==================== datapath_pipe
### Ports around the boundary, datapath_pipe

Scale: 1.5 px per µm. Pins as bars across the die edge, other pins in gray.
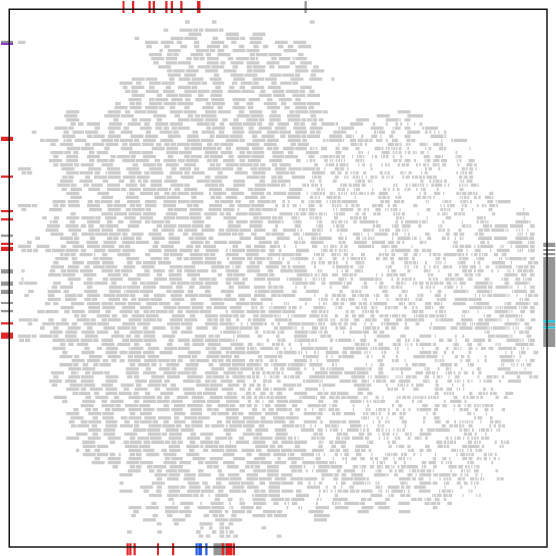

`src/rtl/datapath_pkg.sv`:
```
// Shared types for the datapath pipe: ALU and shifter opcodes, NZCV flag layout.
// Latency: none (declarations only).
// Backpressure: not applicable.
package datapath_pkg;

  typedef enum logic [2:0] {
    ALU_ADD  = 3'b000,
    ALU_SUB  = 3'b001,
    ALU_AND  = 3'b010,
    ALU_ORR  = 3'b011,
    ALU_EOR  = 3'b100,
    ALU_MOV  = 3'b101,
    ALU_BIC  = 3'b110,
    ALU_ZERO = 3'b111
  } alu_op_e;

  typedef enum logic [1:0] {
    SH_LSL = 2'b00,
    SH_LSR = 2'b01,
    SH_ASR = 2'b10,
    SH_ROR = 2'b11
  } shift_op_e;

  // Bit positions of the flags on status_out.
  localparam int FLAG_N = 3;
  localparam int FLAG_Z = 2;
  localparam int FLAG_C = 1;
  localparam int FLAG_V = 0;

  // First member is the MSB, so the packed layout matches the FLAG_* indices.
  typedef struct packed {
    logic n;
    logic z;
    logic c;
    logic v;
  } flags_t;

endpackage

```
`src/rtl/barrel_shifter.sv`:
```
// Combinational barrel shifter: LSL, LSR, ASR, ROR of data_in by amount.
// Latency: 0 cycles (pure combinational).
// Backpressure: none; output follows inputs.
module barrel_shifter
  import datapath_pkg::*;
#(
  parameter int WIDTH = 32,
  localparam int SW = $clog2(WIDTH)
) (
  input  logic [WIDTH-1:0] data_in,
  input  logic [SW-1:0]    amount,
  input  shift_op_e        op,
  output logic [WIDTH-1:0] data_out
);

  logic [SW-1:0] rot_left;

  // Rotate right by k equals (x >> k) | (x << (WIDTH-k)); WIDTH-k taken mod WIDTH
  // makes k=0 collapse to x | x, so a zero amount passes data through.
  always_comb begin
    rot_left = ~amount + SW'(1);
    data_out = data_in;
    case (op)
      SH_LSL:  data_out = data_in << amount;
      SH_LSR:  data_out = data_in >> amount;
      SH_ASR:  data_out = WIDTH'($signed(data_in) >>> amount);
      SH_ROR:  data_out = (data_in >> amount) | (data_in << rot_left);
      default: data_out = data_in;
    endcase
  end

endmodule

```
`src/rtl/datapath_pipe.sv`:
```
// Three-stage (ID/EX/WB) datapath: register file, barrel shifter, ALU, NZCV flags.
// Latency: result strobe and register write 2 edges after the accept edge; flags 1 edge after.
// Backpressure: DATAPATH_PIPE_FORWARD_EN defined -> forwarding, in_ready always 1;
//               undefined -> in_ready drops while a source matches a pending EX/WB destination.
module datapath_pipe
  import datapath_pkg::*;
#(
  parameter int WIDTH = 32,
  parameter int NREGS = 16,
  localparam int AW = $clog2(NREGS),
  localparam int SW = $clog2(WIDTH)
) (
  input  logic             clk,
  input  logic             rst_n,
  input  logic             in_valid,
  output logic             in_ready,
  input  logic [AW-1:0]    A_addr,
  input  logic [AW-1:0]    B_addr,
  input  logic [AW-1:0]    shift_addr,
  input  logic [WIDTH-1:0] imme_data,
  input  logic [SW-1:0]    shift_imme,
  input  logic             sel_A,
  input  logic             sel_B,
  input  logic             sel_shift,
  input  logic [1:0]       shift_op,
  input  logic [2:0]       ALU_op,
  input  logic             en_status,
  input  logic             wb_en,
  input  logic [AW-1:0]    wb_addr,
  output logic             out_valid,
  output logic [WIDTH-1:0] datapath_out,
  output logic [3:0]       status_out
);

  // ID -> EX stage
  logic             ex_vld_q, ex_vld_d;
  logic [WIDTH-1:0] ex_a_q, ex_a_d;
  logic [WIDTH-1:0] ex_b_q, ex_b_d;
  logic [WIDTH-1:0] ex_imm_q, ex_imm_d;
  logic             ex_sel_b_q, ex_sel_b_d;
  logic [SW-1:0]    ex_sh_amt_q, ex_sh_amt_d;
  shift_op_e        ex_sh_op_q, ex_sh_op_d;
  alu_op_e          ex_alu_q, ex_alu_d;
  logic             ex_en_st_q, ex_en_st_d;
  logic             ex_we_q, ex_we_d;
  logic [AW-1:0]    ex_waddr_q, ex_waddr_d;

  // EX -> WB stage
  logic             wb_vld_q, wb_vld_d;
  logic             wb_we_q, wb_we_d;
  logic [AW-1:0]    wb_waddr_q, wb_waddr_d;
  logic [WIDTH-1:0] wb_res_q, wb_res_d;

  // Architectural state and outputs
  logic             out_vld_q, out_vld_d;
  logic [WIDTH-1:0] out_dat_q, out_dat_d;
  flags_t           status_q, status_d;
  logic [WIDTH-1:0] rf_q [NREGS];
  logic [WIDTH-1:0] rf_d [NREGS];

  // EX combinational
  logic [WIDTH-1:0] b_shift, b_op, ex_res;
  logic [WIDTH:0]   sum, diff;
  logic             carry, ovf;
  logic             accept;

  // Source read: register file, overridden by the write landing this cycle, and
  // (with forwarding) by the result being computed in EX, which is the youngest.
  function automatic logic [WIDTH-1:0] read_src(input logic [AW-1:0] addr);
    logic [WIDTH-1:0] val;
    val = rf_q[addr];
    if (wb_vld_q && wb_we_q && (wb_waddr_q == addr)) val = wb_res_q;
`ifdef DATAPATH_PIPE_FORWARD_EN
    if (ex_vld_q && ex_we_q && (ex_waddr_q == addr)) val = ex_res;
`endif
    return val;
  endfunction

`ifdef DATAPATH_PIPE_FORWARD_EN
  assign in_ready = 1'b1;
`else
  logic a_used, b_used, s_used, hazard;

  function automatic logic pending(input logic [AW-1:0] addr);
    return (ex_vld_q && ex_we_q && (ex_waddr_q == addr)) ||
           (wb_vld_q && wb_we_q && (wb_waddr_q == addr));
  endfunction

  // Stall while any register the offered instruction actually reads is still in flight.
  always_comb begin
    a_used = !sel_A && (ALU_op != ALU_MOV) && (ALU_op != ALU_ZERO);
    b_used = !sel_B;
    s_used = !sel_B && sel_shift;
    hazard = (a_used && pending(A_addr)) ||
             (b_used && pending(B_addr)) ||
             (s_used && pending(shift_addr));
  end

  assign in_ready = !hazard;
`endif

  // ID: accept the offered instruction and capture its resolved operands.
  always_comb begin
    accept      = in_valid && in_ready;
    ex_vld_d    = accept;
    ex_a_d      = ex_a_q;
    ex_b_d      = ex_b_q;
    ex_imm_d    = ex_imm_q;
    ex_sel_b_d  = ex_sel_b_q;
    ex_sh_amt_d = ex_sh_amt_q;
    ex_sh_op_d  = ex_sh_op_q;
    ex_alu_d    = ex_alu_q;
    ex_en_st_d  = ex_en_st_q;
    ex_we_d     = ex_we_q;
    ex_waddr_d  = ex_waddr_q;
    if (accept) begin
      ex_a_d      = sel_A ? '0 : read_src(A_addr);
      ex_b_d      = read_src(B_addr);
      ex_imm_d    = imme_data;
      ex_sel_b_d  = sel_B;
      ex_sh_amt_d = sel_shift ? SW'(read_src(shift_addr)) : shift_imme;
      ex_sh_op_d  = shift_op_e'(shift_op);
      ex_alu_d    = alu_op_e'(ALU_op);
      ex_en_st_d  = en_status;
      ex_we_d     = wb_en;
      ex_waddr_d  = wb_addr;
    end
  end

  barrel_shifter #(.WIDTH(WIDTH)) u_shifter (
    .data_in  (ex_b_q),
    .amount   (ex_sh_amt_q),
    .op       (ex_sh_op_q),
    .data_out (b_shift)
  );

  // EX: ALU; carry/overflow default to the held flags so logical ops keep C and V.
  always_comb begin
    b_op   = ex_sel_b_q ? ex_imm_q : b_shift;
    sum    = {1'b0, ex_a_q} + {1'b0, b_op};
    diff   = {1'b0, ex_a_q} - {1'b0, b_op};
    ex_res = '0;
    carry  = status_q.c;
    ovf    = status_q.v;
    case (ex_alu_q)
      ALU_ADD: begin
        ex_res = sum[WIDTH-1:0];
        carry  = sum[WIDTH];
        ovf    = (ex_a_q[WIDTH-1] == b_op[WIDTH-1]) && (sum[WIDTH-1] != ex_a_q[WIDTH-1]);
      end
      ALU_SUB: begin
        ex_res = diff[WIDTH-1:0];
        carry  = !diff[WIDTH];
        ovf    = (ex_a_q[WIDTH-1] != b_op[WIDTH-1]) && (diff[WIDTH-1] != ex_a_q[WIDTH-1]);
      end
      ALU_AND: ex_res = ex_a_q & b_op;
      ALU_ORR: ex_res = ex_a_q | b_op;
      ALU_EOR: ex_res = ex_a_q ^ b_op;
      ALU_MOV: ex_res = b_op;
      ALU_BIC: ex_res = ex_a_q & ~b_op;
      default: ex_res = '0;
    endcase
  end

  // EX end: flags update only for valid instructions that request it.
  always_comb begin
    status_d = status_q;
    if (ex_vld_q && ex_en_st_q) begin
      status_d.n = ex_res[WIDTH-1];
      status_d.z = (ex_res == '0);
      status_d.c = carry;
      status_d.v = ovf;
    end
  end

  // EX -> WB transfer, then WB writes the register file and drives the result port.
  always_comb begin
    wb_vld_d   = ex_vld_q;
    wb_we_d    = ex_we_q;
    wb_waddr_d = ex_waddr_q;
    wb_res_d   = ex_res;
    out_vld_d  = wb_vld_q;
    out_dat_d  = wb_vld_q ? wb_res_q : out_dat_q;
    rf_d       = rf_q;
    if (wb_vld_q && wb_we_q) rf_d[wb_waddr_q] = wb_res_q;
  end

  // All pipeline, flag, output and register-file state.
  always_ff @(posedge clk or negedge rst_n) begin
    if (!rst_n) begin
      ex_vld_q    <= 1'b0;
      ex_a_q      <= '0;
      ex_b_q      <= '0;
      ex_imm_q    <= '0;
      ex_sel_b_q  <= 1'b0;
      ex_sh_amt_q <= '0;
      ex_sh_op_q  <= SH_LSL;
      ex_alu_q    <= ALU_ADD;
      ex_en_st_q  <= 1'b0;
      ex_we_q     <= 1'b0;
      ex_waddr_q  <= '0;
      wb_vld_q    <= 1'b0;
      wb_we_q     <= 1'b0;
      wb_waddr_q  <= '0;
      wb_res_q    <= '0;
      out_vld_q   <= 1'b0;
      out_dat_q   <= '0;
      status_q    <= '0;
      for (int i = 0; i < NREGS; i++) rf_q[i] <= '0;
    end else begin
      ex_vld_q    <= ex_vld_d;
      ex_a_q      <= ex_a_d;
      ex_b_q      <= ex_b_d;
      ex_imm_q    <= ex_imm_d;
      ex_sel_b_q  <= ex_sel_b_d;
      ex_sh_amt_q <= ex_sh_amt_d;
      ex_sh_op_q  <= ex_sh_op_d;
      ex_alu_q    <= ex_alu_d;
      ex_en_st_q  <= ex_en_st_d;
      ex_we_q     <= ex_we_d;
      ex_waddr_q  <= ex_waddr_d;
      wb_vld_q    <= wb_vld_d;
      wb_we_q     <= wb_we_d;
      wb_waddr_q  <= wb_waddr_d;
      wb_res_q    <= wb_res_d;
      out_vld_q   <= out_vld_d;
      out_dat_q   <= out_dat_d;
      status_q    <= status_d;
      rf_q        <= rf_d;
    end
  end

  // Output mapping onto the NZCV bit positions.
  always_comb begin
    out_valid          = out_vld_q;
    datapath_out       = out_dat_q;
    status_out         = '0;
    status_out[FLAG_N] = status_q.n;
    status_out[FLAG_Z] = status_q.z;
    status_out[FLAG_C] = status_q.c;
    status_out[FLAG_V] = status_q.v;
  end

endmodule

```
`config.mk`:
```
export PLATFORM = sky130hd
export DESIGN_NAME = datapath_pipe
export DESIGN_NICKNAME = d
export VERILOG_FILES = /design/src/rtl/datapath_pkg.sv /design/src/rtl/barrel_shifter.sv /design/src/rtl/datapath_pipe.sv
export SDC_FILE = /design/constraint.sdc
export NUM_CORES = 2
export LEC_CHECK = 0
export CORE_MARGIN = 5
export CORE_UTILIZATION = 40
export DETAILED_ROUTE_END_ITERATION = 8
export PLACE_DENSITY = 0.61
export SETUP_SLACK_MARGIN = 0.15
export SLEW_MARGIN = 5
export SYNTH_ARGS = -nofsm -noshare
export SYNTH_HDL_FRONTEND = slang
export SYNTH_HIERARCHICAL = 1
export SYNTH_SLANG_ARGS = --single-unit
```
`constraint.sdc`:
```
create_clock -name clk -period 9.6 [get_ports clk]
set_clock_uncertainty 0.15 [all_clocks]
set_input_delay 1.44 -clock clk [delete_from_list [all_inputs] [get_ports clk]]
set_output_delay 1.44 -clock clk [all_outputs]
set_load 0.05 [all_outputs]
```
==================== dp_seq_arb_flat
**config.mk**
```make
export PLATFORM = sky130hd
export DESIGN_NAME = dp_seq_arb_flat
export DESIGN_NICKNAME = d
export VERILOG_FILES = /design/src/rtl/dp_seq_arb_if.sv /design/src/rtl/dp_seq_arb.sv /design/src/flat_wrapper.sv
export SDC_FILE = /design/constraint.sdc
export NUM_CORES = 1
export LEC_CHECK = 0
export ABC_AREA = 1
export CAP_MARGIN = 30
export CORE_MARGIN = 2
export CORE_UTILIZATION = 41
export DETAILED_ROUTE_END_ITERATION = 8
export PLACE_DENSITY = 0.88
export SKIP_CTS_REPAIR_TIMING = 1
export SYNTH_ARGS = -nofsm -noshare
export SYNTH_HDL_FRONTEND = slang
export SYNTH_SLANG_ARGS = --single-unit
```
**constraint.sdc**
```tcl
create_clock -name clk -period 1.45 [get_ports clk]
set_clock_uncertainty 0.05 [all_clocks]
set_input_delay 0.29 -clock clk [delete_from_list [all_inputs] [get_ports clk]]
set_output_delay 0.29 -clock clk [all_outputs]
set_load 0.05 [all_outputs]
```
**src/rtl/dp_seq_arb_if.sv**
```systemverilog
// Bus bundle between the instruction requesters, dp_seq_arb and the datapath.
// master = sequencer side; slave = requesters plus datapath side; state is a debug view of the FSM.
interface dp_seq_arb_if #(
    parameter int NREQ = 2
);
    logic [NREQ-1:0]      req;
    logic [16*NREQ-1:0]   ins;
    logic [NREQ-1:0]      gnt;
    logic [NREQ-1:0]      done;
    logic [31:0]          res_data;
    logic                 busy;
    logic                 dp_rd1;
    logic                 dp_rd2;
    logic                 dp_wr;
    logic [3:0]           dp_opcode;
    logic [3:0]           dp_src1;
    logic [3:0]           dp_src2;
    logic [3:0]           dp_dest;
    logic [31:0]          dp_out_data;
    logic [2:0]           state;

    // req is a level: an operation is issued only if req is high when sampled in IDLE;
    // gnt stays high from grant through DONE and done pulses once to acknowledge it.
    modport master (
        input  req, ins, dp_out_data,
        output gnt, done, res_data, busy, dp_rd1, dp_rd2, dp_wr,
               dp_opcode, dp_src1, dp_src2, dp_dest, state
    );
    modport slave (
        output req, ins, dp_out_data,
        input  gnt, done, res_data, busy, dp_rd1, dp_rd2, dp_wr,
               dp_opcode, dp_src1, dp_src2, dp_dest, state
    );
endinterface

```
**src/rtl/dp_seq_arb.sv**
```systemverilog
// Arbitrates requesters and sequences the datapath through READ/EXEC/WRITE/DONE.
// Define DP_SEQ_ARB_RR_EN for round-robin arbitration; otherwise fixed priority (lowest index wins).
module dp_seq_arb #(
    parameter int NREQ     = 2,
    parameter int EXEC_CYC = 1
) (
    input  logic         clk,
    input  logic         rst,
    dp_seq_arb_if.master bus
);
    localparam int IW = (NREQ > 1) ? $clog2(NREQ) : 1;

    typedef enum logic [2:0] {
        S_IDLE  = 3'd0,
        S_READ  = 3'd1,
        S_EXEC  = 3'd2,
        S_WRITE = 3'd3,
        S_DONE  = 3'd4
    } state_t;

    state_t            state;
    state_t            state_next;
    logic              run;
    logic [3:0]        cnt;
    logic              any_req;
    logic [IW-1:0]     win_idx;
    logic [NREQ-1:0]   win_oh;
    logic [15:0]       win_ins;

`ifdef DP_SEQ_ARB_RR_EN
    logic [IW-1:0]     ptr;
    logic [IW-1:0]     gnt_idx;
`endif

    assign bus.state = state;

    // Reset release passes through one flop so the first grant lands on the second edge.
    always_ff @(posedge clk or negedge rst) begin
        if (!rst) run <= 1'b0;
        else      run <= 1'b1;
    end

    always_comb begin
`ifdef DP_SEQ_ARB_RR_EN
        int j;
        j = 0;
`endif
        win_idx = '0;
        any_req = 1'b0;
`ifdef DP_SEQ_ARB_RR_EN
        // Walk backwards so the last hit is the first requester at or after ptr.
        for (int k = NREQ - 1; k >= 0; k--) begin
            j = int'(ptr) + k;
            if (j >= NREQ) j = j - NREQ;
            if (bus.req[j]) begin
                win_idx = IW'(j);
                any_req = 1'b1;
            end
        end
`else
        for (int i = NREQ - 1; i >= 0; i--) begin
            if (bus.req[i]) begin
                win_idx = IW'(i);
                any_req = 1'b1;
            end
        end
`endif
        win_oh  = NREQ'(1) << win_idx;
        win_ins = bus.ins[16*int'(win_idx) +: 16];
    end

    always_comb begin
        state_next = state;
        case (state)
            S_IDLE:  if (run && any_req) state_next = S_READ;
            S_READ:  state_next = S_EXEC;
            S_EXEC:  if (cnt == 4'(EXEC_CYC - 1)) state_next = S_WRITE;
            S_WRITE: state_next = S_DONE;
            S_DONE:  state_next = S_IDLE;
            default: state_next = S_IDLE;
        endcase
    end

    always_ff @(posedge clk or negedge rst) begin
        if (!rst) state <= S_IDLE;
        else      state <= state_next;
    end

    // Strobes and status are decoded from the next state so every output is a flop.
    always_ff @(posedge clk or negedge rst) begin
        if (!rst) begin
            bus.dp_rd1   <= 1'b0;
            bus.dp_rd2   <= 1'b0;
            bus.dp_wr    <= 1'b0;
            bus.busy     <= 1'b0;
            bus.done     <= '0;
            bus.res_data <= '0;
            cnt          <= '0;
        end else begin
            bus.dp_rd1 <= (state_next == S_READ);
            bus.dp_rd2 <= (state_next == S_READ);
            bus.dp_wr  <= (state_next == S_WRITE);
            bus.busy   <= (state_next != S_IDLE);
            bus.done   <= (state_next == S_DONE) ? bus.gnt : '0;
            if (state == S_READ)       cnt <= '0;
            else if (state == S_EXEC)  cnt <= cnt + 4'd1;
            if (state == S_WRITE)      bus.res_data <= bus.dp_out_data;
        end
    end

    always_ff @(posedge clk or negedge rst) begin
        if (!rst) begin
            bus.gnt       <= '0;
            bus.dp_opcode <= '0;
            bus.dp_src1   <= '0;
            bus.dp_src2   <= '0;
            bus.dp_dest   <= '0;
`ifdef DP_SEQ_ARB_RR_EN
            ptr           <= '0;
            gnt_idx       <= '0;
`endif
        end else if (state == S_IDLE && state_next == S_READ) begin
            bus.gnt       <= win_oh;
            bus.dp_opcode <= win_ins[15:12];
            bus.dp_src1   <= win_ins[11:8];
            bus.dp_src2   <= win_ins[7:4];
            bus.dp_dest   <= win_ins[3:0];
`ifdef DP_SEQ_ARB_RR_EN
            gnt_idx       <= win_idx;
`endif
        end else if (state == S_DONE) begin
            bus.gnt       <= '0;
            bus.dp_opcode <= '0;
            bus.dp_src1   <= '0;
            bus.dp_src2   <= '0;
            bus.dp_dest   <= '0;
`ifdef DP_SEQ_ARB_RR_EN
            ptr           <= (gnt_idx == IW'(NREQ - 1)) ? '0 : gnt_idx + IW'(1);
`endif
        end
    end
endmodule

```
**src/flat_wrapper.sv**
```systemverilog
// flat-port wrapper written by rule: the top's interface ports become plain ports
module dp_seq_arb_flat 
#(
    parameter int NREQ     = 2,
    parameter int EXEC_CYC = 1
)
  (clk, rst, bus_req, bus_ins, bus_dp_out_data, bus_gnt, bus_done, bus_res_data, bus_busy, bus_dp_rd1, bus_dp_rd2, bus_dp_wr, bus_dp_opcode, bus_dp_src1, bus_dp_src2, bus_dp_dest, bus_state);
  dp_seq_arb_if #(.NREQ(NREQ)) bus_i ();
  input  logic clk;
  input  logic rst;
  input wire logic [$bits(bus_i.req)-1:0] bus_req;
  input wire logic [$bits(bus_i.ins)-1:0] bus_ins;
  input wire logic [$bits(bus_i.dp_out_data)-1:0] bus_dp_out_data;
  output wire logic [$bits(bus_i.gnt)-1:0] bus_gnt;
  output wire logic [$bits(bus_i.done)-1:0] bus_done;
  output wire logic [$bits(bus_i.res_data)-1:0] bus_res_data;
  output wire logic [$bits(bus_i.busy)-1:0] bus_busy;
  output wire logic [$bits(bus_i.dp_rd1)-1:0] bus_dp_rd1;
  output wire logic [$bits(bus_i.dp_rd2)-1:0] bus_dp_rd2;
  output wire logic [$bits(bus_i.dp_wr)-1:0] bus_dp_wr;
  output wire logic [$bits(bus_i.dp_opcode)-1:0] bus_dp_opcode;
  output wire logic [$bits(bus_i.dp_src1)-1:0] bus_dp_src1;
  output wire logic [$bits(bus_i.dp_src2)-1:0] bus_dp_src2;
  output wire logic [$bits(bus_i.dp_dest)-1:0] bus_dp_dest;
  output wire logic [$bits(bus_i.state)-1:0] bus_state;
  assign bus_i.req = bus_req;
  assign bus_i.ins = bus_ins;
  assign bus_i.dp_out_data = bus_dp_out_data;
  assign bus_gnt = bus_i.gnt;
  assign bus_done = bus_i.done;
  assign bus_res_data = bus_i.res_data;
  assign bus_busy = bus_i.busy;
  assign bus_dp_rd1 = bus_i.dp_rd1;
  assign bus_dp_rd2 = bus_i.dp_rd2;
  assign bus_dp_wr = bus_i.dp_wr;
  assign bus_dp_opcode = bus_i.dp_opcode;
  assign bus_dp_src1 = bus_i.dp_src1;
  assign bus_dp_src2 = bus_i.dp_src2;
  assign bus_dp_dest = bus_i.dp_dest;
  assign bus_state = bus_i.state;
  dp_seq_arb #(.NREQ(NREQ), .EXEC_CYC(EXEC_CYC)) u_core (.clk(clk), .rst(rst), .bus(bus_i));
endmodule
```
==================== gt_io_periph_flat
### src/rtl/gt_io_pkg.sv
// Shared definitions for the Gambling_Tec memory-mapped I/O peripheral:
// register offsets, LFSR taps, decoded register select and helpers.
package gt_io_pkg;

   localparam logic [4:0] OFF_RNG   = 5'h00;
   localparam logic [4:0] OFF_TIMER = 5'h04;
   localparam logic [4:0] OFF_BTN   = 5'h08;
   localparam logic [4:0] OFF_LED   = 5'h0C;
   localparam logic [4:0] OFF_SCORE = 5'h10;

   localparam logic [31:0] LFSR_TAPS = 32'h8020_0003;

   typedef enum logic [2:0] {
      REG_NONE,
      REG_RNG,
      REG_TIMER,
      REG_BTN,
      REG_LED,
      REG_SCORE
   } io_reg_e;

   // Galois right-shift step; the map is invertible, so a nonzero state never reaches 0.
   function automatic logic [31:0] lfsr_next(input logic [31:0] s);
      return {1'b0, s[31:1]} ^ (s[0] ? LFSR_TAPS : 32'h0);
   endfunction

   function automatic io_reg_e decode(input logic [4:0] off);
      io_reg_e sel;
      case ({off[4:2], 2'b00})
         OFF_RNG:   sel = REG_RNG;
         OFF_TIMER: sel = REG_TIMER;
         OFF_BTN:   sel = REG_BTN;
         OFF_LED:   sel = REG_LED;
         OFF_SCORE: sel = REG_SCORE;
         default:   sel = REG_NONE;
      endcase
      return sel;
   endfunction

endpackage

### src/rtl/gt_io_periph_if.sv
// CPU data-bus view of the I/O peripheral: address, write data, strobe,
// and the combinational read data / window-hit returned to the top-level mux.
interface gt_io_periph_if;
   logic [31:0] addr;
   logic [31:0] wd;
   logic        we;
   logic [31:0] rd;
   logic        hit;

   modport master (output addr, output wd, output we, input rd, input hit);
   modport slave  (input addr, input wd, input we, output rd, output hit);
endinterface

### src/rtl/gt_io_periph_btn_sync_edge.sv
// Two-flop synchronizer per button bit plus a third flop for rising-edge detection.
module btn_sync_edge #(
   parameter int unsigned W = 1
) (
   input  logic         clk,
   input  logic         rst,
   input  logic [W-1:0] d,
   output logic [W-1:0] rise
);

   logic [W-1:0] s1_q, s2_q, s3_q;

   always_ff @(posedge clk or negedge rst) begin
      if (!rst) begin
         s1_q <= '0;
         s2_q <= '0;
         s3_q <= '0;
      end else begin
         s1_q <= d;
         s2_q <= s1_q;
         s3_q <= s2_q;
      end
   end

   assign rise = s2_q & ~s3_q;

endmodule

### src/rtl/gt_io_periph.sv
// Memory-mapped I/O peripheral beside data_mem: RNG, tick timer, sticky
// button edge flags, LED and score registers in a 32-byte window.
module gt_io_periph
   import gt_io_pkg::*;
#(
   parameter logic [31:0] BASE_ADDR = 32'h0000_0400,
   parameter int unsigned NUM_BTN   = 4,
   parameter int unsigned TICK_DIV  = 50_000,
   parameter logic [31:0] LFSR_SEED = 32'hACE1_2025
) (
   input  logic               clk,
   input  logic               rst,
   gt_io_periph_if.slave      bus,
   input  logic [NUM_BTN-1:0] btn_in,
   output logic [7:0]         leds,
   output logic [15:0]        score
);

   localparam logic [31:0] PRE_LAST = 32'(TICK_DIV - 1);

   logic [31:0]        off;
   logic               hit;
   io_reg_e            sel;
   logic               wr;
   logic [NUM_BTN-1:0] rise;
   logic               tick;

   logic [31:0]        lfsr_q, lfsr_d;
   logic [31:0]        presc_q, presc_d;
   logic [31:0]        timer_q, timer_d;
   logic [NUM_BTN-1:0] flags_q, flags_d;
   logic [7:0]         leds_q, leds_d;
   logic [15:0]        score_q, score_d;

   // Addresses below the base wrap to large offsets, so one compare bounds both ends.
   assign off = bus.addr - BASE_ADDR;
   assign hit = (off[31:5] == '0);
   assign sel = hit ? decode(off[4:0]) : REG_NONE;
   assign wr  = bus.we && hit;

   btn_sync_edge #(.W(NUM_BTN)) u_btn (
      .clk  (clk),
      .rst  (rst),
      .d    (btn_in),
      .rise (rise)
   );

   assign tick = (presc_q == PRE_LAST);

   always_comb begin
      lfsr_d  = lfsr_next(lfsr_q);
      presc_d = tick ? '0 : presc_q + 32'd1;
      timer_d = tick ? timer_q + 32'd1 : timer_q;
      flags_d = flags_q;
      leds_d  = leds_q;
      score_d = score_q;
      if (wr) begin
         case (sel)
            REG_RNG:   lfsr_d = (bus.wd == '0) ? LFSR_SEED : bus.wd;
            REG_TIMER: begin
               presc_d = '0;
               timer_d = '0;
            end
            REG_BTN:   flags_d = flags_q & ~bus.wd[NUM_BTN-1:0];
            REG_LED:   leds_d  = bus.wd[7:0];
            REG_SCORE: score_d = bus.wd[15:0];
            default:   ;
         endcase
      end
      // Applied after the clear so a coincident edge keeps its flag.
      flags_d = flags_d | rise;
   end

   always_ff @(posedge clk or negedge rst) begin
      if (!rst) begin
         lfsr_q  <= LFSR_SEED;
         presc_q <= '0;
         timer_q <= '0;
         flags_q <= '0;
         leds_q  <= '0;
         score_q <= '0;
      end else begin
         lfsr_q  <= lfsr_d;
         presc_q <= presc_d;
         timer_q <= timer_d;
         flags_q <= flags_d;
         leds_q  <= leds_d;
         score_q <= score_d;
      end
   end

   always_comb begin
      bus.rd = '0;
      case (sel)
         REG_RNG:   bus.rd = lfsr_q;
         REG_TIMER: bus.rd = timer_q;
         REG_BTN:   bus.rd[NUM_BTN-1:0] = flags_q;
         REG_LED:   bus.rd[7:0] = leds_q;
         REG_SCORE: bus.rd[15:0] = score_q;
         default:   bus.rd = '0;
      endcase
   end

   assign bus.hit = hit;
   assign leds    = leds_q;
   assign score   = score_q;

endmodule
### src/flat_wrapper.sv
// flat-port wrapper written by rule: the top's interface ports become plain ports
module gt_io_periph_flat import gt_io_pkg::*;
#(
   parameter logic [31:0] BASE_ADDR = 32'h0000_0400,
   parameter int unsigned NUM_BTN   = 4,
   parameter int unsigned TICK_DIV  = 50_000,
   parameter logic [31:0] LFSR_SEED = 32'hACE1_2025
)
  (clk, rst, btn_in, leds, score, bus_addr, bus_wd, bus_we, bus_rd, bus_hit);
  gt_io_periph_if bus_i ();
  input  logic clk;
  input  logic rst;
  input  logic [NUM_BTN-1:0] btn_in;
  output logic [7:0] leds;
  output logic [15:0] score;
  input wire logic [$bits(bus_i.addr)-1:0] bus_addr;
  input wire logic [$bits(bus_i.wd)-1:0] bus_wd;
  input wire logic [$bits(bus_i.we)-1:0] bus_we;
  output wire logic [$bits(bus_i.rd)-1:0] bus_rd;
  output wire logic [$bits(bus_i.hit)-1:0] bus_hit;
  assign bus_i.addr = bus_addr;
  assign bus_i.wd = bus_wd;
  assign bus_i.we = bus_we;
  assign bus_rd = bus_i.rd;
  assign bus_hit = bus_i.hit;
  gt_io_periph #(.BASE_ADDR(BASE_ADDR), .NUM_BTN(NUM_BTN), .TICK_DIV(TICK_DIV), .LFSR_SEED(LFSR_SEED)) u_core (.clk(clk), .rst(rst), .bus(bus_i), .btn_in(btn_in), .leds(leds), .score(score));
endmodule
### config.mk
export PLATFORM = sky130hd
export DESIGN_NAME = gt_io_periph_flat
export DESIGN_NICKNAME = d
export VERILOG_FILES = /design/src/rtl/gt_io_pkg.sv /design/src/rtl/gt_io_periph_if.sv /design/src/rtl/gt_io_periph_btn_sync_edge.sv /design/src/rtl/gt_io_periph.sv /design/src/flat_wrapper.sv
export SDC_FILE = /design/constraint.sdc
export NUM_CORES = 1
export LEC_CHECK = 0
export ABC_CLOCK_PERIOD_IN_PS = 4700
export CORE_ASPECT_RATIO = 1.25
export CORE_MARGIN = 2
export CORE_UTILIZATION = 30
export DETAILED_ROUTE_END_ITERATION = 10
export SETUP_SLACK_MARGIN = 0.05
export SLEW_MARGIN = 10
export SYNTH_ARGS = -nofsm -noshare
export SYNTH_HDL_FRONTEND = slang
export SYNTH_SLANG_ARGS = --single-unit
### constraint.sdc
create_clock -name clk -period 4.7 [get_ports clk]
set_input_delay 1.175 -clock clk [delete_from_list [all_inputs] [get_ports clk]]
set_output_delay 1.175 -clock clk [all_outputs]
set_load 0.1 [all_outputs]
==================== serial_add_sequencer
==> src/rtl/serial_add_sequencer.sv <==
// serial_add_sequencer: bit-serial add/subtract, one full-adder cell, operands streamed LSB first.
module serial_add_sequencer #(
    parameter int WIDTH = 8
) (
    input  logic             clk,
    input  logic             rst,
    input  logic             start,
    input  logic [WIDTH-1:0] a,
    input  logic [WIDTH-1:0] b,
    input  logic             cin,
    input  logic             sub,
    output logic             busy,
    output logic             done,
    output logic [WIDTH-1:0] sum,
    output logic             cout,
    output logic             overflow
);
    localparam int CW = $clog2(WIDTH);
    localparam logic [CW-1:0] LAST = CW'(WIDTH - 1);
    localparam logic [CW-1:0] PENULT = CW'(WIDTH - 2);
    typedef enum logic [1:0] {IDLE, RUN, FINISH} state_t;
    state_t r_state, w_state_nxt;
    logic [WIDTH-1:0] r_a, r_b, w_res;
    logic [WIDTH-2:0] r_res;
    logic [CW-1:0] r_cnt;
    logic r_c, r_cmsb, w_s, w_c, w_accept, w_last;
    always_comb begin
        w_accept = start && r_state != RUN;
        w_last = r_state == RUN && r_cnt == LAST;
        w_s = r_a[0] ^ r_b[0] ^ r_c;
        w_c = (r_a[0] & r_b[0]) | (r_a[0] & r_c) | (r_b[0] & r_c);
        w_res = {w_s, r_res};
        w_state_nxt = w_accept ? RUN : w_last ? FINISH : r_state == FINISH ? IDLE : r_state;
    end
    always_ff @(posedge clk) begin
        if (rst) r_state <= IDLE;
        else r_state <= w_state_nxt;
    end
    assign busy = r_state == RUN;
    assign done = r_state == FINISH;
    always_ff @(posedge clk) begin
        if (rst) begin
            r_a <= '0;
            r_b <= '0;
            r_c <= 1'b0;
            r_cnt <= '0;
            r_res <= '0;
            r_cmsb <= 1'b0;
            sum <= '0;
            cout <= 1'b0;
            overflow <= 1'b0;
        end else if (w_accept) begin
            r_a <= a;
            r_b <= sub ? ~b : b;
            r_c <= sub | cin;
            r_cnt <= '0;
        end else if (r_state == RUN) begin
            r_a <= r_a >> 1;
            r_b <= r_b >> 1;
            r_c <= w_c;
            r_res <= w_res[WIDTH-1:1];
            r_cnt <= w_last ? r_cnt : r_cnt + CW'(1);
            if (r_cnt == PENULT) r_cmsb <= w_c;
            if (w_last) begin
                sum <= w_res;
                cout <= w_c;
                overflow <= r_cmsb ^ w_c;
            end
        end
    end
endmodule

==> config.mk <==
export PLATFORM = sky130hd
export DESIGN_NAME = serial_add_sequencer
export DESIGN_NICKNAME = d
export VERILOG_FILES = /design/src/rtl/serial_add_sequencer.sv
export SDC_FILE = /design/constraint.sdc
export NUM_CORES = 1
export LEC_CHECK = 0
export CORE_MARGIN = 1.5
export CORE_UTILIZATION = 45
export DETAILED_ROUTE_END_ITERATION = 7
export PLACE_DENSITY_LB_ADDON = 0.12
export SLEW_MARGIN = 20
export SYNTH_ARGS = -nofsm -noshare
export SYNTH_HDL_FRONTEND = slang
export SYNTH_SLANG_ARGS = --single-unit
==> constraint.sdc <==
create_clock -name clk -period 1.37 [get_ports clk]
set_input_delay 0.2055 -clock clk [delete_from_list [all_inputs] [get_ports clk]]
set_output_delay 0.2055 -clock clk [all_outputs]
set_load 0.05 [all_outputs]
### Congestion heat map, serial_add_sequencer

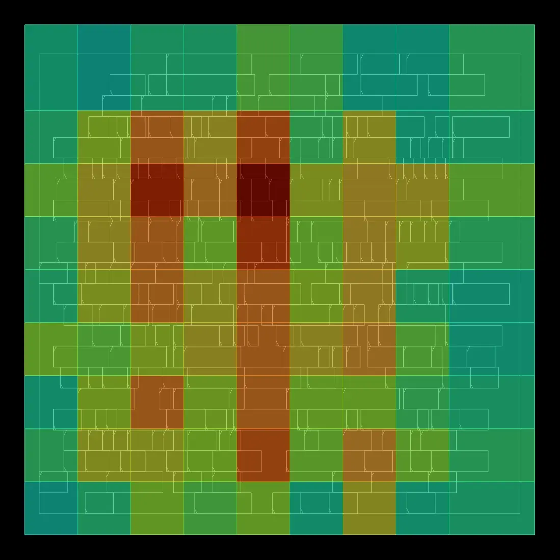
share of the core filled with cells in the final layout: 67.65%
per-cell routed wire length: 13.31 µm

==> Slide: Implementation Results, serial_add_sequencer <==
Physical Implementation Snapshot

Layout
  • Combinational Gates: 144
  • Area-dominant class: combinational gates
  • Comb area: 937.1 µm²
  • Clock buffer count in the final layout: 5
  • Number of cells in the finished layout apart from fillers: 292
  • Area growth from synthesis to final layout: 40.46%
  • Filler cell count: 316
  • Fraction of final layout cells sized beyond drive strength 1: 22.54%
  • Commonest cells after routing, fill and taps aside: sky130_fd_sc_hd__nand2_1 (44), sky130_fd_sc_hd__dfxtp_1 (38), sky130_fd_sc_hd__a21oi_1 (26)
  • Number of antenna diodes: 0
  • Non-CTS inverters: 4

Drt
  • Remaining number of nets flagged by the antenna check after routing: 0
  • Total routed wirelength: between 3000 and 4000 µm
  • Number of vias after detailed routing: 1544

Run status
  • Result of the run: finished, final reports clean

Placed design
  • Routability cong.: 0.7779
  • Count of input and output buffers: 32
  • Number of placed instances with taps included: around 280

Clocking
  • H-tree Lvls: 2
  • Post-CTS setup buffers: 0
  • Skew-Pair Late Insertion Delay: 0.30 ns
  • Post-cts repair resize count: 10

Worst setup path
  • Source of the critical timing path: r_cnt[1]
  • Endpoint of the worst setup timing path: r_cnt[1]
  • WP buf/inv: 1
  • Stages on the worst setup path: 4
  • Largest fanout on the critical path: 3
  • Cells along the critical path: buf_4, ha_1, or3_1, a31oi_1

Final timing
  • Period utilisation layout: 97.54%
  • Hold_ws: roughly 0.46 ns
  • Peak Freq: 748.4 MHz
  • Max Transition Viols Final: 0

Pwr
  • Power after layout: 2.554 mW
  • Power drawn by the sequential cells: 1.24 mW
  • Total net switching power: 0.6221 mW
  • Leakage power of the design: 0.9396 nW
  • Clk pwr: 0.955 mW

Synthesis
  • Post-synth ARST share: 0%
  • Nets at Floorplan: roughly 230
  • Synthesized area per cell: 8.926 µm²
  • Number of unique standard cell types used by synthesis: 33
  • Cell with the most instances after synthesis: sky130_fd_sc_hd__nand2_1

Global routing
  • Pin count of the biggest net entering global routing: 26
  • Vias in the first global route: between 1000 and 1500

Die
  • Rows: 22
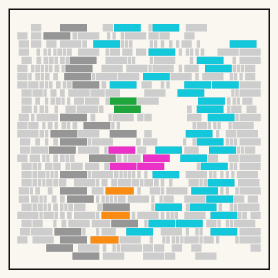
*Sequential cells grouped by signal name, dp_seq_arb_flat*
Scale: 3 px per µm. Other sequential cells in the stronger gray, the rest of the logic in the fainter gray.
u_core.bus.state: drawn in orange, flops 3. u_core.bus.res_data: drawn in cyan, flops 32. u_core.cnt: drawn in magenta, flops 4, where center. u_core.bus.done: drawn in green, flops 2.

==> Slide: Implementation Results, dp_seq_arb_flat <==
Physical Implementation Snapshot

Run status
  • Result of the run: finished, final reports clean

Final timing
  • Setup repair after global routing missed its margin: no
  • Total setup violations reported at the end of the flow: 0
  • Count of endpoints failing hold in the final timing report: 0

Layout
  • Sequential cell area: between 1500 and 2000 µm²
  • Most common cell after layout, fill and taps aside: sky130_fd_sc_hd__nand2_1
  • Non-CTS inverters: 14
  • Number of antenna diodes: 0
  • Register with the most flip-flops: u_core.bus.res_data
  • Post-layout instance area: 4908 µm²
  • Max FFs per register: 32
  • Share of the core filled with cells in the final layout: 76.43%

Global routing
  • Most utilized layer in the global route result: met2
  • Grt met3 use: 8.277%
  • Gr ovfl total: 0

Die
  • Overall chip area: 7420 µm²

Drt
  • Drt drc: 0
  • DRC violation total after the first TritonRoute iteration: around 86
  • Remaining number of nets flagged by the antenna check after routing: 0
  • Number of vias after detailed routing: 2632
  • Number of optimization iterations in the first detailed-route pass: 5
  • Met3 wire len: 649 µm

Synthesis
  • Post-synth ARST share: 100.0%

Worst setup path
  • WP buf/inv: 2
  • Stages on the worst setup path: 6

Pwr
  • Proportion of power drawn by the clock network: 10.0%
  • Power density cells: 2589 nW/µm²
  • Group with the largest share of power: combinational logic

Min path
  • Hold path depth: 3
  • Hold Crit Class: in -> reg

Run
  • Maximum capacitance violations: 0

Clocking
  • Worst-case clock buffer depth: 2
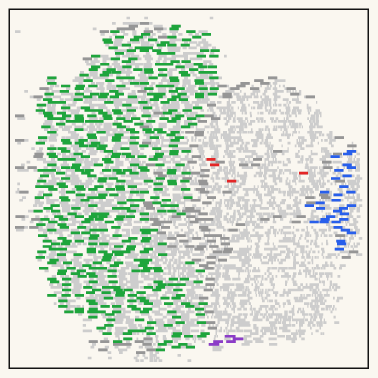
*Sequential cells grouped by signal name, datapath_pipe*
Scale: 1 px per µm. Other sequential cells in the stronger gray, the rest of the logic in the fainter gray.
ex_imm_q: drawn in blue, flops 32, where east. ex_sh_amt_q: drawn in purple, flops 5, where south. rf_q: drawn in green, flops 512. status_out: drawn in red, flops 4, where center.
Another 148 sequential cells are not colored.

Notes on 'Ports around the boundary' of datapath_pipe above:
shift_op: drawn in cyan, pins 2, direction input, edge east. datapath_out: drawn in red, pins 32, direction output, edge 12 west, 11 south, 9 north. rst_n: drawn in purple, pins 1, direction input, edge west. shift_addr: drawn in blue, pins 4, direction input, edge south.
All pins by edge: 48 east, 23 west, 23 south, 10 north.
Die Y: 357.5 µm
count of input and output buffers: 103
Die Wd: 357.5 µm

==> Slide: Implementation Results, datapath_pipe <==
Physical Implementation Snapshot

Run status
  • Result of the run: finished, final reports clean

Layout
  • Number of antenna diodes: 2
  • Most common cell after layout, fill and taps aside: sky130_fd_sc_hd__dfrtp_1
  • Sequential cell area: between 15000 and 20000 µm²
  • Fraction of final layout cells sized beyond drive strength 1: 32.73%
  • Seq/total area: between 30% and 40%

Final timing
  • Transition time of the tightest slew-check pin: around 1.2 ns

Global routing
  • Gr ovfl total: 0
  • Tot GR Track Use: 25.98%
  • Number of antenna violations at the first check in global routing: 6

Placed design
  • DPL Wire Length: 111100 µm

Synthesis
  • Top cells by count: sky130_fd_sc_hd__dfrtp_1 (701), sky130_fd_sc_hd__mux2_2 (596), sky130_fd_sc_hd__mux4_2 (407)
  • Register bit total from synthesis: 701
  • Mux cell area share: 36.96%
  • Instance tally after logic synthesis: 4123

Drt
  • DRC violation total after the first TritonRoute iteration: 4276
  • Routed metal-1 wirelength: 70530 µm

Worst setup path
  • Largest fanout on the critical path: 39

Die
  • Rows: 127

Pwr
  • Power after layout: 15.05 mW

Clocking
  • TritonCTS clock tree: built
### Gate-type map, gt_io_periph_flat

Scale: 1.5 px per µm.
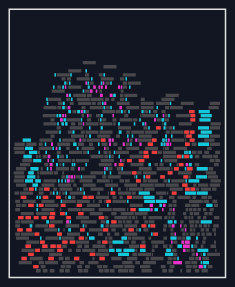
nor cells: drawn in cyan, cells 201. mux cells: drawn in red, cells 89. nand cells: drawn in magenta, cells 73.

### Sequential cells grouped by signal name, gt_io_periph_flat

Scale: 1.5 px per µm. Other sequential cells in the stronger gray, the rest of the logic in the fainter gray.
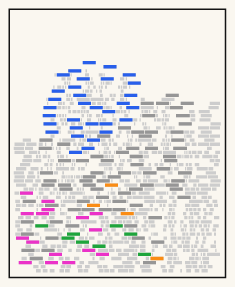
u_core.score: drawn in magenta, flops 16, where south-west. u_core.leds: drawn in green, flops 8. u_core.presc_q: drawn in blue, flops 32. u_core.u_btn.s3_q: drawn in orange, flops 4, where south.
Another 76 sequential cells are not colored.

==> Slide: Implementation Results, gt_io_periph_flat <==
Physical Implementation Snapshot

Min path
  • Worst hold start: u_core.u_btn.s1_q[1]

Pwr
  • Leakage power of the design: 4.372 nW
  • Clk pwr: around 1.3 mW

Run status
  • Violations in the final reports: setup timing
  • Result of the run: finished with violations

Synthesis
  • Number of unique standard cell types used by synthesis: 53
  • Post-Synth Simple-Gate Area: 22.55%
  • Primary flip-flop cell chosen by synthesis mapping: sky130_fd_sc_hd__dfrtp_1
  • Nets at Floorplan: 793
  • Register bit total from synthesis: 136
  • Instance tally after logic synthesis: 719
  • Area of the synthesized netlist per yosys stat: 7258 µm²

Global routing
  • Pin count of the biggest net entering global routing: 114
  • Met2 Usage GRT: 28.13%

Layout
  • Clock buffers and inverters, area share: 5.385%
  • Number of nets in the layout: 967
  • Biggest registers after layout: u_core.lfsr_q (32), u_core.presc_q (32), u_core.timer_q (32)
  • Filler cell count: 2228

Worst setup path
  • CP peak stage delay: 0.55 ns
  • Cells along the critical path: buf_6, or4_4, or4_4, a21oi_4, o2111a_1, nand4_1, buf_6, buf_4, nor4_4, buf_12
  • Max stage delay cell, worst path: sky130_fd_sc_hd__or4_4
  • R2R depth: 6
  • Source of the critical timing path: bus_addr[15]
  • WP buf/inv: 4

Clocking
  • CTS root buffer: sky130_fd_sc_hd__clkbuf_16
  • Number of clock sinks: 136

Drt
  • Per-cell via count in the routed design: 4.922
  • Remaining number of nets flagged by the antenna check after routing: 0
  • Drt drc: 0
  • Number of vias after detailed routing: 6064

Final timing
  • Total setup violations reported at the end of the flow: 10
  • Smallest setup slack after layout: -0.01788 ns

==================== bus_decoder_n
### Gate-type map, bus_decoder_n

Scale: 2 px per µm.
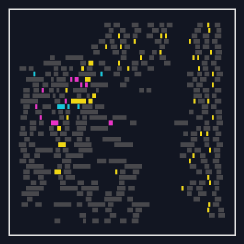

### src/rtl/bus_map_pkg.sv
// Address map and default sizing for the factorial system master bus.
// Holds the memory and factorial-core windows shared by the decoder and its users.
package bus_map_pkg;

    localparam int unsigned NS_DEF = 2;
    localparam int unsigned AW_DEF = 16;
    localparam int unsigned DW_DEF = 32;
    localparam int unsigned CW_DEF = 8;

    localparam logic [AW_DEF-1:0] MEM_BASE = 16'h0000;
    localparam logic [AW_DEF-1:0] MEM_MASK = 16'hF800;
    localparam logic [AW_DEF-1:0] FAC_BASE = 16'h7000;
    localparam logic [AW_DEF-1:0] FAC_MASK = 16'hFE00;

    localparam logic [NS_DEF*AW_DEF-1:0] BASE_DEF = {FAC_BASE, MEM_BASE};
    localparam logic [NS_DEF*AW_DEF-1:0] MASK_DEF = {FAC_MASK, MEM_MASK};

    localparam logic [DW_DEF-1:0] ERR_DATA_DEF = 32'h0000_0000;

endpackage

### src/rtl/bus_addr_match.sv
// Single-window address comparator: hit when the masked address equals the masked base.
module bus_addr_match
    import bus_map_pkg::*;
#(
    parameter int unsigned    AW   = AW_DEF,
    parameter logic [AW-1:0]  BASE = '0,
    parameter logic [AW-1:0]  MASK = '0
) (
    input  logic [AW-1:0] addr_i,
    output logic          hit_c_o
);

    localparam logic [AW-1:0] BASE_M = BASE & MASK;

    assign hit_c_o = ((addr_i & MASK) == BASE_M);

endmodule

### src/rtl/bus_decoder_n.sv
// N-slave master bus decoder: priority one-hot select, 1-cycle read return mux,
// and unmapped-access tracking (pulse, saturating count, first-fault address).
module bus_decoder_n
    import bus_map_pkg::*;
#(
    parameter int unsigned        NS       = NS_DEF,
    parameter int unsigned        AW       = AW_DEF,
    parameter int unsigned        DW       = DW_DEF,
    parameter int unsigned        CW       = CW_DEF,
    parameter logic [NS*AW-1:0]   BASE     = BASE_DEF,
    parameter logic [NS*AW-1:0]   MASK     = MASK_DEF,
    parameter logic [DW-1:0]      ERR_DATA = ERR_DATA_DEF
) (
    input  logic                 clk,
    input  logic                 reset_n,
    input  logic                 m_req,
    input  logic                 m_wr,
    input  logic [AW-1:0]        m_addr,
    output logic [NS-1:0]        s_sel,
    input  logic [NS*DW-1:0]     s_rdata,
    output logic [DW-1:0]        m_rdata,
    output logic                 m_rvalid,
    output logic                 dec_err,
    output logic [CW-1:0]        err_cnt,
    output logic [AW-1:0]        err_addr,
    output logic                 err_vld,
    input  logic                 err_clr
);

    localparam logic [CW-1:0] CNT_MAX = {CW{1'b1}};

    logic [NS-1:0] hit_c;
    logic [NS-1:0] pri_c;
    logic          found_c;
    logic          miss_c;
    logic          rd_c;

    logic [NS-1:0] rd_sel_q, rd_sel_d;
    logic          rd_err_q, rd_err_d;
    logic          rvalid_q, rvalid_d;
    logic          dec_err_q, dec_err_d;
    logic [CW-1:0] err_cnt_q, err_cnt_d;
    logic [AW-1:0] err_addr_q, err_addr_d;
    logic          err_vld_q, err_vld_d;
    logic [DW-1:0] rdata_c;

    for (genvar g = 0; g < int'(NS); g++) begin : g_match
        bus_addr_match #(
            .AW   (AW),
            .BASE (BASE[g*AW +: AW]),
            .MASK (MASK[g*AW +: AW])
        ) u_match (
            .addr_i  (m_addr),
            .hit_c_o (hit_c[g])
        );
    end

    // Lowest matching index wins so overlapping windows still give a one-hot select.
    always_comb begin
        pri_c   = '0;
        found_c = 1'b0;
        for (int unsigned i = 0; i < NS; i++) begin
            if (hit_c[i] && !found_c) begin
                pri_c[i] = 1'b1;
                found_c  = 1'b1;
            end
        end
    end

    assign s_sel  = m_req ? pri_c : '0;
    assign miss_c = m_req && !found_c;
    assign rd_c   = m_req && !m_wr;

    // Next-state for the read return path and the error tracker.
    always_comb begin
        rd_sel_d   = '0;
        rd_err_d   = 1'b0;
        rvalid_d   = 1'b0;
        dec_err_d  = miss_c;
        err_cnt_d  = err_cnt_q;
        err_addr_d = err_addr_q;
        err_vld_d  = err_vld_q;

        if (rd_c) begin
            rd_sel_d = s_sel;
            rd_err_d = !found_c;
            rvalid_d = 1'b1;
        end

        if (miss_c) begin
            if (err_clr) begin
                err_cnt_d = CW'(1);
            end else if (err_cnt_q != CNT_MAX) begin
                err_cnt_d = err_cnt_q + CW'(1);
            end
            // A clear in the same cycle invalidates the old capture, so the new miss takes it.
            if (err_clr || !err_vld_q) begin
                err_addr_d = m_addr;
                err_vld_d  = 1'b1;
            end
        end else if (err_clr) begin
            err_cnt_d  = '0;
            err_addr_d = '0;
            err_vld_d  = 1'b0;
        end
    end

    always_ff @(posedge clk or negedge reset_n) begin
        if (!reset_n) begin
            rd_sel_q   <= '0;
            rd_err_q   <= 1'b0;
            rvalid_q   <= 1'b0;
            dec_err_q  <= 1'b0;
            err_cnt_q  <= '0;
            err_addr_q <= '0;
            err_vld_q  <= 1'b0;
        end else begin
            rd_sel_q   <= rd_sel_d;
            rd_err_q   <= rd_err_d;
            rvalid_q   <= rvalid_d;
            dec_err_q  <= dec_err_d;
            err_cnt_q  <= err_cnt_d;
            err_addr_q <= err_addr_d;
            err_vld_q  <= err_vld_d;
        end
    end

    // Return mux: one-hot OR of slave slots, forced to ERR_DATA on a miss and 0 when idle.
    always_comb begin
        rdata_c = '0;
        if (rvalid_q) begin
            if (rd_err_q) begin
                rdata_c = ERR_DATA;
            end else begin
                for (int unsigned i = 0; i < NS; i++) begin
                    if (rd_sel_q[i]) begin
                        rdata_c = rdata_c | s_rdata[i*DW +: DW];
                    end
                end
            end
        end
    end

    assign m_rdata  = rdata_c;
    assign m_rvalid = rvalid_q;
    assign dec_err  = dec_err_q;
    assign err_cnt  = err_cnt_q;
    assign err_addr = err_addr_q;
    assign err_vld  = err_vld_q;

endmodule

### config.mk
export PLATFORM = sky130hd
export DESIGN_NAME = bus_decoder_n
export DESIGN_NICKNAME = d
export VERILOG_FILES = /design/src/rtl/bus_map_pkg.sv /design/src/rtl/bus_addr_match.sv /design/src/rtl/bus_decoder_n.sv
export SDC_FILE = /design/constraint.sdc
export NUM_CORES = 1
export LEC_CHECK = 0
export CAP_MARGIN = 15
export CELL_PAD_IN_SITES_DETAIL_PLACEMENT = 1
export CELL_PAD_IN_SITES_GLOBAL_PLACEMENT = 2
export CORE_MARGIN = 4
export CORE_UTILIZATION = 16
export CTS_CLUSTER_SIZE = 16
export DETAILED_ROUTE_END_ITERATION = 8
export PLACE_DENSITY = 0.75
export SYNTH_ARGS = -nofsm -noshare
export SYNTH_HDL_FRONTEND = slang
export SYNTH_HIERARCHICAL = 1
export SYNTH_SLANG_ARGS = --single-unit
export TNS_END_PERCENT = 1
### constraint.sdc
create_clock -name clk -period 2 [get_ports clk]
set_input_delay 0.4 -clock clk [delete_from_list [all_inputs] [get_ports clk]]
set_output_delay 0.4 -clock clk [all_outputs]
set_load 0.02 [all_outputs]
==================== compx_beam_acc
### config.mk
export PLATFORM = sky130hd
export DESIGN_NAME = compx_beam_acc
export DESIGN_NICKNAME = d
export VERILOG_FILES = /design/src/rtl/compx_beam_acc.sv
export SDC_FILE = /design/constraint.sdc
export NUM_CORES = 1
export LEC_CHECK = 0
export ABC_CLOCK_PERIOD_IN_PS = 5130
export CORE_ASPECT_RATIO = 1.5
export CORE_MARGIN = 3
export CORE_UTILIZATION = 51
export CTS_CLUSTER_SIZE = 30
export DETAILED_ROUTE_END_ITERATION = 8
export DONT_BUFFER_PORTS = 1
export PLACE_DENSITY = 0.66
export SLEW_MARGIN = 0
export SYNTH_ARGS = -nofsm -noshare
export SYNTH_HDL_FRONTEND = slang
export SYNTH_SLANG_ARGS = --single-unit
export TNS_END_PERCENT = 100
### constraint.sdc
create_clock -name clk -period 5.13 [get_ports clk]
set_input_delay 1.539 -clock clk [delete_from_list [all_inputs] [get_ports clk]]
set_output_delay 1.539 -clock clk [all_outputs]
set_load 0.02 [all_outputs]
### src/rtl/compx_beam_acc.sv
// Complex frame accumulator: sums pr/pi beats per frame, result registered 1 cycle after the closing beat.
// Stalls input while a result waits for out_ready; optional clamping of output via ACC_SAT_EN (wrap when undefined).
module compx_beam_acc #(
    parameter int IW    = 32,
    parameter int OW    = 32,
    parameter int MAXN  = 256,
    parameter int SHIFT = 8,
    localparam int AW   = IW + $clog2(MAXN),
    localparam int CW   = $clog2(MAXN) + 1
) (
    input  logic          clk,
    input  logic          rst_n,
    input  logic          in_valid,
    output logic          in_ready,
    input  logic          in_last,
    input  logic [IW-1:0] pr,
    input  logic [IW-1:0] pi,
    output logic          out_valid,
    input  logic          out_ready,
    output logic [OW-1:0] out_r,
    output logic [OW-1:0] out_i,
    output logic [CW-1:0] out_cnt,
    output logic          out_ovf,
    output logic          out_sat
);

    logic signed [AW-1:0] r_acc_r, r_acc_i;
    logic [CW-1:0]        r_cnt;
    logic                 r_out_vld, r_out_ovf, r_out_sat;
    logic [OW-1:0]        r_out_r, r_out_i;
    logic [CW-1:0]        r_out_cnt;

    logic                 w_acc, w_first, w_close;
    logic [CW-1:0]        w_cnt_nxt;
    logic signed [AW-1:0] w_ext_r, w_ext_i, w_sum_r, w_sum_i, w_shr_r, w_shr_i;
    logic [OW-1:0]        w_red_r, w_red_i;
    logic                 w_sat_r, w_sat_i;

    assign in_ready  = !r_out_vld || out_ready;
    assign w_acc     = in_valid && in_ready;
    // r_cnt == 0 marks frame start, so the stale accumulator is bypassed rather than cleared
    assign w_first   = (r_cnt == '0);
    assign w_cnt_nxt = r_cnt + CW'(1);
    assign w_close   = w_acc && (in_last || (w_cnt_nxt == CW'(MAXN)));

    assign w_ext_r = {{(AW-IW){pr[IW-1]}}, pr};
    assign w_ext_i = {{(AW-IW){pi[IW-1]}}, pi};
    assign w_sum_r = w_first ? w_ext_r : r_acc_r + w_ext_r;
    assign w_sum_i = w_first ? w_ext_i : r_acc_i + w_ext_i;
    assign w_shr_r = w_sum_r >>> SHIFT;
    assign w_shr_i = w_sum_i >>> SHIFT;

`ifdef ACC_SAT_EN
    localparam logic signed [AW-1:0] L_MAX = {{(AW-OW+1){1'b0}}, {(OW-1){1'b1}}};
    localparam logic signed [AW-1:0] L_MIN = {{(AW-OW+1){1'b1}}, {(OW-1){1'b0}}};

    always_comb begin
        w_red_r = w_shr_r[OW-1:0];
        w_red_i = w_shr_i[OW-1:0];
        w_sat_r = 1'b0;
        w_sat_i = 1'b0;
        if (w_shr_r > L_MAX) begin
            w_red_r = L_MAX[OW-1:0];
            w_sat_r = 1'b1;
        end else if (w_shr_r < L_MIN) begin
            w_red_r = L_MIN[OW-1:0];
            w_sat_r = 1'b1;
        end
        if (w_shr_i > L_MAX) begin
            w_red_i = L_MAX[OW-1:0];
            w_sat_i = 1'b1;
        end else if (w_shr_i < L_MIN) begin
            w_red_i = L_MIN[OW-1:0];
            w_sat_i = 1'b1;
        end
    end
`else
    logic w_unused;
    assign w_red_r  = w_shr_r[OW-1:0];
    assign w_red_i  = w_shr_i[OW-1:0];
    assign w_sat_r  = 1'b0;
    assign w_sat_i  = 1'b0;
    assign w_unused = ^{w_shr_r[AW-1:OW], w_shr_i[AW-1:OW]};
`endif

    always_ff @(posedge clk or negedge rst_n) begin
        if (!rst_n) begin
            r_acc_r   <= '0;
            r_acc_i   <= '0;
            r_cnt     <= '0;
            r_out_vld <= 1'b0;
            r_out_r   <= '0;
            r_out_i   <= '0;
            r_out_cnt <= '0;
            r_out_ovf <= 1'b0;
            r_out_sat <= 1'b0;
        end else begin
            if (w_acc) begin
                if (w_close) begin
                    r_cnt <= '0;
                end else begin
                    r_cnt   <= w_cnt_nxt;
                    r_acc_r <= w_sum_r;
                    r_acc_i <= w_sum_i;
                end
            end
            // close can only occur while in_ready, so a held result is never overwritten
            if (w_close) begin
                r_out_vld <= 1'b1;
                r_out_r   <= w_red_r;
                r_out_i   <= w_red_i;
                r_out_cnt <= w_cnt_nxt;
                r_out_ovf <= !in_last;
                r_out_sat <= w_sat_r | w_sat_i;
            end else if (r_out_vld && out_ready) begin
                r_out_vld <= 1'b0;
            end
        end
    end

    assign out_valid = r_out_vld;
    assign out_r     = r_out_r;
    assign out_i     = r_out_i;
    assign out_cnt   = r_out_cnt;
    assign out_ovf   = r_out_ovf;
    assign out_sat   = r_out_sat;

endmodule

==================== spi_master_nch
### src/rtl/spi_master_nch.sv
// rtl/spi_master_nch.sv - parametrised SPI master, N slave selects, CPOL/CPHA, SCLK divider; SPI_LSB_FIRST_EN selects LSB-first frames
module spi_master_nch #(
  parameter int DATA_W = 8,
  parameter int NUM_SS = 4,
  parameter int DIV_W  = 8,
  localparam int SEL_W = (NUM_SS > 1) ? $clog2(NUM_SS) : 1
) (
  input  logic              clk,
  input  logic              rst,
  input  logic              start,
  input  logic [SEL_W-1:0]  slave,
  input  logic [DATA_W-1:0] tx_data,
  input  logic [1:0]        mode,
  input  logic [DIV_W-1:0]  clk_div,
  output logic              busy,
  output logic              done,
  output logic              err,
  output logic [DATA_W-1:0] rx_data,
  output logic              sclk,
  output logic              mosi,
  input  logic              miso,
  output logic [NUM_SS-1:0] ss_n
);

  localparam int ECNT_W = $clog2(2 * DATA_W + 1);
  localparam logic [ECNT_W-1:0] LAST_EDGE = ECNT_W'(2 * DATA_W);
  localparam logic [ECNT_W-1:0] PREV_EDGE = ECNT_W'(2 * DATA_W - 1);
  localparam logic [SEL_W:0]    NUM_SS_L  = (SEL_W + 1)'(NUM_SS);

  typedef enum logic [1:0] {S_IDLE, S_SETUP, S_XFER, S_HOLD} state_t;

  state_t              state_q;
  logic                cpol_q;
  logic                cpha_q;
  logic [DIV_W-1:0]    div_q;
  logic [DIV_W-1:0]    cnt_q;
  logic [ECNT_W-1:0]   ecnt_q;
  logic [DATA_W-1:0]   tx_q;
  logic [DATA_W-1:0]   rx_sr_q;
  logic [DATA_W-1:0]   rx_q;
  logic                busy_q;
  logic                done_q;
  logic                err_q;
  logic                sclk_q;
  logic                mosi_q;
  logic [NUM_SS-1:0]   ss_n_q;

  logic                half_done_d;
  logic                shift_edge_d;
  logic                last_edge_d;
  logic                do_edge_d;
  logic                slave_ok_d;
  logic [NUM_SS-1:0]   ss_sel_d;
  logic                tx_bit_d;
  logic [DATA_W-1:0]   tx_shift_d;
  logic                load_bit_d;
  logic [DATA_W-1:0]   load_shift_d;
  logic [DATA_W-1:0]   rx_shift_d;

  // Edge scheduling, slave decode and bit-order dependent shift values
  always_comb begin
    half_done_d  = (cnt_q == div_q);
    // odd edge numbers are leading; CPHA=1 drives on leading, CPHA=0 drives on trailing
    shift_edge_d = ecnt_q[0] ? ~cpha_q : cpha_q;
    // the final trailing edge must not shift, so mosi keeps the last frame bit
    last_edge_d  = (ecnt_q == PREV_EDGE);
    do_edge_d    = half_done_d &&
                   ((state_q == S_SETUP) || ((state_q == S_XFER) && (ecnt_q != LAST_EDGE)));
    slave_ok_d   = ({1'b0, slave} < NUM_SS_L);
    ss_sel_d     = ~(NUM_SS'(1) << slave);
`ifdef SPI_LSB_FIRST_EN
    tx_bit_d     = tx_q[0];
    tx_shift_d   = tx_q >> 1;
    load_bit_d   = tx_data[0];
    load_shift_d = tx_data >> 1;
    rx_shift_d   = {miso, rx_sr_q[DATA_W-1:1]};
`else
    tx_bit_d     = tx_q[DATA_W-1];
    tx_shift_d   = tx_q << 1;
    load_bit_d   = tx_data[DATA_W-1];
    load_shift_d = tx_data << 1;
    rx_shift_d   = {rx_sr_q[DATA_W-2:0], miso};
`endif
  end

  // Transfer FSM with registered SPI pins and handshake outputs
  always_ff @(posedge clk) begin
    if (rst) begin
      state_q <= S_IDLE;
      cpol_q  <= 1'b0;
      cpha_q  <= 1'b0;
      div_q   <= '0;
      cnt_q   <= '0;
      ecnt_q  <= '0;
      tx_q    <= '0;
      rx_sr_q <= '0;
      rx_q    <= '0;
      busy_q  <= 1'b0;
      done_q  <= 1'b0;
      err_q   <= 1'b0;
      sclk_q  <= 1'b0;
      mosi_q  <= 1'b0;
      ss_n_q  <= '1;
    end else begin
      done_q <= 1'b0;
      err_q  <= 1'b0;

      if (state_q != S_IDLE) begin
        cnt_q <= half_done_d ? '0 : cnt_q + DIV_W'(1);
      end

      if (do_edge_d) begin
        sclk_q <= ~sclk_q;
        ecnt_q <= ecnt_q + ECNT_W'(1);
        if (shift_edge_d && !last_edge_d) begin
          mosi_q <= tx_bit_d;
          tx_q   <= tx_shift_d;
        end
        if (!shift_edge_d) begin
          rx_sr_q <= rx_shift_d;
        end
      end

      case (state_q)
        S_IDLE: begin
          // the done cycle itself still counts as the tail of the previous transfer
          if (start && !done_q) begin
            if (slave_ok_d) begin
              cpol_q  <= mode[1];
              cpha_q  <= mode[0];
              div_q   <= clk_div;
              cnt_q   <= '0;
              ecnt_q  <= '0;
              rx_sr_q <= '0;
              busy_q  <= 1'b1;
              ss_n_q  <= ss_sel_d;
              sclk_q  <= mode[1];
              if (!mode[0]) begin
                mosi_q <= load_bit_d;
                tx_q   <= load_shift_d;
              end else begin
                tx_q   <= tx_data;
              end
              state_q <= S_SETUP;
            end else begin
              err_q <= 1'b1;
            end
          end
        end
        S_SETUP: begin
          if (half_done_d) begin
            state_q <= S_XFER;
          end
        end
        S_XFER: begin
          if (half_done_d && (ecnt_q == LAST_EDGE)) begin
            sclk_q  <= cpol_q;
            state_q <= S_HOLD;
          end
        end
        S_HOLD: begin
          if (half_done_d) begin
            ss_n_q  <= '1;
            busy_q  <= 1'b0;
            done_q  <= 1'b1;
            rx_q    <= rx_sr_q;
            state_q <= S_IDLE;
          end
        end
        default: state_q <= S_IDLE;
      endcase
    end
  end

  assign busy    = busy_q;
  assign done    = done_q;
  assign err     = err_q;
  assign rx_data = rx_q;
  assign sclk    = sclk_q;
  assign mosi    = mosi_q;
  assign ss_n    = ss_n_q;

endmodule

### config.mk
export PLATFORM = sky130hd
export DESIGN_NAME = spi_master_nch
export DESIGN_NICKNAME = d
export VERILOG_FILES = /design/src/rtl/spi_master_nch.sv
export SDC_FILE = /design/constraint.sdc
export NUM_CORES = 1
export LEC_CHECK = 0
export CAP_MARGIN = 5
export CORE_MARGIN = 2
export CORE_UTILIZATION = 41
export DETAILED_ROUTE_END_ITERATION = 8
export PLACE_DENSITY = 0.74
export SLEW_MARGIN = 20
export SYNTH_ARGS = -nofsm -noshare
export SYNTH_HDL_FRONTEND = slang
export SYNTH_SLANG_ARGS = --single-unit
### constraint.sdc
create_clock -name clk -period 3 [get_ports clk]
set_clock_uncertainty 0.1 [all_clocks]
set_input_delay 0.45 -clock clk [delete_from_list [all_inputs] [get_ports clk]]
set_output_delay 0.45 -clock clk [all_outputs]
set_load 0.005 [all_outputs]
==================== one_time_pad
### src/rtl/one_time_pad.sv
// Registered one-time-pad encryptor: the key is tiled across the data word and XORed in.
// Define OTP_REUSE_CHECK_EN to build the key-reuse detector; otherwise key_reuse is tied to 0.
module one_time_pad #(
    parameter int N = 2,
    parameter int M = 6
) (
    input  logic         clk,
    input  logic         rst_n,
    input  logic         in_valid,
    input  logic [M-1:0] plaintext,
    input  logic [N-1:0] key,
    output logic         out_valid,
    output logic [M-1:0] ciphertext,
    output logic [M-1:0] decryptedtext,
    output logic         key_reuse
);

    // Key bit i mod N lands on data bit i; key bits at or above M never get used.
    function automatic logic [M-1:0] tile_pad(input logic [N-1:0] k);
        logic [M-1:0] p;
        p = '0;
        for (int i = 0; i < M; i++) begin
            p[i] = k[i % N];
        end
        return p;
    endfunction

    logic [M-1:0] pad_p0;
    logic [M-1:0] ct_p0;
    logic [M-1:0] dt_p0;

    always_comb begin
        pad_p0 = tile_pad(key);
        ct_p0  = plaintext ^ pad_p0;
        dt_p0  = ct_p0 ^ pad_p0;
    end

    // ---- stage p0 -> p1: results registered one cycle after the sample ----
    logic         vld_p1;
    logic [M-1:0] ct_p1;
    logic [M-1:0] dt_p1;

    always_ff @(posedge clk or negedge rst_n) begin
        if (!rst_n) begin
            vld_p1 <= 1'b0;
            ct_p1  <= '0;
            dt_p1  <= '0;
        end else begin
            vld_p1 <= in_valid;
            if (in_valid) begin
                ct_p1 <= ct_p0;
                dt_p1 <= dt_p0;
            end
        end
    end

`ifdef OTP_REUSE_CHECK_EN
    logic [N-1:0] prev_key_p1;
    logic         hist_vld_p1;
    logic         reuse_p1;

    always_ff @(posedge clk or negedge rst_n) begin
        if (!rst_n) begin
            prev_key_p1 <= '0;
            hist_vld_p1 <= 1'b0;
            reuse_p1    <= 1'b0;
        end else if (in_valid) begin
            reuse_p1    <= hist_vld_p1 && (key == prev_key_p1);
            prev_key_p1 <= key;
            hist_vld_p1 <= 1'b1;
        end
    end

    assign key_reuse = reuse_p1;
`else
    assign key_reuse = 1'b0;
`endif

    assign out_valid     = vld_p1;
    assign ciphertext    = ct_p1;
    assign decryptedtext = dt_p1;

endmodule

### config.mk
export PLATFORM = sky130hd
export DESIGN_NAME = one_time_pad
export DESIGN_NICKNAME = d
export VERILOG_FILES = /design/src/rtl/one_time_pad.sv
export SDC_FILE = /design/constraint.sdc
export NUM_CORES = 1
export LEC_CHECK = 0
export ABC_AREA = 1
export ABC_CLOCK_PERIOD_IN_PS = 1200
export CORE_UTILIZATION = 40
export DETAILED_ROUTE_END_ITERATION = 8
export GPL_TIMING_DRIVEN = 0
export HOLD_SLACK_MARGIN = 0.1
export PLACE_DENSITY = 0.83
export SETUP_SLACK_MARGIN = 0.3
export SYNTH_ARGS = -nofsm -noshare
export SYNTH_HDL_FRONTEND = slang
export SYNTH_SLANG_ARGS = --single-unit
### constraint.sdc
create_clock -name clk -period 1.2 [get_ports clk]
set_input_delay 0.12 -clock clk [delete_from_list [all_inputs] [get_ports clk]]
set_output_delay 0.12 -clock clk [all_outputs]
set_load 0.01 [all_outputs]
==================== serial_pattern_tx
===== config.mk =====
export PLATFORM = sky130hd
export DESIGN_NAME = serial_pattern_tx
export DESIGN_NICKNAME = d
export VERILOG_FILES = /design/src/rtl/serial_tx_pkg.sv /design/src/rtl/tx_down_counter.sv /design/src/rtl/serial_pattern_tx.sv
export SDC_FILE = /design/constraint.sdc
export NUM_CORES = 1
export LEC_CHECK = 0
export ABC_CLOCK_PERIOD_IN_PS = 2900
export CAP_MARGIN = 20
export CORE_MARGIN = 4
export CORE_UTILIZATION = 30
export DETAILED_ROUTE_END_ITERATION = 6
export GPL_TIMING_DRIVEN = 0
export PLACE_DENSITY = 0.6
export SLEW_MARGIN = 30
export SYNTH_ARGS = -nofsm -noshare
export SYNTH_HDL_FRONTEND = slang
export SYNTH_SLANG_ARGS = --single-unit

===== constraint.sdc =====
create_clock -name clock -period 2.9 [get_ports clock]
set_clock_uncertainty 0.1 [all_clocks]
set_input_delay 0.435 -clock clock [delete_from_list [all_inputs] [get_ports clock]]
set_output_delay 0.435 -clock clock [all_outputs]
set_load 0.005 [all_outputs]

===== src/rtl/serial_tx_pkg.sv =====
// Shared types and sizing helpers for the serial pattern transmitter.
// The even-parity bit is compiled in only when SERIAL_TX_PARITY_EN is defined.
package serial_tx_pkg;

  typedef enum logic [1:0] {
    S_IDLE   = 2'b00,
    S_SHIFT  = 2'b01,
    S_PARITY = 2'b10,
    S_GAP    = 2'b11
  } state_t;

  // One counter serves both the bit count (max WIDTH-1) and the gap count
  // (max GAP_CYCLES-1); it is kept at least one bit wide.
  function automatic int cnt_width(input int width, input int gap);
    int m;
    m = (width > gap) ? width : gap;
    if (m < 2) m = 2;
    return $clog2(m);
  endfunction

endpackage


===== src/rtl/tx_down_counter.sv =====
// Loadable down-counter with a zero flag, used for both bit and gap counting.
module tx_down_counter #(
  parameter int CW = 3
) (
  input  logic          clock,
  input  logic          reset,
  input  logic          load,
  input  logic [CW-1:0] load_value,
  input  logic          dec,
  output logic          zero
);

  logic [CW-1:0] count_q, count_d;

  always_comb begin
    count_d = count_q;
    if (load) begin
      count_d = load_value;
    end else if (dec && (count_q != '0)) begin
      count_d = count_q - 1'b1;
    end
  end

  always_ff @(posedge clock or negedge reset) begin
    if (!reset) begin
      count_q <= '0;
    end else begin
      count_q <= count_d;
    end
  end

  assign zero = (count_q == '0);

endmodule


===== src/rtl/serial_pattern_tx.sv =====
// MSB-first serial transmitter with inter-frame low gap; optional even parity
// bit appended after the data when SERIAL_TX_PARITY_EN is defined.
module serial_pattern_tx
  import serial_tx_pkg::*;
#(
  parameter int WIDTH      = 8,
  parameter int GAP_CYCLES = 2
) (
  input  logic             clock,
  input  logic             reset,
  input  logic [WIDTH-1:0] data_in,
  input  logic             load,
  output logic             ready,
  output logic             busy,
  output logic             x_out,
  output logic             done,
  output logic [1:0]       dbg_state
);

  localparam int            CW       = cnt_width(WIDTH, GAP_CYCLES);
  localparam bit            HAS_GAP  = (GAP_CYCLES > 0);
  localparam logic [CW-1:0] BIT_LOAD = CW'(WIDTH - 1);
  localparam logic [CW-1:0] GAP_LOAD = CW'((GAP_CYCLES > 0) ? (GAP_CYCLES - 1) : 0);

  // Handshake: a word is taken on any rising edge where load && ready; ready
  // is high exactly while idle, and neither load nor data_in matter otherwise.

  state_t            state_q, state_d;
  logic [WIDTH-1:0]  shift_q, shift_d;
  logic              x_out_q, x_out_d;
  logic              done_q, done_d;
`ifdef SERIAL_TX_PARITY_EN
  logic              parity_q, parity_d;
`endif

  logic              cnt_load;
  logic [CW-1:0]     cnt_load_value;
  logic              cnt_dec;
  logic              cnt_zero;

  tx_down_counter #(.CW(CW)) u_counter (
    .clock      (clock),
    .reset      (reset),
    .load       (cnt_load),
    .load_value (cnt_load_value),
    .dec        (cnt_dec),
    .zero       (cnt_zero)
  );

  always_comb begin
    state_d        = state_q;
    shift_d        = shift_q;
    x_out_d        = 1'b0;
    done_d         = 1'b0;
    cnt_load       = 1'b0;
    cnt_load_value = BIT_LOAD;
    cnt_dec        = 1'b0;
`ifdef SERIAL_TX_PARITY_EN
    parity_d       = parity_q;
`endif
    case (state_q)
      S_IDLE: begin
        if (load) begin
          shift_d  = data_in;
          x_out_d  = data_in[WIDTH-1];
          cnt_load = 1'b1;
          state_d  = S_SHIFT;
`ifdef SERIAL_TX_PARITY_EN
          parity_d = ^data_in;
`endif
        end
      end
      S_SHIFT: begin
        if (!cnt_zero) begin
          shift_d = {shift_q[WIDTH-2:0], 1'b0};
          x_out_d = shift_q[WIDTH-2];
          cnt_dec = 1'b1;
        end else begin
`ifdef SERIAL_TX_PARITY_EN
          state_d = S_PARITY;
          x_out_d = parity_q;
`else
          done_d = 1'b1;
          if (HAS_GAP) begin
            state_d        = S_GAP;
            cnt_load       = 1'b1;
            cnt_load_value = GAP_LOAD;
          end else begin
            state_d = S_IDLE;
          end
`endif
        end
      end
      S_PARITY: begin
`ifdef SERIAL_TX_PARITY_EN
        done_d = 1'b1;
        if (HAS_GAP) begin
          state_d        = S_GAP;
          cnt_load       = 1'b1;
          cnt_load_value = GAP_LOAD;
        end else begin
          state_d = S_IDLE;
        end
`else
        state_d = S_IDLE;
`endif
      end
      S_GAP: begin
        // Entered with GAP_CYCLES-1 loaded, so the line stays low GAP_CYCLES cycles.
        if (cnt_zero) begin
          state_d = S_IDLE;
        end else begin
          cnt_dec = 1'b1;
        end
      end
      default: state_d = S_IDLE;
    endcase
  end

  always_ff @(posedge clock or negedge reset) begin
    if (!reset) begin
      state_q  <= S_IDLE;
      shift_q  <= '0;
      x_out_q  <= 1'b0;
      done_q   <= 1'b0;
`ifdef SERIAL_TX_PARITY_EN
      parity_q <= 1'b0;
`endif
    end else begin
      state_q  <= state_d;
      shift_q  <= shift_d;
      x_out_q  <= x_out_d;
      done_q   <= done_d;
`ifdef SERIAL_TX_PARITY_EN
      parity_q <= parity_d;
`endif
    end
  end

  assign ready     = (state_q == S_IDLE);
  assign busy      = (state_q != S_IDLE);
  assign x_out     = x_out_q;
  assign done      = done_q;
  assign dbg_state = state_q;

endmodule



==> gallery <==
Congestion heat map.
Plate I
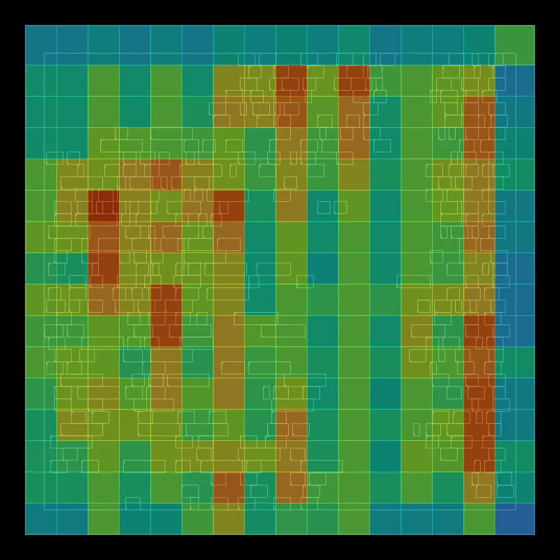
Plate II
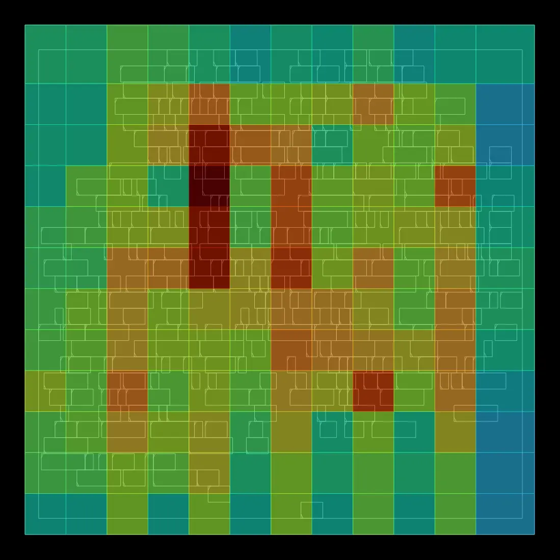
Plate III
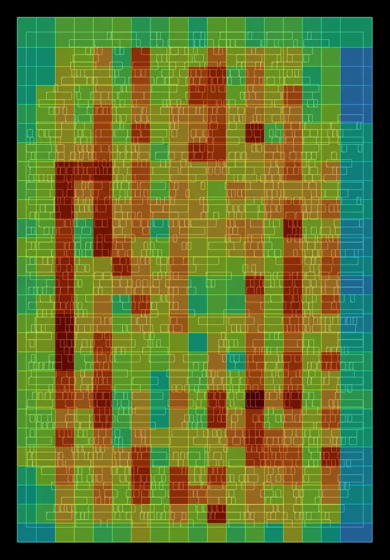
Plate IV
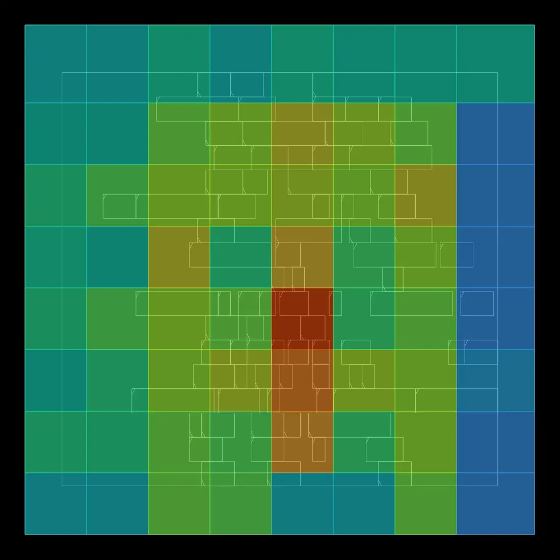
Plate V
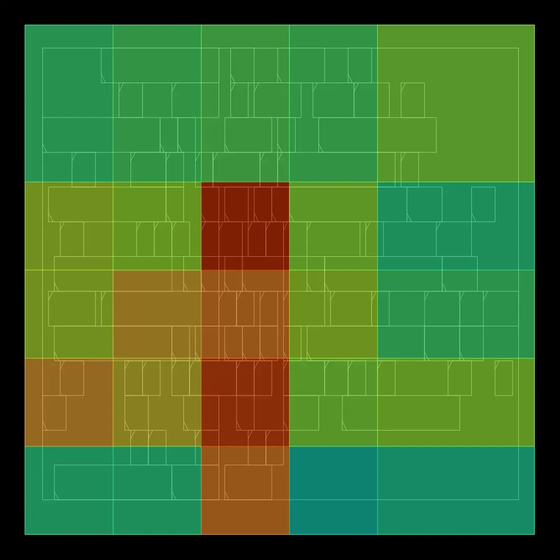
compx_beam_acc -> Plate III
spi_master_nch -> Plate II
serial_pattern_tx -> Plate IV
one_time_pad -> Plate V
bus_decoder_n -> Plate I

### Ports around the boundary, serial_pattern_tx

Scale: 8 px per µm. Pins as bars across the die edge, other pins in gray.
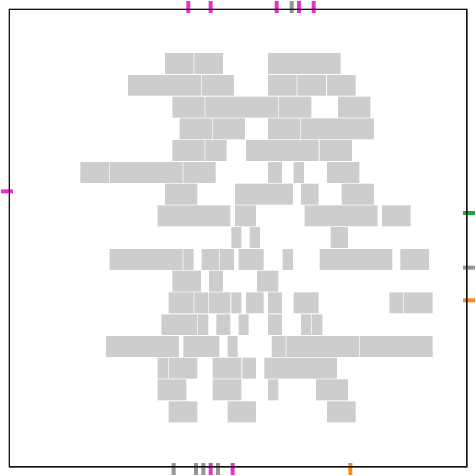
dbg_state: drawn in orange, pins 2, direction output, edge 1 south, 1 east. done: drawn in green, pins 1, direction output, edge east. data_in: drawn in magenta, pins 8, direction input, edge 5 north, 2 south, 1 west.
All pins by edge: 7 south, 6 north, 3 east, 1 west.
Die Y: 57.02 µm
Die Wd: 57.02 µm
count of input and output buffers: 16

==> Slide: Implementation Results, serial_pattern_tx <==
Physical Implementation Snapshot

Final timing
  • Count of endpoints failing hold in the final timing report: 0
  • Final critical-path required period: 2.196 ns
  • Max Transition Viols Final: 0
  • Smallest setup slack after layout: 0.7042 ns
  • Hold_ws: 0.4015 ns

Pwr
  • Power drawn by the sequential cells: about 0.33 mW
  • Comb power frac: a little under three fifths

Clocking
  • Worst-case clock buffer depth: 2
  • H-tree Lvls: 1
  • CTS root buffer: sky130_fd_sc_hd__clkbuf_4

Layout
  • Max FFs per register: 7
  • Number of ordinary and repair buffers in the finished layout: 20
  • Number of nets in the layout: 97
  • Commonest cells after routing, fill and taps aside: sky130_fd_sc_hd__clkdlybuf4s50_1 (16), sky130_fd_sc_hd__dfrtp_1 (14), sky130_fd_sc_hd__mux2_2 (12)
  • Most common cell after layout, fill and taps aside: sky130_fd_sc_hd__clkdlybuf4s50_1
  • Combinational Gates: 39
  • Fraction of final layout cells sized beyond drive strength 1: 24.39%
  • Clock buffer count in the final layout: 3

Synthesis
  • Post-Synth Simple-Gate Area: 10.24%
  • Mux cell area share: 18.75%
  • Instance tally after logic synthesis: approximately 63
  • Area of the synthesized netlist per yosys stat: 720.7 µm²
  • Area fraction in full adders, half adders and majority gates: 3.472%
  • Share of the synthesized area in the top cell type: 48.61%
  • Number of cell instances after yosys synthesis: 63
  • Number of unique standard cell types used by synthesis: 20
  • Number of warnings reported in the yosys synthesis log: 0

Drt
  • Total routed wirelength: ~1200 µm
  • Per-cell via count in the routed design: 4.455
  • Met3 wire len: 30 µm

Placed design
  • Routability cong.: 0.8381
  • Placed instance area: 915.9 µm²

Global routing
  • Grt met3 use: 1.584%
  • Most utilized layer in the global route result: met2

Die
  • Core Region: 2255 µm²
  • Total number of tap cells: 28

Worst setup path
  • Stages on the worst setup path: 3
  • Crit path required time: ~2.4 ns
  • Cells along the critical path: buf_2, nor2_1, clkdlybuf4s50_1

Run status
  • Result of the run: finished, final reports clean

Min path
  • Hold Crit Class: reg -> reg
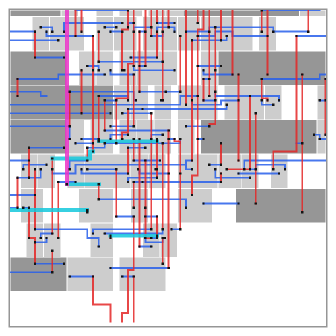
*Close-up of the layout, one_time_pad*
Region (7, 0) to (32, 25) µm. Cells in gray, sequential cells in the stronger gray; small squares are vias.
M1: drawn in blue. M3: drawn in cyan. M4: drawn in magenta. M2: drawn in red.
Most frequent: nand2_1 (24), inv_1 (6), dfrtp_1 (4). Netlist names of flops here include decryptedtext (3), ciphertext (1). 52 logic cells have their middle in the window. Sequential cells in the window: 4.

==> Slide: Implementation Results, one_time_pad <==
Physical Implementation Snapshot

Final timing
  • Peak Freq: ~1100 MHz
  • Hold_ws: about 0.2 ns
  • Period utilisation layout: 77.15%
  • Setup clock skew after layout: 0 ns

Clocking
  • TritonCTS clock tree: built
  • Number of clock sinks: 13
  • CTS root buffer: sky130_fd_sc_hd__clkbuf_4

Synthesis
  • Post-Synth Simple-Gate Area: 25.71%
  • Number of flops mapped to enable cells by yosys: 0
  • Nets at Floorplan: 80
  • Leading area contributor after synthesis: sky130_fd_sc_hd__dfrtp_1
  • Cell area after synthesis: 574.3 µm²
  • Dominant cells by area after synthesis: sky130_fd_sc_hd__dfrtp_1 (57%), sky130_fd_sc_hd__nand2_1 (22%), sky130_fd_sc_hd__o21ai_2 (6.1%), sky130_fd_sc_hd__inv_1 (5.2%), sky130_fd_sc_hd__nand3_1 (3.5%)
  • Synthesized area per cell: 8.323 µm²

Pwr
  • Power after layout: 0.9812 mW
  • Group with the largest share of power: sequential cells
  • Combinational-cell power consumption: 0.219 mW
  • Worst VDD drop: about 0.71 mV
  • Leakage power of the design: between 0.4 and 0.5 nW

Die
  • Overall chip area: 1591 µm²
  • Rows: 13
  • Die Y: 39.89 µm
  • Core Region: 1318 µm²

Placed design
  • Placed instance area: around 820 µm²
  • DPL Wire Length: roughly 950 µm
  • Number of placed instances with taps included: between 100 and 150
  • Worst setup timing slack at the placement stage: -0.1032 ns

Min path
  • Hold Crit Class: in -> async

Layout
  • Clock buffer count in the final layout: 4
  • Non-CTS inverters: 9
  • Filler cell count: 115
  • Number of antenna diodes: 0
  • Commonest cells after routing, fill and taps aside: sky130_fd_sc_hd__nand2_1 (34), sky130_fd_sc_hd__dfrtp_1 (13), sky130_fd_sc_hd__buf_2 (13)
  • Number of sequential cells: 13
  • Seq/total area: 39.27%

Run status
  • Result of the run: finished, final reports clean

Drt
  • Drt drc: 0
  • Met3 wire len: ~60 µm
  • Remaining number of nets flagged by the antenna check after routing: 0
  • Number of optimization iterations in the first detailed-route pass: 4

Global routing
  • Vias in the first global route: between 400 and 500
  • Global-route wire length before repair: 1938 µm
  • Met1 usage: a little over a fifth
  • Gr ovfl total: 0
  • Met2 Usage GRT: between 30% and 40%
  • Number of antenna violations at the first check in global routing: 0
  • Pin count of the biggest net entering global routing: 14
  • Grt met3 use: under 10%

Worst setup path
  • Origin of the critical flop-to-flop path: decryptedtext[5]
  • Reg-to-reg setup timing slack: approximately 0.34 ns
  • Data arrival time of the worst path: between 0.8 and 0.9 ns
  • Cells along the critical path: buf_2
  • Startpoint Class: flop
  • Stages on the worst setup path: 1
  • Kind of cell adding the most delay to the critical path: flip-flops
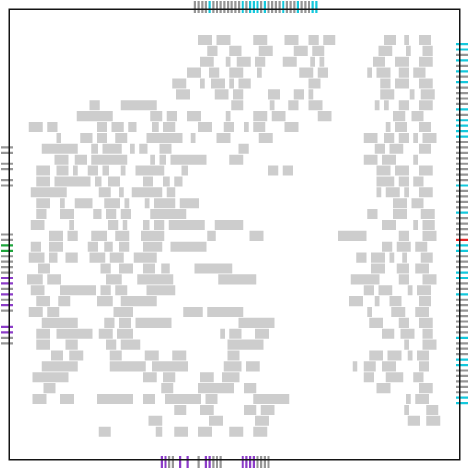
*Ports around the boundary, bus_decoder_n*
Scale: 4 px per µm. Pins as bars across the die edge, other pins in gray.
m_rvalid: drawn in red, pins 1, direction output, edge east. m_rdata: drawn in cyan, pins 32, direction output, edge 22 east, 10 north. s_sel: drawn in green, pins 2, direction output, edge west. m_addr: drawn in purple, pins 16, direction input, edge 10 south, 6 west.
All pins by edge: 67 east, 34 north, 25 west, 20 south.
count of input and output buffers: 145
Die Y: 112.2 µm

About 'Gate-type map' of bus_decoder_n:
nand cells: drawn in magenta, cells 10. nor cells: drawn in yellow, cells 44, where all over the die. inv cells: drawn in cyan, cells 5, where west.
multi-input gate share of total cell area: 25.75%
most common cell after layout, fill and taps aside: sky130_fd_sc_hd__clkdlybuf4s50_1
number of cells in the finished layout apart from fillers: 478

==> Slide: Implementation Results, bus_decoder_n <==
Physical Implementation Snapshot

Run status
  • Result of the run: finished with violations
  • Violations in the final reports: setup timing

Run
  • Maximum capacitance violations: 0

Layout
  • Max FFs per register: 16
  • Non-CTS inverters: 5
  • Commonest cells after routing, fill and taps aside: sky130_fd_sc_hd__clkdlybuf4s50_1 (104), sky130_fd_sc_hd__nor2_1 (35), sky130_fd_sc_hd__dlygate4sd2_1 (32)

Synthesis
  • Primary flip-flop cell chosen by synthesis mapping: sky130_fd_sc_hd__dfrtp_1
  • Number of unique standard cell types used by synthesis: roughly 40

Final timing
  • Smallest setup slack after layout: -0.004988 ns
  • Setup repair after global routing missed its margin: yes
  • Total setup violations reported at the end of the flow: 1

Worst setup path
  • Cells along the critical path: dlygate4sd2_1, or4_4, nor2_4, and3b_1, buf_6
  • Stages on the worst setup path: 5

Clocking
  • Clock slew at reported path FFs: 0.07 ns

Global routing
  • Tot GR Track Use: between 10% and 20%

Drt
  • Remaining number of nets flagged by the antenna check after routing: 0
  • Highest metal layer used by the detailed router: met4

Placed design
  • Number of placed instances with taps included: between 400 and 500

Pwr
  • Combinational-cell power consumption: 0.481 mW
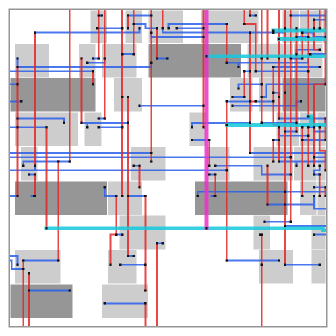
*Close-up of the layout, spi_master_nch*
Region (30, 13) to (55, 38) µm. Cells in gray, sequential cells in the stronger gray; small squares are vias.
M2: drawn in red. M3: drawn in cyan. M1: drawn in blue. M4: drawn in magenta.
Netlist names of flops here include cnt_q (2). Sequential cells in the window: 5. 38 logic cells have their middle in the window. Most frequent: nand2_1 (5), dfxtp_1 (5), nor2_1 (4).

==> Slide: Implementation Results, spi_master_nch <==
Physical Implementation Snapshot

Layout
  • Area growth from synthesis to final layout: 23.82%
  • Post-layout instance area: ~3400 µm²
  • Sequential cell area: about 1100 µm²
  • Combinational Gates: approximately 210
  • Most common cell after layout, fill and taps aside: sky130_fd_sc_hd__dfxtp_1
  • Number of antenna diodes: 0
  • Area-dominant class: combinational gates
  • Commonest cells after routing, fill and taps aside: sky130_fd_sc_hd__dfxtp_1 (57), sky130_fd_sc_hd__clkdlybuf4s50_1 (39), sky130_fd_sc_hd__nor2_1 (32)
  • Share of the core filled with cells in the final layout: 52.85%
  • Number of nets in the layout: 364
  • Comb area: ~1500 µm²

Synthesis
  • Area of the synthesized netlist per yosys stat: 2741 µm²
  • Number of warnings reported in the yosys synthesis log: 0
  • Top cells by count: sky130_fd_sc_hd__dfxtp_1 (57), sky130_fd_sc_hd__nor2_1 (32), sky130_fd_sc_hd__nand2_1 (30)
  • Leading area contributor after synthesis: sky130_fd_sc_hd__dfxtp_1
  • Number of unique standard cell types used by synthesis: 48
  • Register bit total from synthesis: 57
  • Post-synth ARST share: 0%

Die
  • Init Core Util: between 40% and 50%
  • Rows: 29
  • Overall chip area: 7356 µm²
  • I/O pin count: about 41

Final timing
  • Period utilisation layout: about three quarters
  • Remaining max-slew budget at the tightest pin: 54.15%
  • Hold_ws: 0.3682 ns
  • Final critical-path required period: 2.306 ns
  • Total setup violations reported at the end of the flow: 0

Worst setup path
  • Stages on the worst setup path: 7
  • Cells along the critical path: inv_1, ha_1, and4bb_2, o21ba_4, nor4_4, mux2i_1, nor2_1
  • Endpoint of the worst setup timing path: rx_sr_q[5]
  • Crit path required time: around 3.1 ns
  • Reg-to-reg setup timing slack: 0.69 ns
  • Max stage delay cell, worst path: sky130_fd_sc_hd__nor4_4

Global routing
  • Met2 Usage GRT: 26.70%
  • Global-route wire length before repair: 9687 µm

Run status
  • Result of the run: finished, final reports clean

Min path
  • Hold Crit Class: reg -> reg

Clocking
  • TritonCTS Buffers: 9
  • Worst-case clock buffer depth: 2

Pwr
  • Proportion of total power due to net switching: between 30% and 40%
  • Proportion of power drawn by the clock network: 27.6%

Drt
  • DR WL met2: between 2000 and 3000 µm

Placed design
  • DPL Wire Length: between 4000 and 5000 µm
### Gate-type map, compx_beam_acc

Scale: 1.5 px per µm.
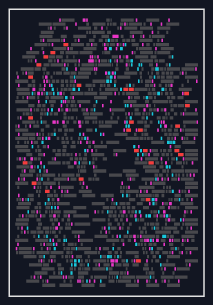
nor cells: drawn in cyan, cells 143, where all over the die. mux cells: drawn in red, cells 26. nand cells: drawn in magenta, cells 273, where all over the die.

### Close-up of the layout, compx_beam_acc

Region (52, 45) to (77, 70) µm. Cells in gray, sequential cells in the stronger gray; small squares are vias.
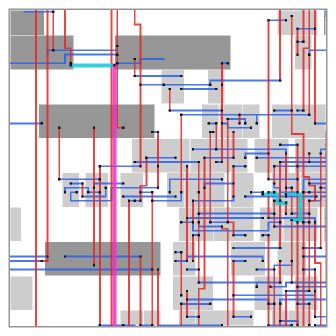
M4: drawn in magenta. M1: drawn in blue. M2: drawn in red. M3: drawn in cyan.
Most frequent: a21oi_1 (6), a21o_1 (4), dfrtp_1 (4). Netlist names of flops here include r_acc_r (3), out_i (1). 34 logic cells have their middle in the window. Sequential cells in the window: 4.

==> Slide: Implementation Results, compx_beam_acc <==
Physical Implementation Snapshot

Worst setup path
  • Kind of cell adding the most delay to the critical path: AND-OR/OR-AND gates
  • Most Frequent Cell on Critical Path: sky130_fd_sc_hd__o21ai_0
  • R2R depth: 9
  • Crit path required time: 5.41 ns

Pwr
  • Total net switching power: 3.720 mW

Clocking
  • Post-CTS setup buffers: 0
  • H-tree Lvls: 4

Synthesis
  • Post-Synth Simple-Gate Area: 18.42%
  • Dominant cells by area after synthesis: sky130_fd_sc_hd__dfrtp_1 (36%), sky130_fd_sc_hd__ha_1 (8.8%), sky130_fd_sc_hd__o21ai_0 (8.0%), sky130_fd_sc_hd__nand2_1 (7.1%), sky130_fd_sc_hd__a21oi_1 (5.7%)

Min path
  • Hold path depth: 2

Final timing
  • Smallest setup slack after layout: 1.095 ns
  • Total setup violations reported at the end of the flow: 0

Layout
  • Area growth from synthesis to final layout: 6.045%
  • Fraction of final layout cells sized beyond drive strength 1: ~4.3%
  • Non-CTS inverters: 32

Global routing
  • Grt met3 use: between 5 and 6%

Drt
  • Number of vias after detailed routing: 9922

Run status
  • Result of the run: finished, final reports clean

==================== oclib_dummy_logic_ctrl
### Gate-type map, oclib_dummy_logic_ctrl

Scale: 2 px per µm.
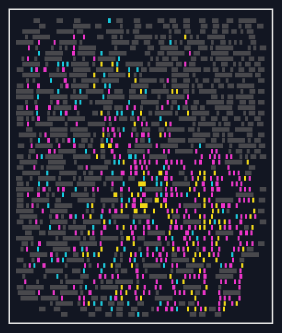

`config.mk`:
```
export PLATFORM = sky130hd
export DESIGN_NAME = oclib_dummy_logic_ctrl
export DESIGN_NICKNAME = d
export VERILOG_FILES = /design/src/rtl/oclib_dummy_logic_ctrl.sv
export SDC_FILE = /design/constraint.sdc
export NUM_CORES = 1
export LEC_CHECK = 0
export ABC_AREA = 1
export CELL_PAD_IN_SITES_DETAIL_PLACEMENT = 1
export CELL_PAD_IN_SITES_GLOBAL_PLACEMENT = 1
export CORE_ASPECT_RATIO = 1.2
export CORE_MARGIN = 2
export CORE_UTILIZATION = 39
export CTS_CLUSTER_DIAMETER = 100
export DETAILED_ROUTE_END_ITERATION = 10
export GPL_ROUTABILITY_DRIVEN = 0
export GPL_TIMING_DRIVEN = 1
export PLACE_DENSITY_LB_ADDON = 0.1
export RECOVER_POWER = 100
export SETUP_SLACK_MARGIN = 0.2
export SLEW_MARGIN = 10
export SYNTH_ARGS = -nofsm -noshare
export SYNTH_HDL_FRONTEND = slang
export SYNTH_SLANG_ARGS = --single-unit
```
`constraint.sdc`:
```
create_clock -name clock -period 6.2 [get_ports clock]
set_input_delay 1.24 -clock clock [delete_from_list [all_inputs] [get_ports clock]]
set_output_delay 1.24 -clock clock [all_outputs]
set_load 0.02 [all_outputs]
```
`src/rtl/oclib_dummy_logic_ctrl.sv`:
```
// LFSR-driven stimulus generator and MISR result compactor for a pipelined datapath under test.
// Optional pass/fail comparison against an expected signature: define OC_DUMMY_LOGIC_CTRL_CHECK_EN.
module oclib_dummy_logic_ctrl #(
   parameter int DatapathWidth = 32,
   parameter int PipeLatency   = 9,
   parameter int CountWidth    = 32,
   parameter logic [DatapathWidth-1:0] Seed = DatapathWidth'(1),
   parameter logic [DatapathWidth-1:0] Taps = DatapathWidth'(32'h80200003)
) (
   input  logic                     clock,
   input  logic                     reset,
   input  logic                     start,
   input  logic                     abort,
   input  logic [CountWidth-1:0]    runCycles,
   output logic [DatapathWidth-1:0] dpIn,
   input  logic [DatapathWidth-1:0] dpOut,
   output logic                     busy,
   output logic                     done,
`ifdef OC_DUMMY_LOGIC_CTRL_CHECK_EN
   input  logic [DatapathWidth-1:0] expectSig,
   output logic                     pass,
   output logic                     fail,
`endif
   output logic [DatapathWidth-1:0] signature
);

   localparam int W  = DatapathWidth;
   localparam int DW = $clog2(PipeLatency + 1);
   localparam logic [DW-1:0] DrainLoad = DW'(PipeLatency);
   localparam logic [W-1:0]  SeedEff   = (Seed == '0) ? W'(1) : Seed;

   typedef enum logic [1:0] {IDLE, RUN, DRAIN, DONE} state_t;

   state_t                state;
   logic [W-1:0]          lfsr;
   logic [CountWidth-1:0] cnt;
   logic [DW-1:0]         dcnt;
   logic [PipeLatency:0]  vld_pipe;
   logic [W-1:0]          sig_nxt;

   function automatic logic [W-1:0] step(input logic [W-1:0] x);
      return {x[W-2:0], 1'b0} ^ (x[W-1] ? Taps : '0);
   endfunction

   // vld_pipe[PipeLatency] marks the cycle in which dpOut belongs to a stimulus word
   always_comb begin
      sig_nxt = signature;
      if (vld_pipe[PipeLatency]) sig_nxt = step(signature) ^ dpOut;
   end

   always_ff @(posedge clock or posedge reset) begin
      if (reset) begin
         state     <= IDLE;
         busy      <= 1'b0;
         done      <= 1'b0;
         dpIn      <= '0;
         signature <= '0;
         vld_pipe  <= '0;
         lfsr      <= SeedEff;
         cnt       <= '0;
         dcnt      <= '0;
`ifdef OC_DUMMY_LOGIC_CTRL_CHECK_EN
         pass      <= 1'b0;
         fail      <= 1'b0;
`endif
      end else begin
         done                    <= 1'b0;
         signature               <= sig_nxt;
         vld_pipe[PipeLatency:1] <= vld_pipe[PipeLatency-1:0];
         vld_pipe[0]             <= 1'b0;
         case (state)
            IDLE: begin
               dpIn <= '0;
               if (start) begin
                  signature <= '0;
                  cnt       <= runCycles;
                  busy      <= 1'b1;
                  lfsr      <= SeedEff;
`ifdef OC_DUMMY_LOGIC_CTRL_CHECK_EN
                  pass      <= 1'b0;
                  fail      <= 1'b0;
`endif
                  if (runCycles == '0) begin
                     state <= DONE;
                     done  <= 1'b1;
`ifdef OC_DUMMY_LOGIC_CTRL_CHECK_EN
                     pass  <= (expectSig == '0);
                     fail  <= (expectSig != '0);
`endif
                  end else begin
                     state       <= RUN;
                     dpIn        <= SeedEff;
                     lfsr        <= step(SeedEff);
                     vld_pipe[0] <= 1'b1;
                  end
               end
            end
            RUN: begin
               if (abort) begin
                  state    <= IDLE;
                  busy     <= 1'b0;
                  dpIn     <= '0;
                  vld_pipe <= '0;
               end else if (cnt == CountWidth'(1)) begin
                  state <= DRAIN;
                  dpIn  <= '0;
                  dcnt  <= DrainLoad;
               end else begin
                  cnt         <= cnt - 1'b1;
                  dpIn        <= lfsr;
                  lfsr        <= step(lfsr);
                  vld_pipe[0] <= 1'b1;
               end
            end
            DRAIN: begin
               if (abort) begin
                  state    <= IDLE;
                  busy     <= 1'b0;
                  vld_pipe <= '0;
               end else if (dcnt == DW'(1)) begin
                  state <= DONE;
                  done  <= 1'b1;
`ifdef OC_DUMMY_LOGIC_CTRL_CHECK_EN
                  // compare against the value that includes this edge's final fold
                  pass  <= (sig_nxt == expectSig);
                  fail  <= (sig_nxt != expectSig);
`endif
               end else begin
                  dcnt <= dcnt - 1'b1;
               end
            end
            default: begin
               state <= IDLE;
               busy  <= 1'b0;
            end
         endcase
      end
   end

endmodule

```
==================== muldiv_seq_flat
**config.mk**
```make
export PLATFORM = sky130hd
export DESIGN_NAME = muldiv_seq_flat
export DESIGN_NICKNAME = d
export VERILOG_FILES = /design/src/rtl/muldiv_seq_pkg.sv /design/src/rtl/muldiv_seq_if.sv /design/src/rtl/muldiv_seq_iter.sv /design/src/rtl/muldiv_seq.sv /design/src/flat_wrapper.sv
export SDC_FILE = /design/constraint.sdc
export NUM_CORES = 2
export LEC_CHECK = 0
export CELL_PAD_IN_SITES_DETAIL_PLACEMENT = 0
export CELL_PAD_IN_SITES_GLOBAL_PLACEMENT = 1
export CORE_UTILIZATION = 50
export CTS_BUF_LIST = sky130_fd_sc_hd__clkbuf_4
export DETAILED_ROUTE_END_ITERATION = 7
export PLACE_DENSITY_LB_ADDON = 0.08
export SETUP_SLACK_MARGIN = 0.2
export SLEW_MARGIN = 10
export SYNTH_ARGS = -nofsm -noshare
export SYNTH_HDL_FRONTEND = slang
export SYNTH_SLANG_ARGS = --single-unit
```
**constraint.sdc**
```tcl
create_clock -name clk -period 10 [get_ports clk]
set_input_delay 2 -clock clk [delete_from_list [all_inputs] [get_ports clk]]
set_output_delay 2 -clock clk [all_outputs]
set_load 0.03 [all_outputs]
```
**src/rtl/muldiv_seq_pkg.sv**
```systemverilog
// muldiv_seq_pkg -- shared types and helpers for the RV64M multiply/divide sequencer.
//   muldiv_op_t    : func3 encodings of the M-extension ops
//   muldiv_state_t : sequencer states
//   OPC_* / F7_*   : decode constants identifying an M-class instruction
//   op_src*_signed : which operands an op treats as two's complement
package muldiv_seq_pkg;

   localparam logic [6:0] OPC_OP    = 7'b0110011;
   localparam logic [6:0] OPC_OP32  = 7'b0111011;
   localparam logic [6:0] F7_MULDIV = 7'b0000001;

   typedef enum logic [2:0] {
      OP_MUL    = 3'b000,
      OP_MULH   = 3'b001,
      OP_MULHSU = 3'b010,
      OP_MULHU  = 3'b011,
      OP_DIV    = 3'b100,
      OP_DIVU   = 3'b101,
      OP_REM    = 3'b110,
      OP_REMU   = 3'b111
   } muldiv_op_t;

   typedef enum logic [1:0] {
      IDLE = 2'b00,
      CALC = 2'b01,
      FIX  = 2'b10,
      DONE = 2'b11
   } muldiv_state_t;

   // rs1 is signed for every signed op, including MULHSU
   function automatic logic op_src1_signed(input logic [2:0] f3);
      logic s;
      case (f3)
         3'b000, 3'b001, 3'b010, 3'b100, 3'b110: s = 1'b1;
         default:                                s = 1'b0;
      endcase
      return s;
   endfunction

   // rs2 is signed for MUL/MULH/DIV/REM only
   function automatic logic op_src2_signed(input logic [2:0] f3);
      logic s;
      case (f3)
         3'b000, 3'b001, 3'b100, 3'b110: s = 1'b1;
         default:                        s = 1'b0;
      endcase
      return s;
   endfunction

endpackage

```
**src/rtl/muldiv_seq_if.sv**
```systemverilog
// muldiv_seq_if -- request/response bundle between the core and muldiv_seq.
//   master (core)  : drives req_valid/req_func3/req_word/req_src1/req_src2/flush,
//                    observes req_ready/busy/resp_valid/resp_data
//   slave (block)  : the reverse
interface muldiv_seq_if #(parameter int XLEN = 64);

   logic            req_valid;
   logic            req_ready;
   logic [2:0]      req_func3;
   logic            req_word;
   logic [XLEN-1:0] req_src1;
   logic [XLEN-1:0] req_src2;
   logic            flush;
   logic            busy;
   logic            resp_valid;
   logic [XLEN-1:0] resp_data;

   modport master (
      output req_valid, req_func3, req_word, req_src1, req_src2, flush,
      input  req_ready, busy, resp_valid, resp_data
   );

   modport slave (
      input  req_valid, req_func3, req_word, req_src1, req_src2, flush,
      output req_ready, busy, resp_valid, resp_data
   );

endinterface

```
**src/rtl/muldiv_seq_iter.sv**
```systemverilog
// muldiv_iter -- one combinational step of the radix-2 multiply / restoring divide.
//   is_div   : 1 = divide step, 0 = multiply step
//   acc      : 2*XLEN working register
//              multiply: {partial product high, multiplier remaining}
//              divide  : {partial remainder, dividend bits / quotient bits}
//   operand  : multiplicand (multiply) or divisor (divide) magnitude
//   acc_next : accumulator after this step
module muldiv_iter #(
   parameter int XLEN = 64
) (
   input  logic              is_div,
   input  logic [2*XLEN-1:0] acc,
   input  logic [XLEN-1:0]   operand,
   output logic [2*XLEN-1:0] acc_next
);

   logic [XLEN:0]   sum_s;
   logic [XLEN:0]   rem_sh_s;
   logic [XLEN-1:0] diff_s;
   logic            ok_s;

   // single add-shift or compare-subtract-shift step
   always_comb begin
      sum_s    = {1'b0, acc[2*XLEN-1:XLEN]} + (acc[0] ? {1'b0, operand} : {(XLEN+1){1'b0}});
      // remainder shifted left by one with the next dividend bit brought in
      rem_sh_s = acc[2*XLEN-1:XLEN-1];
      ok_s     = (rem_sh_s >= {1'b0, operand});
      // when the subtract succeeds the difference is below the divisor, so XLEN bits suffice
      diff_s   = rem_sh_s[XLEN-1:0] - operand;
      if (is_div) begin
         if (ok_s) begin
            acc_next = {diff_s, acc[XLEN-2:0], 1'b1};
         end else begin
            acc_next = {rem_sh_s[XLEN-1:0], acc[XLEN-2:0], 1'b0};
         end
      end else begin
         acc_next = {sum_s, acc[XLEN-1:1]};
      end
   end

endmodule

```
**src/rtl/muldiv_seq.sv**
```systemverilog
// muldiv_seq -- multi-cycle RV64M multiply/divide sequencer (one bit per cycle).
//   clk    : core clock
//   resetn : asynchronous active-low reset
//   bus    : muldiv_seq_if.slave -- request (valid/ready, func3, word, src1, src2),
//            flush, busy stall, single-cycle resp_valid with held resp_data
// Flow: IDLE -accept-> CALC (N cycles) -> FIX -> DONE -> IDLE; divide by zero,
// signed overflow and multiply by zero go IDLE -> FIX directly.
module muldiv_seq
   import muldiv_seq_pkg::*;
#(
   parameter int XLEN = 64
) (
   input  logic         clk,
   input  logic         resetn,
   muldiv_seq_if.slave  bus
);

   localparam int              HALF = XLEN / 2;
   localparam int              CW   = $clog2(XLEN);
   localparam logic [XLEN-1:0] ZERO = {XLEN{1'b0}};
   localparam logic [XLEN-1:0] ONES = {XLEN{1'b1}};
   localparam logic [CW-1:0]   LAST_X = CW'(XLEN - 1);
   localparam logic [CW-1:0]   LAST_W = CW'(HALF - 1);

   muldiv_state_t     state_r;
   muldiv_op_t        op_r;
   logic              div_r;
   logic              word_r;
   logic              neg1_r;
   logic              neg2_r;
   logic              fast_r;
   logic [CW-1:0]     cnt_r;
   logic [2*XLEN-1:0] acc_r;
   logic [XLEN-1:0]   opnd_r;
   logic              req_ready_r;
   logic              busy_r;
   logic              resp_valid_r;
   logic [XLEN-1:0]   resp_data_r;

   logic              sgn1_s, sgn2_s, is_div_s;
   logic [XLEN-1:0]   ext1_s, ext2_s, mag1_s, mag2_s, most_neg_s;
   logic              neg1_s, neg2_s;
   logic              div0_s, ovf_s, mul0_s, fast_s;
   logic [XLEN-1:0]   fast_res_s;
   logic [2*XLEN-1:0] acc_init_s;
   logic [XLEN-1:0]   opnd_init_s;
   logic [2*XLEN-1:0] acc_next_s;
   logic [2*XLEN-1:0] prod_s, prod_fix_s;
   logic [XLEN-1:0]   quot_s, rem_s, sel_s, raw_s, fix_s;
   logic [CW-1:0]     last_s;

   assign bus.req_ready  = req_ready_r;
   assign bus.busy       = busy_r;
   assign bus.resp_valid = resp_valid_r;
   assign bus.resp_data  = resp_data_r;

   // operand preparation at accept: W extension, magnitudes, fast-path detection
   always_comb begin
      sgn1_s   = op_src1_signed(bus.req_func3);
      sgn2_s   = op_src2_signed(bus.req_func3);
      is_div_s = bus.req_func3[2];
      if (bus.req_word) begin
         ext1_s     = {{HALF{sgn1_s & bus.req_src1[HALF-1]}}, bus.req_src1[HALF-1:0]};
         ext2_s     = {{HALF{sgn2_s & bus.req_src2[HALF-1]}}, bus.req_src2[HALF-1:0]};
         most_neg_s = {{(HALF+1){1'b1}}, {(HALF-1){1'b0}}};
      end else begin
         ext1_s     = bus.req_src1;
         ext2_s     = bus.req_src2;
         most_neg_s = {1'b1, {(XLEN-1){1'b0}}};
      end
      neg1_s = sgn1_s & ext1_s[XLEN-1];
      neg2_s = sgn2_s & ext2_s[XLEN-1];
      if (neg1_s) begin
         mag1_s = ZERO - ext1_s;
      end else begin
         mag1_s = ext1_s;
      end
      if (neg2_s) begin
         mag2_s = ZERO - ext2_s;
      end else begin
         mag2_s = ext2_s;
      end
      div0_s = is_div_s & (ext2_s == ZERO);
      ovf_s  = is_div_s & sgn1_s & (ext1_s == most_neg_s) & (ext2_s == ONES);
      mul0_s = ~is_div_s & ((ext1_s == ZERO) | (ext2_s == ZERO));
      fast_s = div0_s | ovf_s | mul0_s;
      // func3[1] distinguishes remainder from quotient on the divide side
      if (div0_s) begin
         if (bus.req_func3[1]) begin
            fast_res_s = ext1_s;
         end else begin
            fast_res_s = ONES;
         end
      end else if (ovf_s) begin
         if (bus.req_func3[1]) begin
            fast_res_s = ZERO;
         end else begin
            fast_res_s = most_neg_s;
         end
      end else begin
         fast_res_s = ZERO;
      end
      // fast results ride in the low accumulator half straight to FIX
      if (fast_s) begin
         acc_init_s = {ZERO, fast_res_s};
      end else if (is_div_s) begin
         if (bus.req_word) begin
            // left-align the 32-bit dividend so its MSB enters the remainder first
            acc_init_s = {ZERO, mag1_s[HALF-1:0], {HALF{1'b0}}};
         end else begin
            acc_init_s = {ZERO, mag1_s};
         end
      end else begin
         acc_init_s = {ZERO, mag2_s};
      end
      if (is_div_s) begin
         opnd_init_s = mag2_s;
      end else begin
         opnd_init_s = mag1_s;
      end
   end

   muldiv_iter #(.XLEN(XLEN)) u_iter (
      .is_div   (div_r),
      .acc      (acc_r),
      .operand  (opnd_r),
      .acc_next (acc_next_s)
   );

   // sign fix-up, result selection and W-form sign extension
   always_comb begin
      // after 32 W steps the product sits 32 bits above the LSB
      if (word_r) begin
         prod_s = {{HALF{1'b0}}, acc_r[2*XLEN-1:HALF]};
      end else begin
         prod_s = acc_r;
      end
      if (neg1_r ^ neg2_r) begin
         prod_fix_s = {(2*XLEN){1'b0}} - prod_s;
         quot_s     = ZERO - acc_r[XLEN-1:0];
      end else begin
         prod_fix_s = prod_s;
         quot_s     = acc_r[XLEN-1:0];
      end
      if (neg1_r) begin
         rem_s = ZERO - acc_r[2*XLEN-1:XLEN];
      end else begin
         rem_s = acc_r[2*XLEN-1:XLEN];
      end
      case (op_r)
         OP_MUL:                       sel_s = prod_fix_s[XLEN-1:0];
         OP_MULH, OP_MULHSU, OP_MULHU: sel_s = prod_fix_s[2*XLEN-1:XLEN];
         OP_DIV, OP_DIVU:              sel_s = quot_s;
         OP_REM, OP_REMU:              sel_s = rem_s;
         default:                      sel_s = ZERO;
      endcase
      if (fast_r) begin
         raw_s = acc_r[XLEN-1:0];
      end else begin
         raw_s = sel_s;
      end
      if (word_r) begin
         fix_s = {{HALF{raw_s[HALF-1]}}, raw_s[HALF-1:0]};
      end else begin
         fix_s = raw_s;
      end
      if (word_r) begin
         last_s = LAST_W;
      end else begin
         last_s = LAST_X;
      end
   end

   // sequencer FSM with registered handshake and response outputs
   always_ff @(posedge clk or negedge resetn) begin
      if (!resetn) begin
         state_r      <= IDLE;
         op_r         <= OP_MUL;
         div_r        <= 1'b0;
         word_r       <= 1'b0;
         neg1_r       <= 1'b0;
         neg2_r       <= 1'b0;
         fast_r       <= 1'b0;
         cnt_r        <= {CW{1'b0}};
         acc_r        <= {(2*XLEN){1'b0}};
         opnd_r       <= ZERO;
         req_ready_r  <= 1'b1;
         busy_r       <= 1'b0;
         resp_valid_r <= 1'b0;
         resp_data_r  <= ZERO;
      end else begin
         resp_valid_r <= 1'b0;
         if (bus.flush) begin
            // abort wins over everything, including a request arriving in IDLE
            state_r     <= IDLE;
            busy_r      <= 1'b0;
            req_ready_r <= 1'b1;
         end else begin
            case (state_r)
               IDLE: begin
                  if (bus.req_valid) begin
                     op_r        <= muldiv_op_t'(bus.req_func3);
                     div_r       <= is_div_s;
                     word_r      <= bus.req_word;
                     neg1_r      <= neg1_s;
                     neg2_r      <= neg2_s;
                     fast_r      <= fast_s;
                     cnt_r       <= {CW{1'b0}};
                     acc_r       <= acc_init_s;
                     opnd_r      <= opnd_init_s;
                     busy_r      <= 1'b1;
                     req_ready_r <= 1'b0;
                     state_r     <= fast_s ? FIX : CALC;
                  end
               end
               CALC: begin
                  acc_r <= acc_next_s;
                  cnt_r <= cnt_r + {{(CW-1){1'b0}}, 1'b1};
                  if (cnt_r == last_s) begin
                     state_r <= FIX;
                  end
               end
               FIX: begin
                  resp_data_r  <= fix_s;
                  resp_valid_r <= 1'b1;
                  busy_r       <= 1'b0;
                  state_r      <= DONE;
               end
               DONE: begin
                  req_ready_r <= 1'b1;
                  state_r     <= IDLE;
               end
               default: begin
                  state_r     <= IDLE;
                  busy_r      <= 1'b0;
                  req_ready_r <= 1'b1;
               end
            endcase
         end
      end
   end

endmodule

```
**src/flat_wrapper.sv**
```systemverilog
// flat-port wrapper written by rule: the top's interface ports become plain ports
module muldiv_seq_flat import muldiv_seq_pkg::*;
#(
   parameter int XLEN = 64
)
  (clk, resetn, bus_req_valid, bus_req_func3, bus_req_word, bus_req_src1, bus_req_src2, bus_flush, bus_req_ready, bus_busy, bus_resp_valid, bus_resp_data);
  muldiv_seq_if #(.XLEN(XLEN)) bus_i ();
  input  logic clk;
  input  logic resetn;
  input wire logic [$bits(bus_i.req_valid)-1:0] bus_req_valid;
  input wire logic [$bits(bus_i.req_func3)-1:0] bus_req_func3;
  input wire logic [$bits(bus_i.req_word)-1:0] bus_req_word;
  input wire logic [$bits(bus_i.req_src1)-1:0] bus_req_src1;
  input wire logic [$bits(bus_i.req_src2)-1:0] bus_req_src2;
  input wire logic [$bits(bus_i.flush)-1:0] bus_flush;
  output wire logic [$bits(bus_i.req_ready)-1:0] bus_req_ready;
  output wire logic [$bits(bus_i.busy)-1:0] bus_busy;
  output wire logic [$bits(bus_i.resp_valid)-1:0] bus_resp_valid;
  output wire logic [$bits(bus_i.resp_data)-1:0] bus_resp_data;
  assign bus_i.req_valid = bus_req_valid;
  assign bus_i.req_func3 = bus_req_func3;
  assign bus_i.req_word = bus_req_word;
  assign bus_i.req_src1 = bus_req_src1;
  assign bus_i.req_src2 = bus_req_src2;
  assign bus_i.flush = bus_flush;
  assign bus_req_ready = bus_i.req_ready;
  assign bus_busy = bus_i.busy;
  assign bus_resp_valid = bus_i.resp_valid;
  assign bus_resp_data = bus_i.resp_data;
  muldiv_seq #(.XLEN(XLEN)) u_core (.clk(clk), .resetn(resetn), .bus(bus_i));
endmodule
```
### Close-up of the layout, oclib_dummy_logic_ctrl

Region (53, 34) to (78, 59) µm. Cells in gray, sequential cells in the stronger gray; small squares are vias.
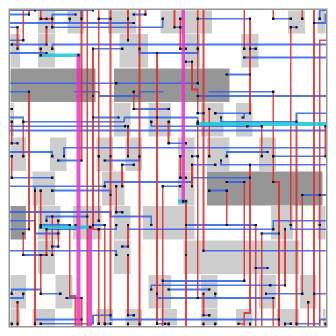
M2: drawn in red. M4: drawn in magenta. M3: drawn in cyan. M1: drawn in blue.
Netlist names of flops here include cnt (3). 49 logic cells have their middle in the window. Sequential cells in the window: 3. Most frequent: nand2_1 (15), nor2_1 (10).

About 'Gate-type map' of oclib_dummy_logic_ctrl:
inv cells: drawn in cyan, cells 105. nor cells: drawn in yellow, cells 117. nand cells: drawn in magenta, cells 339.

==> Slide: Implementation Results, oclib_dummy_logic_ctrl <==
Physical Implementation Snapshot

Pwr
  • Power density cells: 465.0 nW/µm²

Worst setup path
  • Stages on the worst setup path: 6
  • Crit path required time: between 6 and 7 ns

Final timing
  • Max Transition Viols Final: 61

Layout
  • Area growth from synthesis to final layout: 27.11%
  • Comb area: 3244 µm²
  • Number of sequential cells: 146
  • Share of the core filled with cells in the final layout: about half

Global routing
  • Pin count of the biggest net entering global routing: 78
  • Grt met3 use: 4.684%
  • Vias in the first global route: 7335
  • Number of antenna violations at the first check in global routing: 2

Clocking
  • Post-cts repair resize count: 0

Run status
  • Result of the run: finished with violations
  • Violations in the final reports: capacitance limit, slew limit

Die
  • Init Core Util: 39.83%

Run
  • Maximum capacitance violations: 1

Min path
  • Hold Crit Class: reg -> reg

Synthesis
  • Number of unique standard cell types used by synthesis: 32
  • Primary flip-flop cell chosen by synthesis mapping: sky130_fd_sc_hd__dfrtp_1
  • Leading area contributor after synthesis: sky130_fd_sc_hd__dfrtp_1
### Close-up of the layout, muldiv_seq_flat

Region (126, 71) to (151, 96) µm. Cells in gray, sequential cells in the stronger gray; small squares are vias.
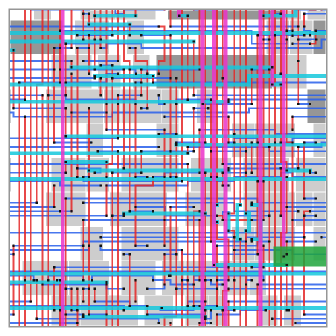
M4: drawn in magenta. M2: drawn in red. M3: drawn in cyan. M1: drawn in blue. M5: drawn in green.
47 logic cells have their middle in the window. Netlist names of flops here include u_core.opnd_r (1). Sequential cells in the window: 1. Most frequent: nor2_1 (7), a21oi_1 (7), ha_1 (5).

==> Slide: Implementation Results, muldiv_seq_flat <==
Physical Implementation Snapshot

Layout
  • Register with the most flip-flops: u_core.acc_r
  • Signal buffers share of area: 7.275%
  • Clock buffers and inverters, area share: about 2.4%
  • Fraction of final layout cells sized beyond drive strength 1: 7.563%
  • Non-CTS inverters: 153
  • Number of cells in the finished layout apart from fillers: 6395

Pwr
  • Power drawn by the sequential cells: 2.69 mW
  • Int Pwr: 6.443 mW
  • Power after layout: ~17 mW
  • Proportion of power drawn by the clock network: about 6.7%
  • Power density cells: 406.8 nW/µm²

Synthesis
  • Post-Synth Simple-Gate Area: 25.16%
  • Primary flip-flop cell chosen by synthesis mapping: sky130_fd_sc_hd__dfrtp_1
  • Synthesized area per cell: 6.960 µm²
  • Share of the yosys chip area belonging to registers: 18.17%
  • Number of unique standard cell types used by synthesis: 103

Worst setup path
  • Startpoint Class: flop
  • Reg-to-reg setup timing slack: 3.70 ns
  • Origin of the critical flop-to-flop path: u_core.word_r

Global routing
  • Tot GR Track Use: 52.09%
  • Global-route wire length before repair: 296000 µm

Run
  • Number of OpenROAD warnings: 33

Min path
  • Hold path depth: 2

Drt
  • Drt drc: 0
  • Met3 wire len: 27360 µm

Die
  • Core Region: approximately 75000 µm²
  • Init Core Util: 50.61%

Placed design
  • Placed instance area: 40180 µm²

Final timing
  • Hold_ws: between 0.4 and 0.5 ns
  • Setup clock skew after layout: 0.1217 ns

Clocking
  • TritonCTS clock tree: built
  • CTS Hold Bufs: 0
  • Clock slew at reported path FFs: 0.07 ns

Run status
  • Result of the run: finished, final reports clean


==> screenshots <==
Congestion heat map.
image #1
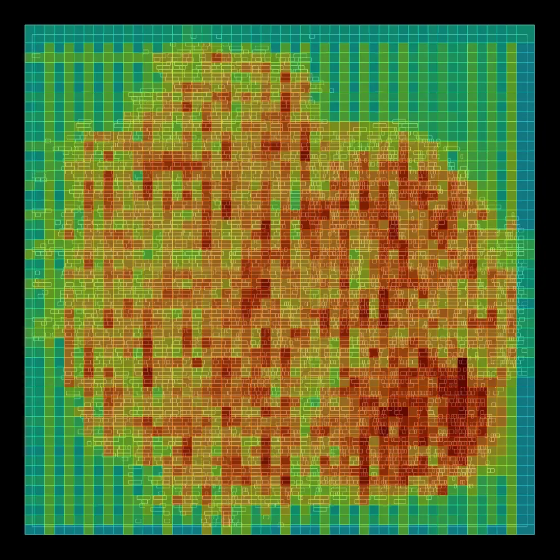
image #2
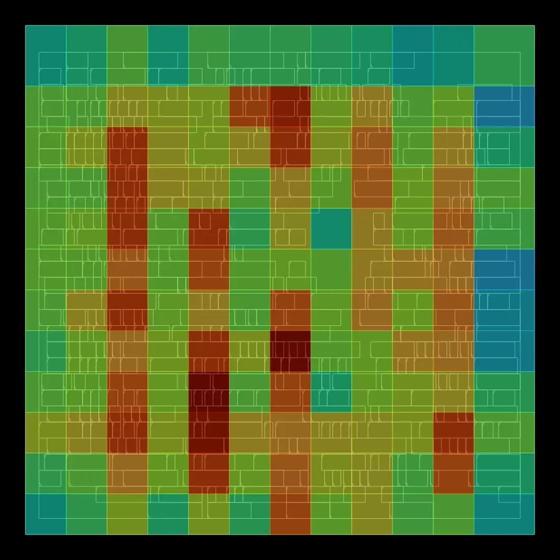
image #3
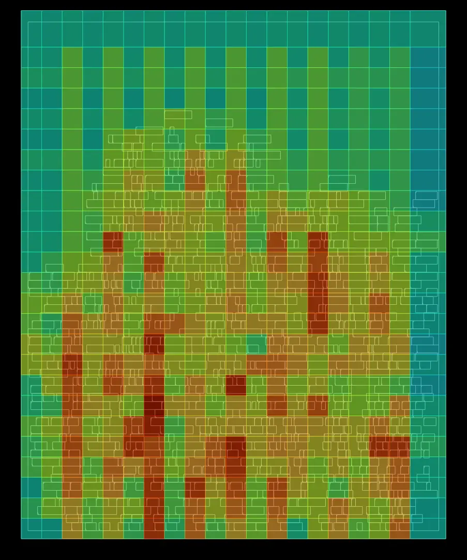
image #4
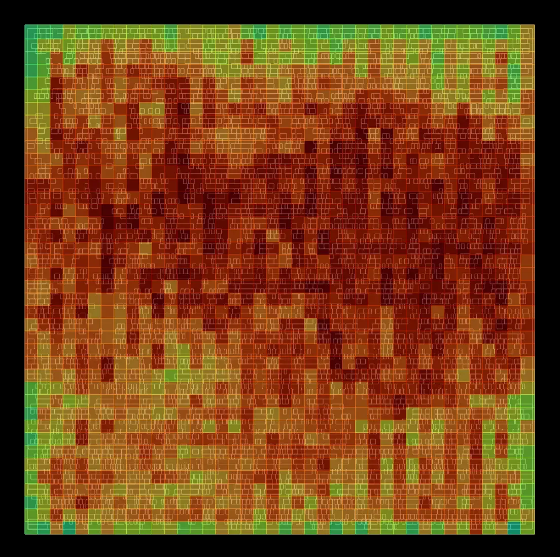
image #5
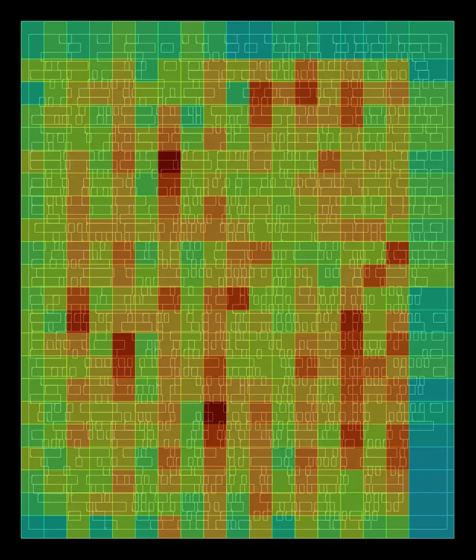
The one with the least wire per cell is image #2.
The one with the highest track usage is image #4.
Image #3 is gt_io_periph_flat.
Image #1 is datapath_pipe.
Image #4 is muldiv_seq_flat.
Image #5 is oclib_dummy_logic_ctrl.
Image #2 is dp_seq_arb_flat.


==> gallery <==
Sequential cells grouped by signal name.
shot_01.png
Scale: 4 px per µm. Other sequential cells in the stronger gray, the rest of the logic in the fainter gray.
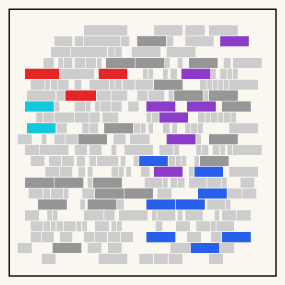
shot_02.png
Scale: 3 px per µm. Other sequential cells in the stronger gray, the rest of the logic in the fainter gray.
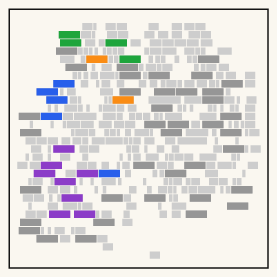
shot_03.png
Scale: 2 px per µm. Other sequential cells in the stronger gray, the rest of the logic in the fainter gray.
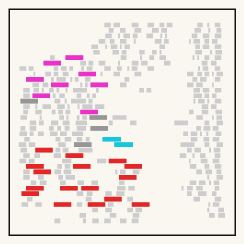
shot_04.png
Scale: 1.5 px per µm. Other sequential cells in the stronger gray, the rest of the logic in the fainter gray.
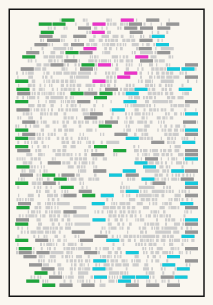
shot_05.png
Scale: 2 px per µm. Other sequential cells in the stronger gray, the rest of the logic in the fainter gray.
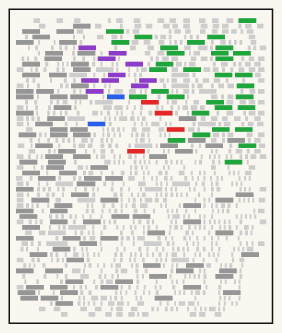
shot_06.png
Scale: 1 px per µm. Other sequential cells in the stronger gray, the rest of the logic in the fainter gray.
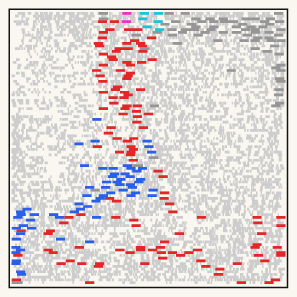
Of these, largest die: shot_06.png
Of these, fewest cells: shot_01.png
- shot_06.png = muldiv_seq_flat
- shot_01.png = serial_add_sequencer
- shot_02.png = spi_master_nch
- shot_03.png = bus_decoder_n
- shot_04.png = compx_beam_acc
- shot_05.png = oclib_dummy_logic_ctrl

Power figures rest on the tool's default switching activity, not on a simulated workload.
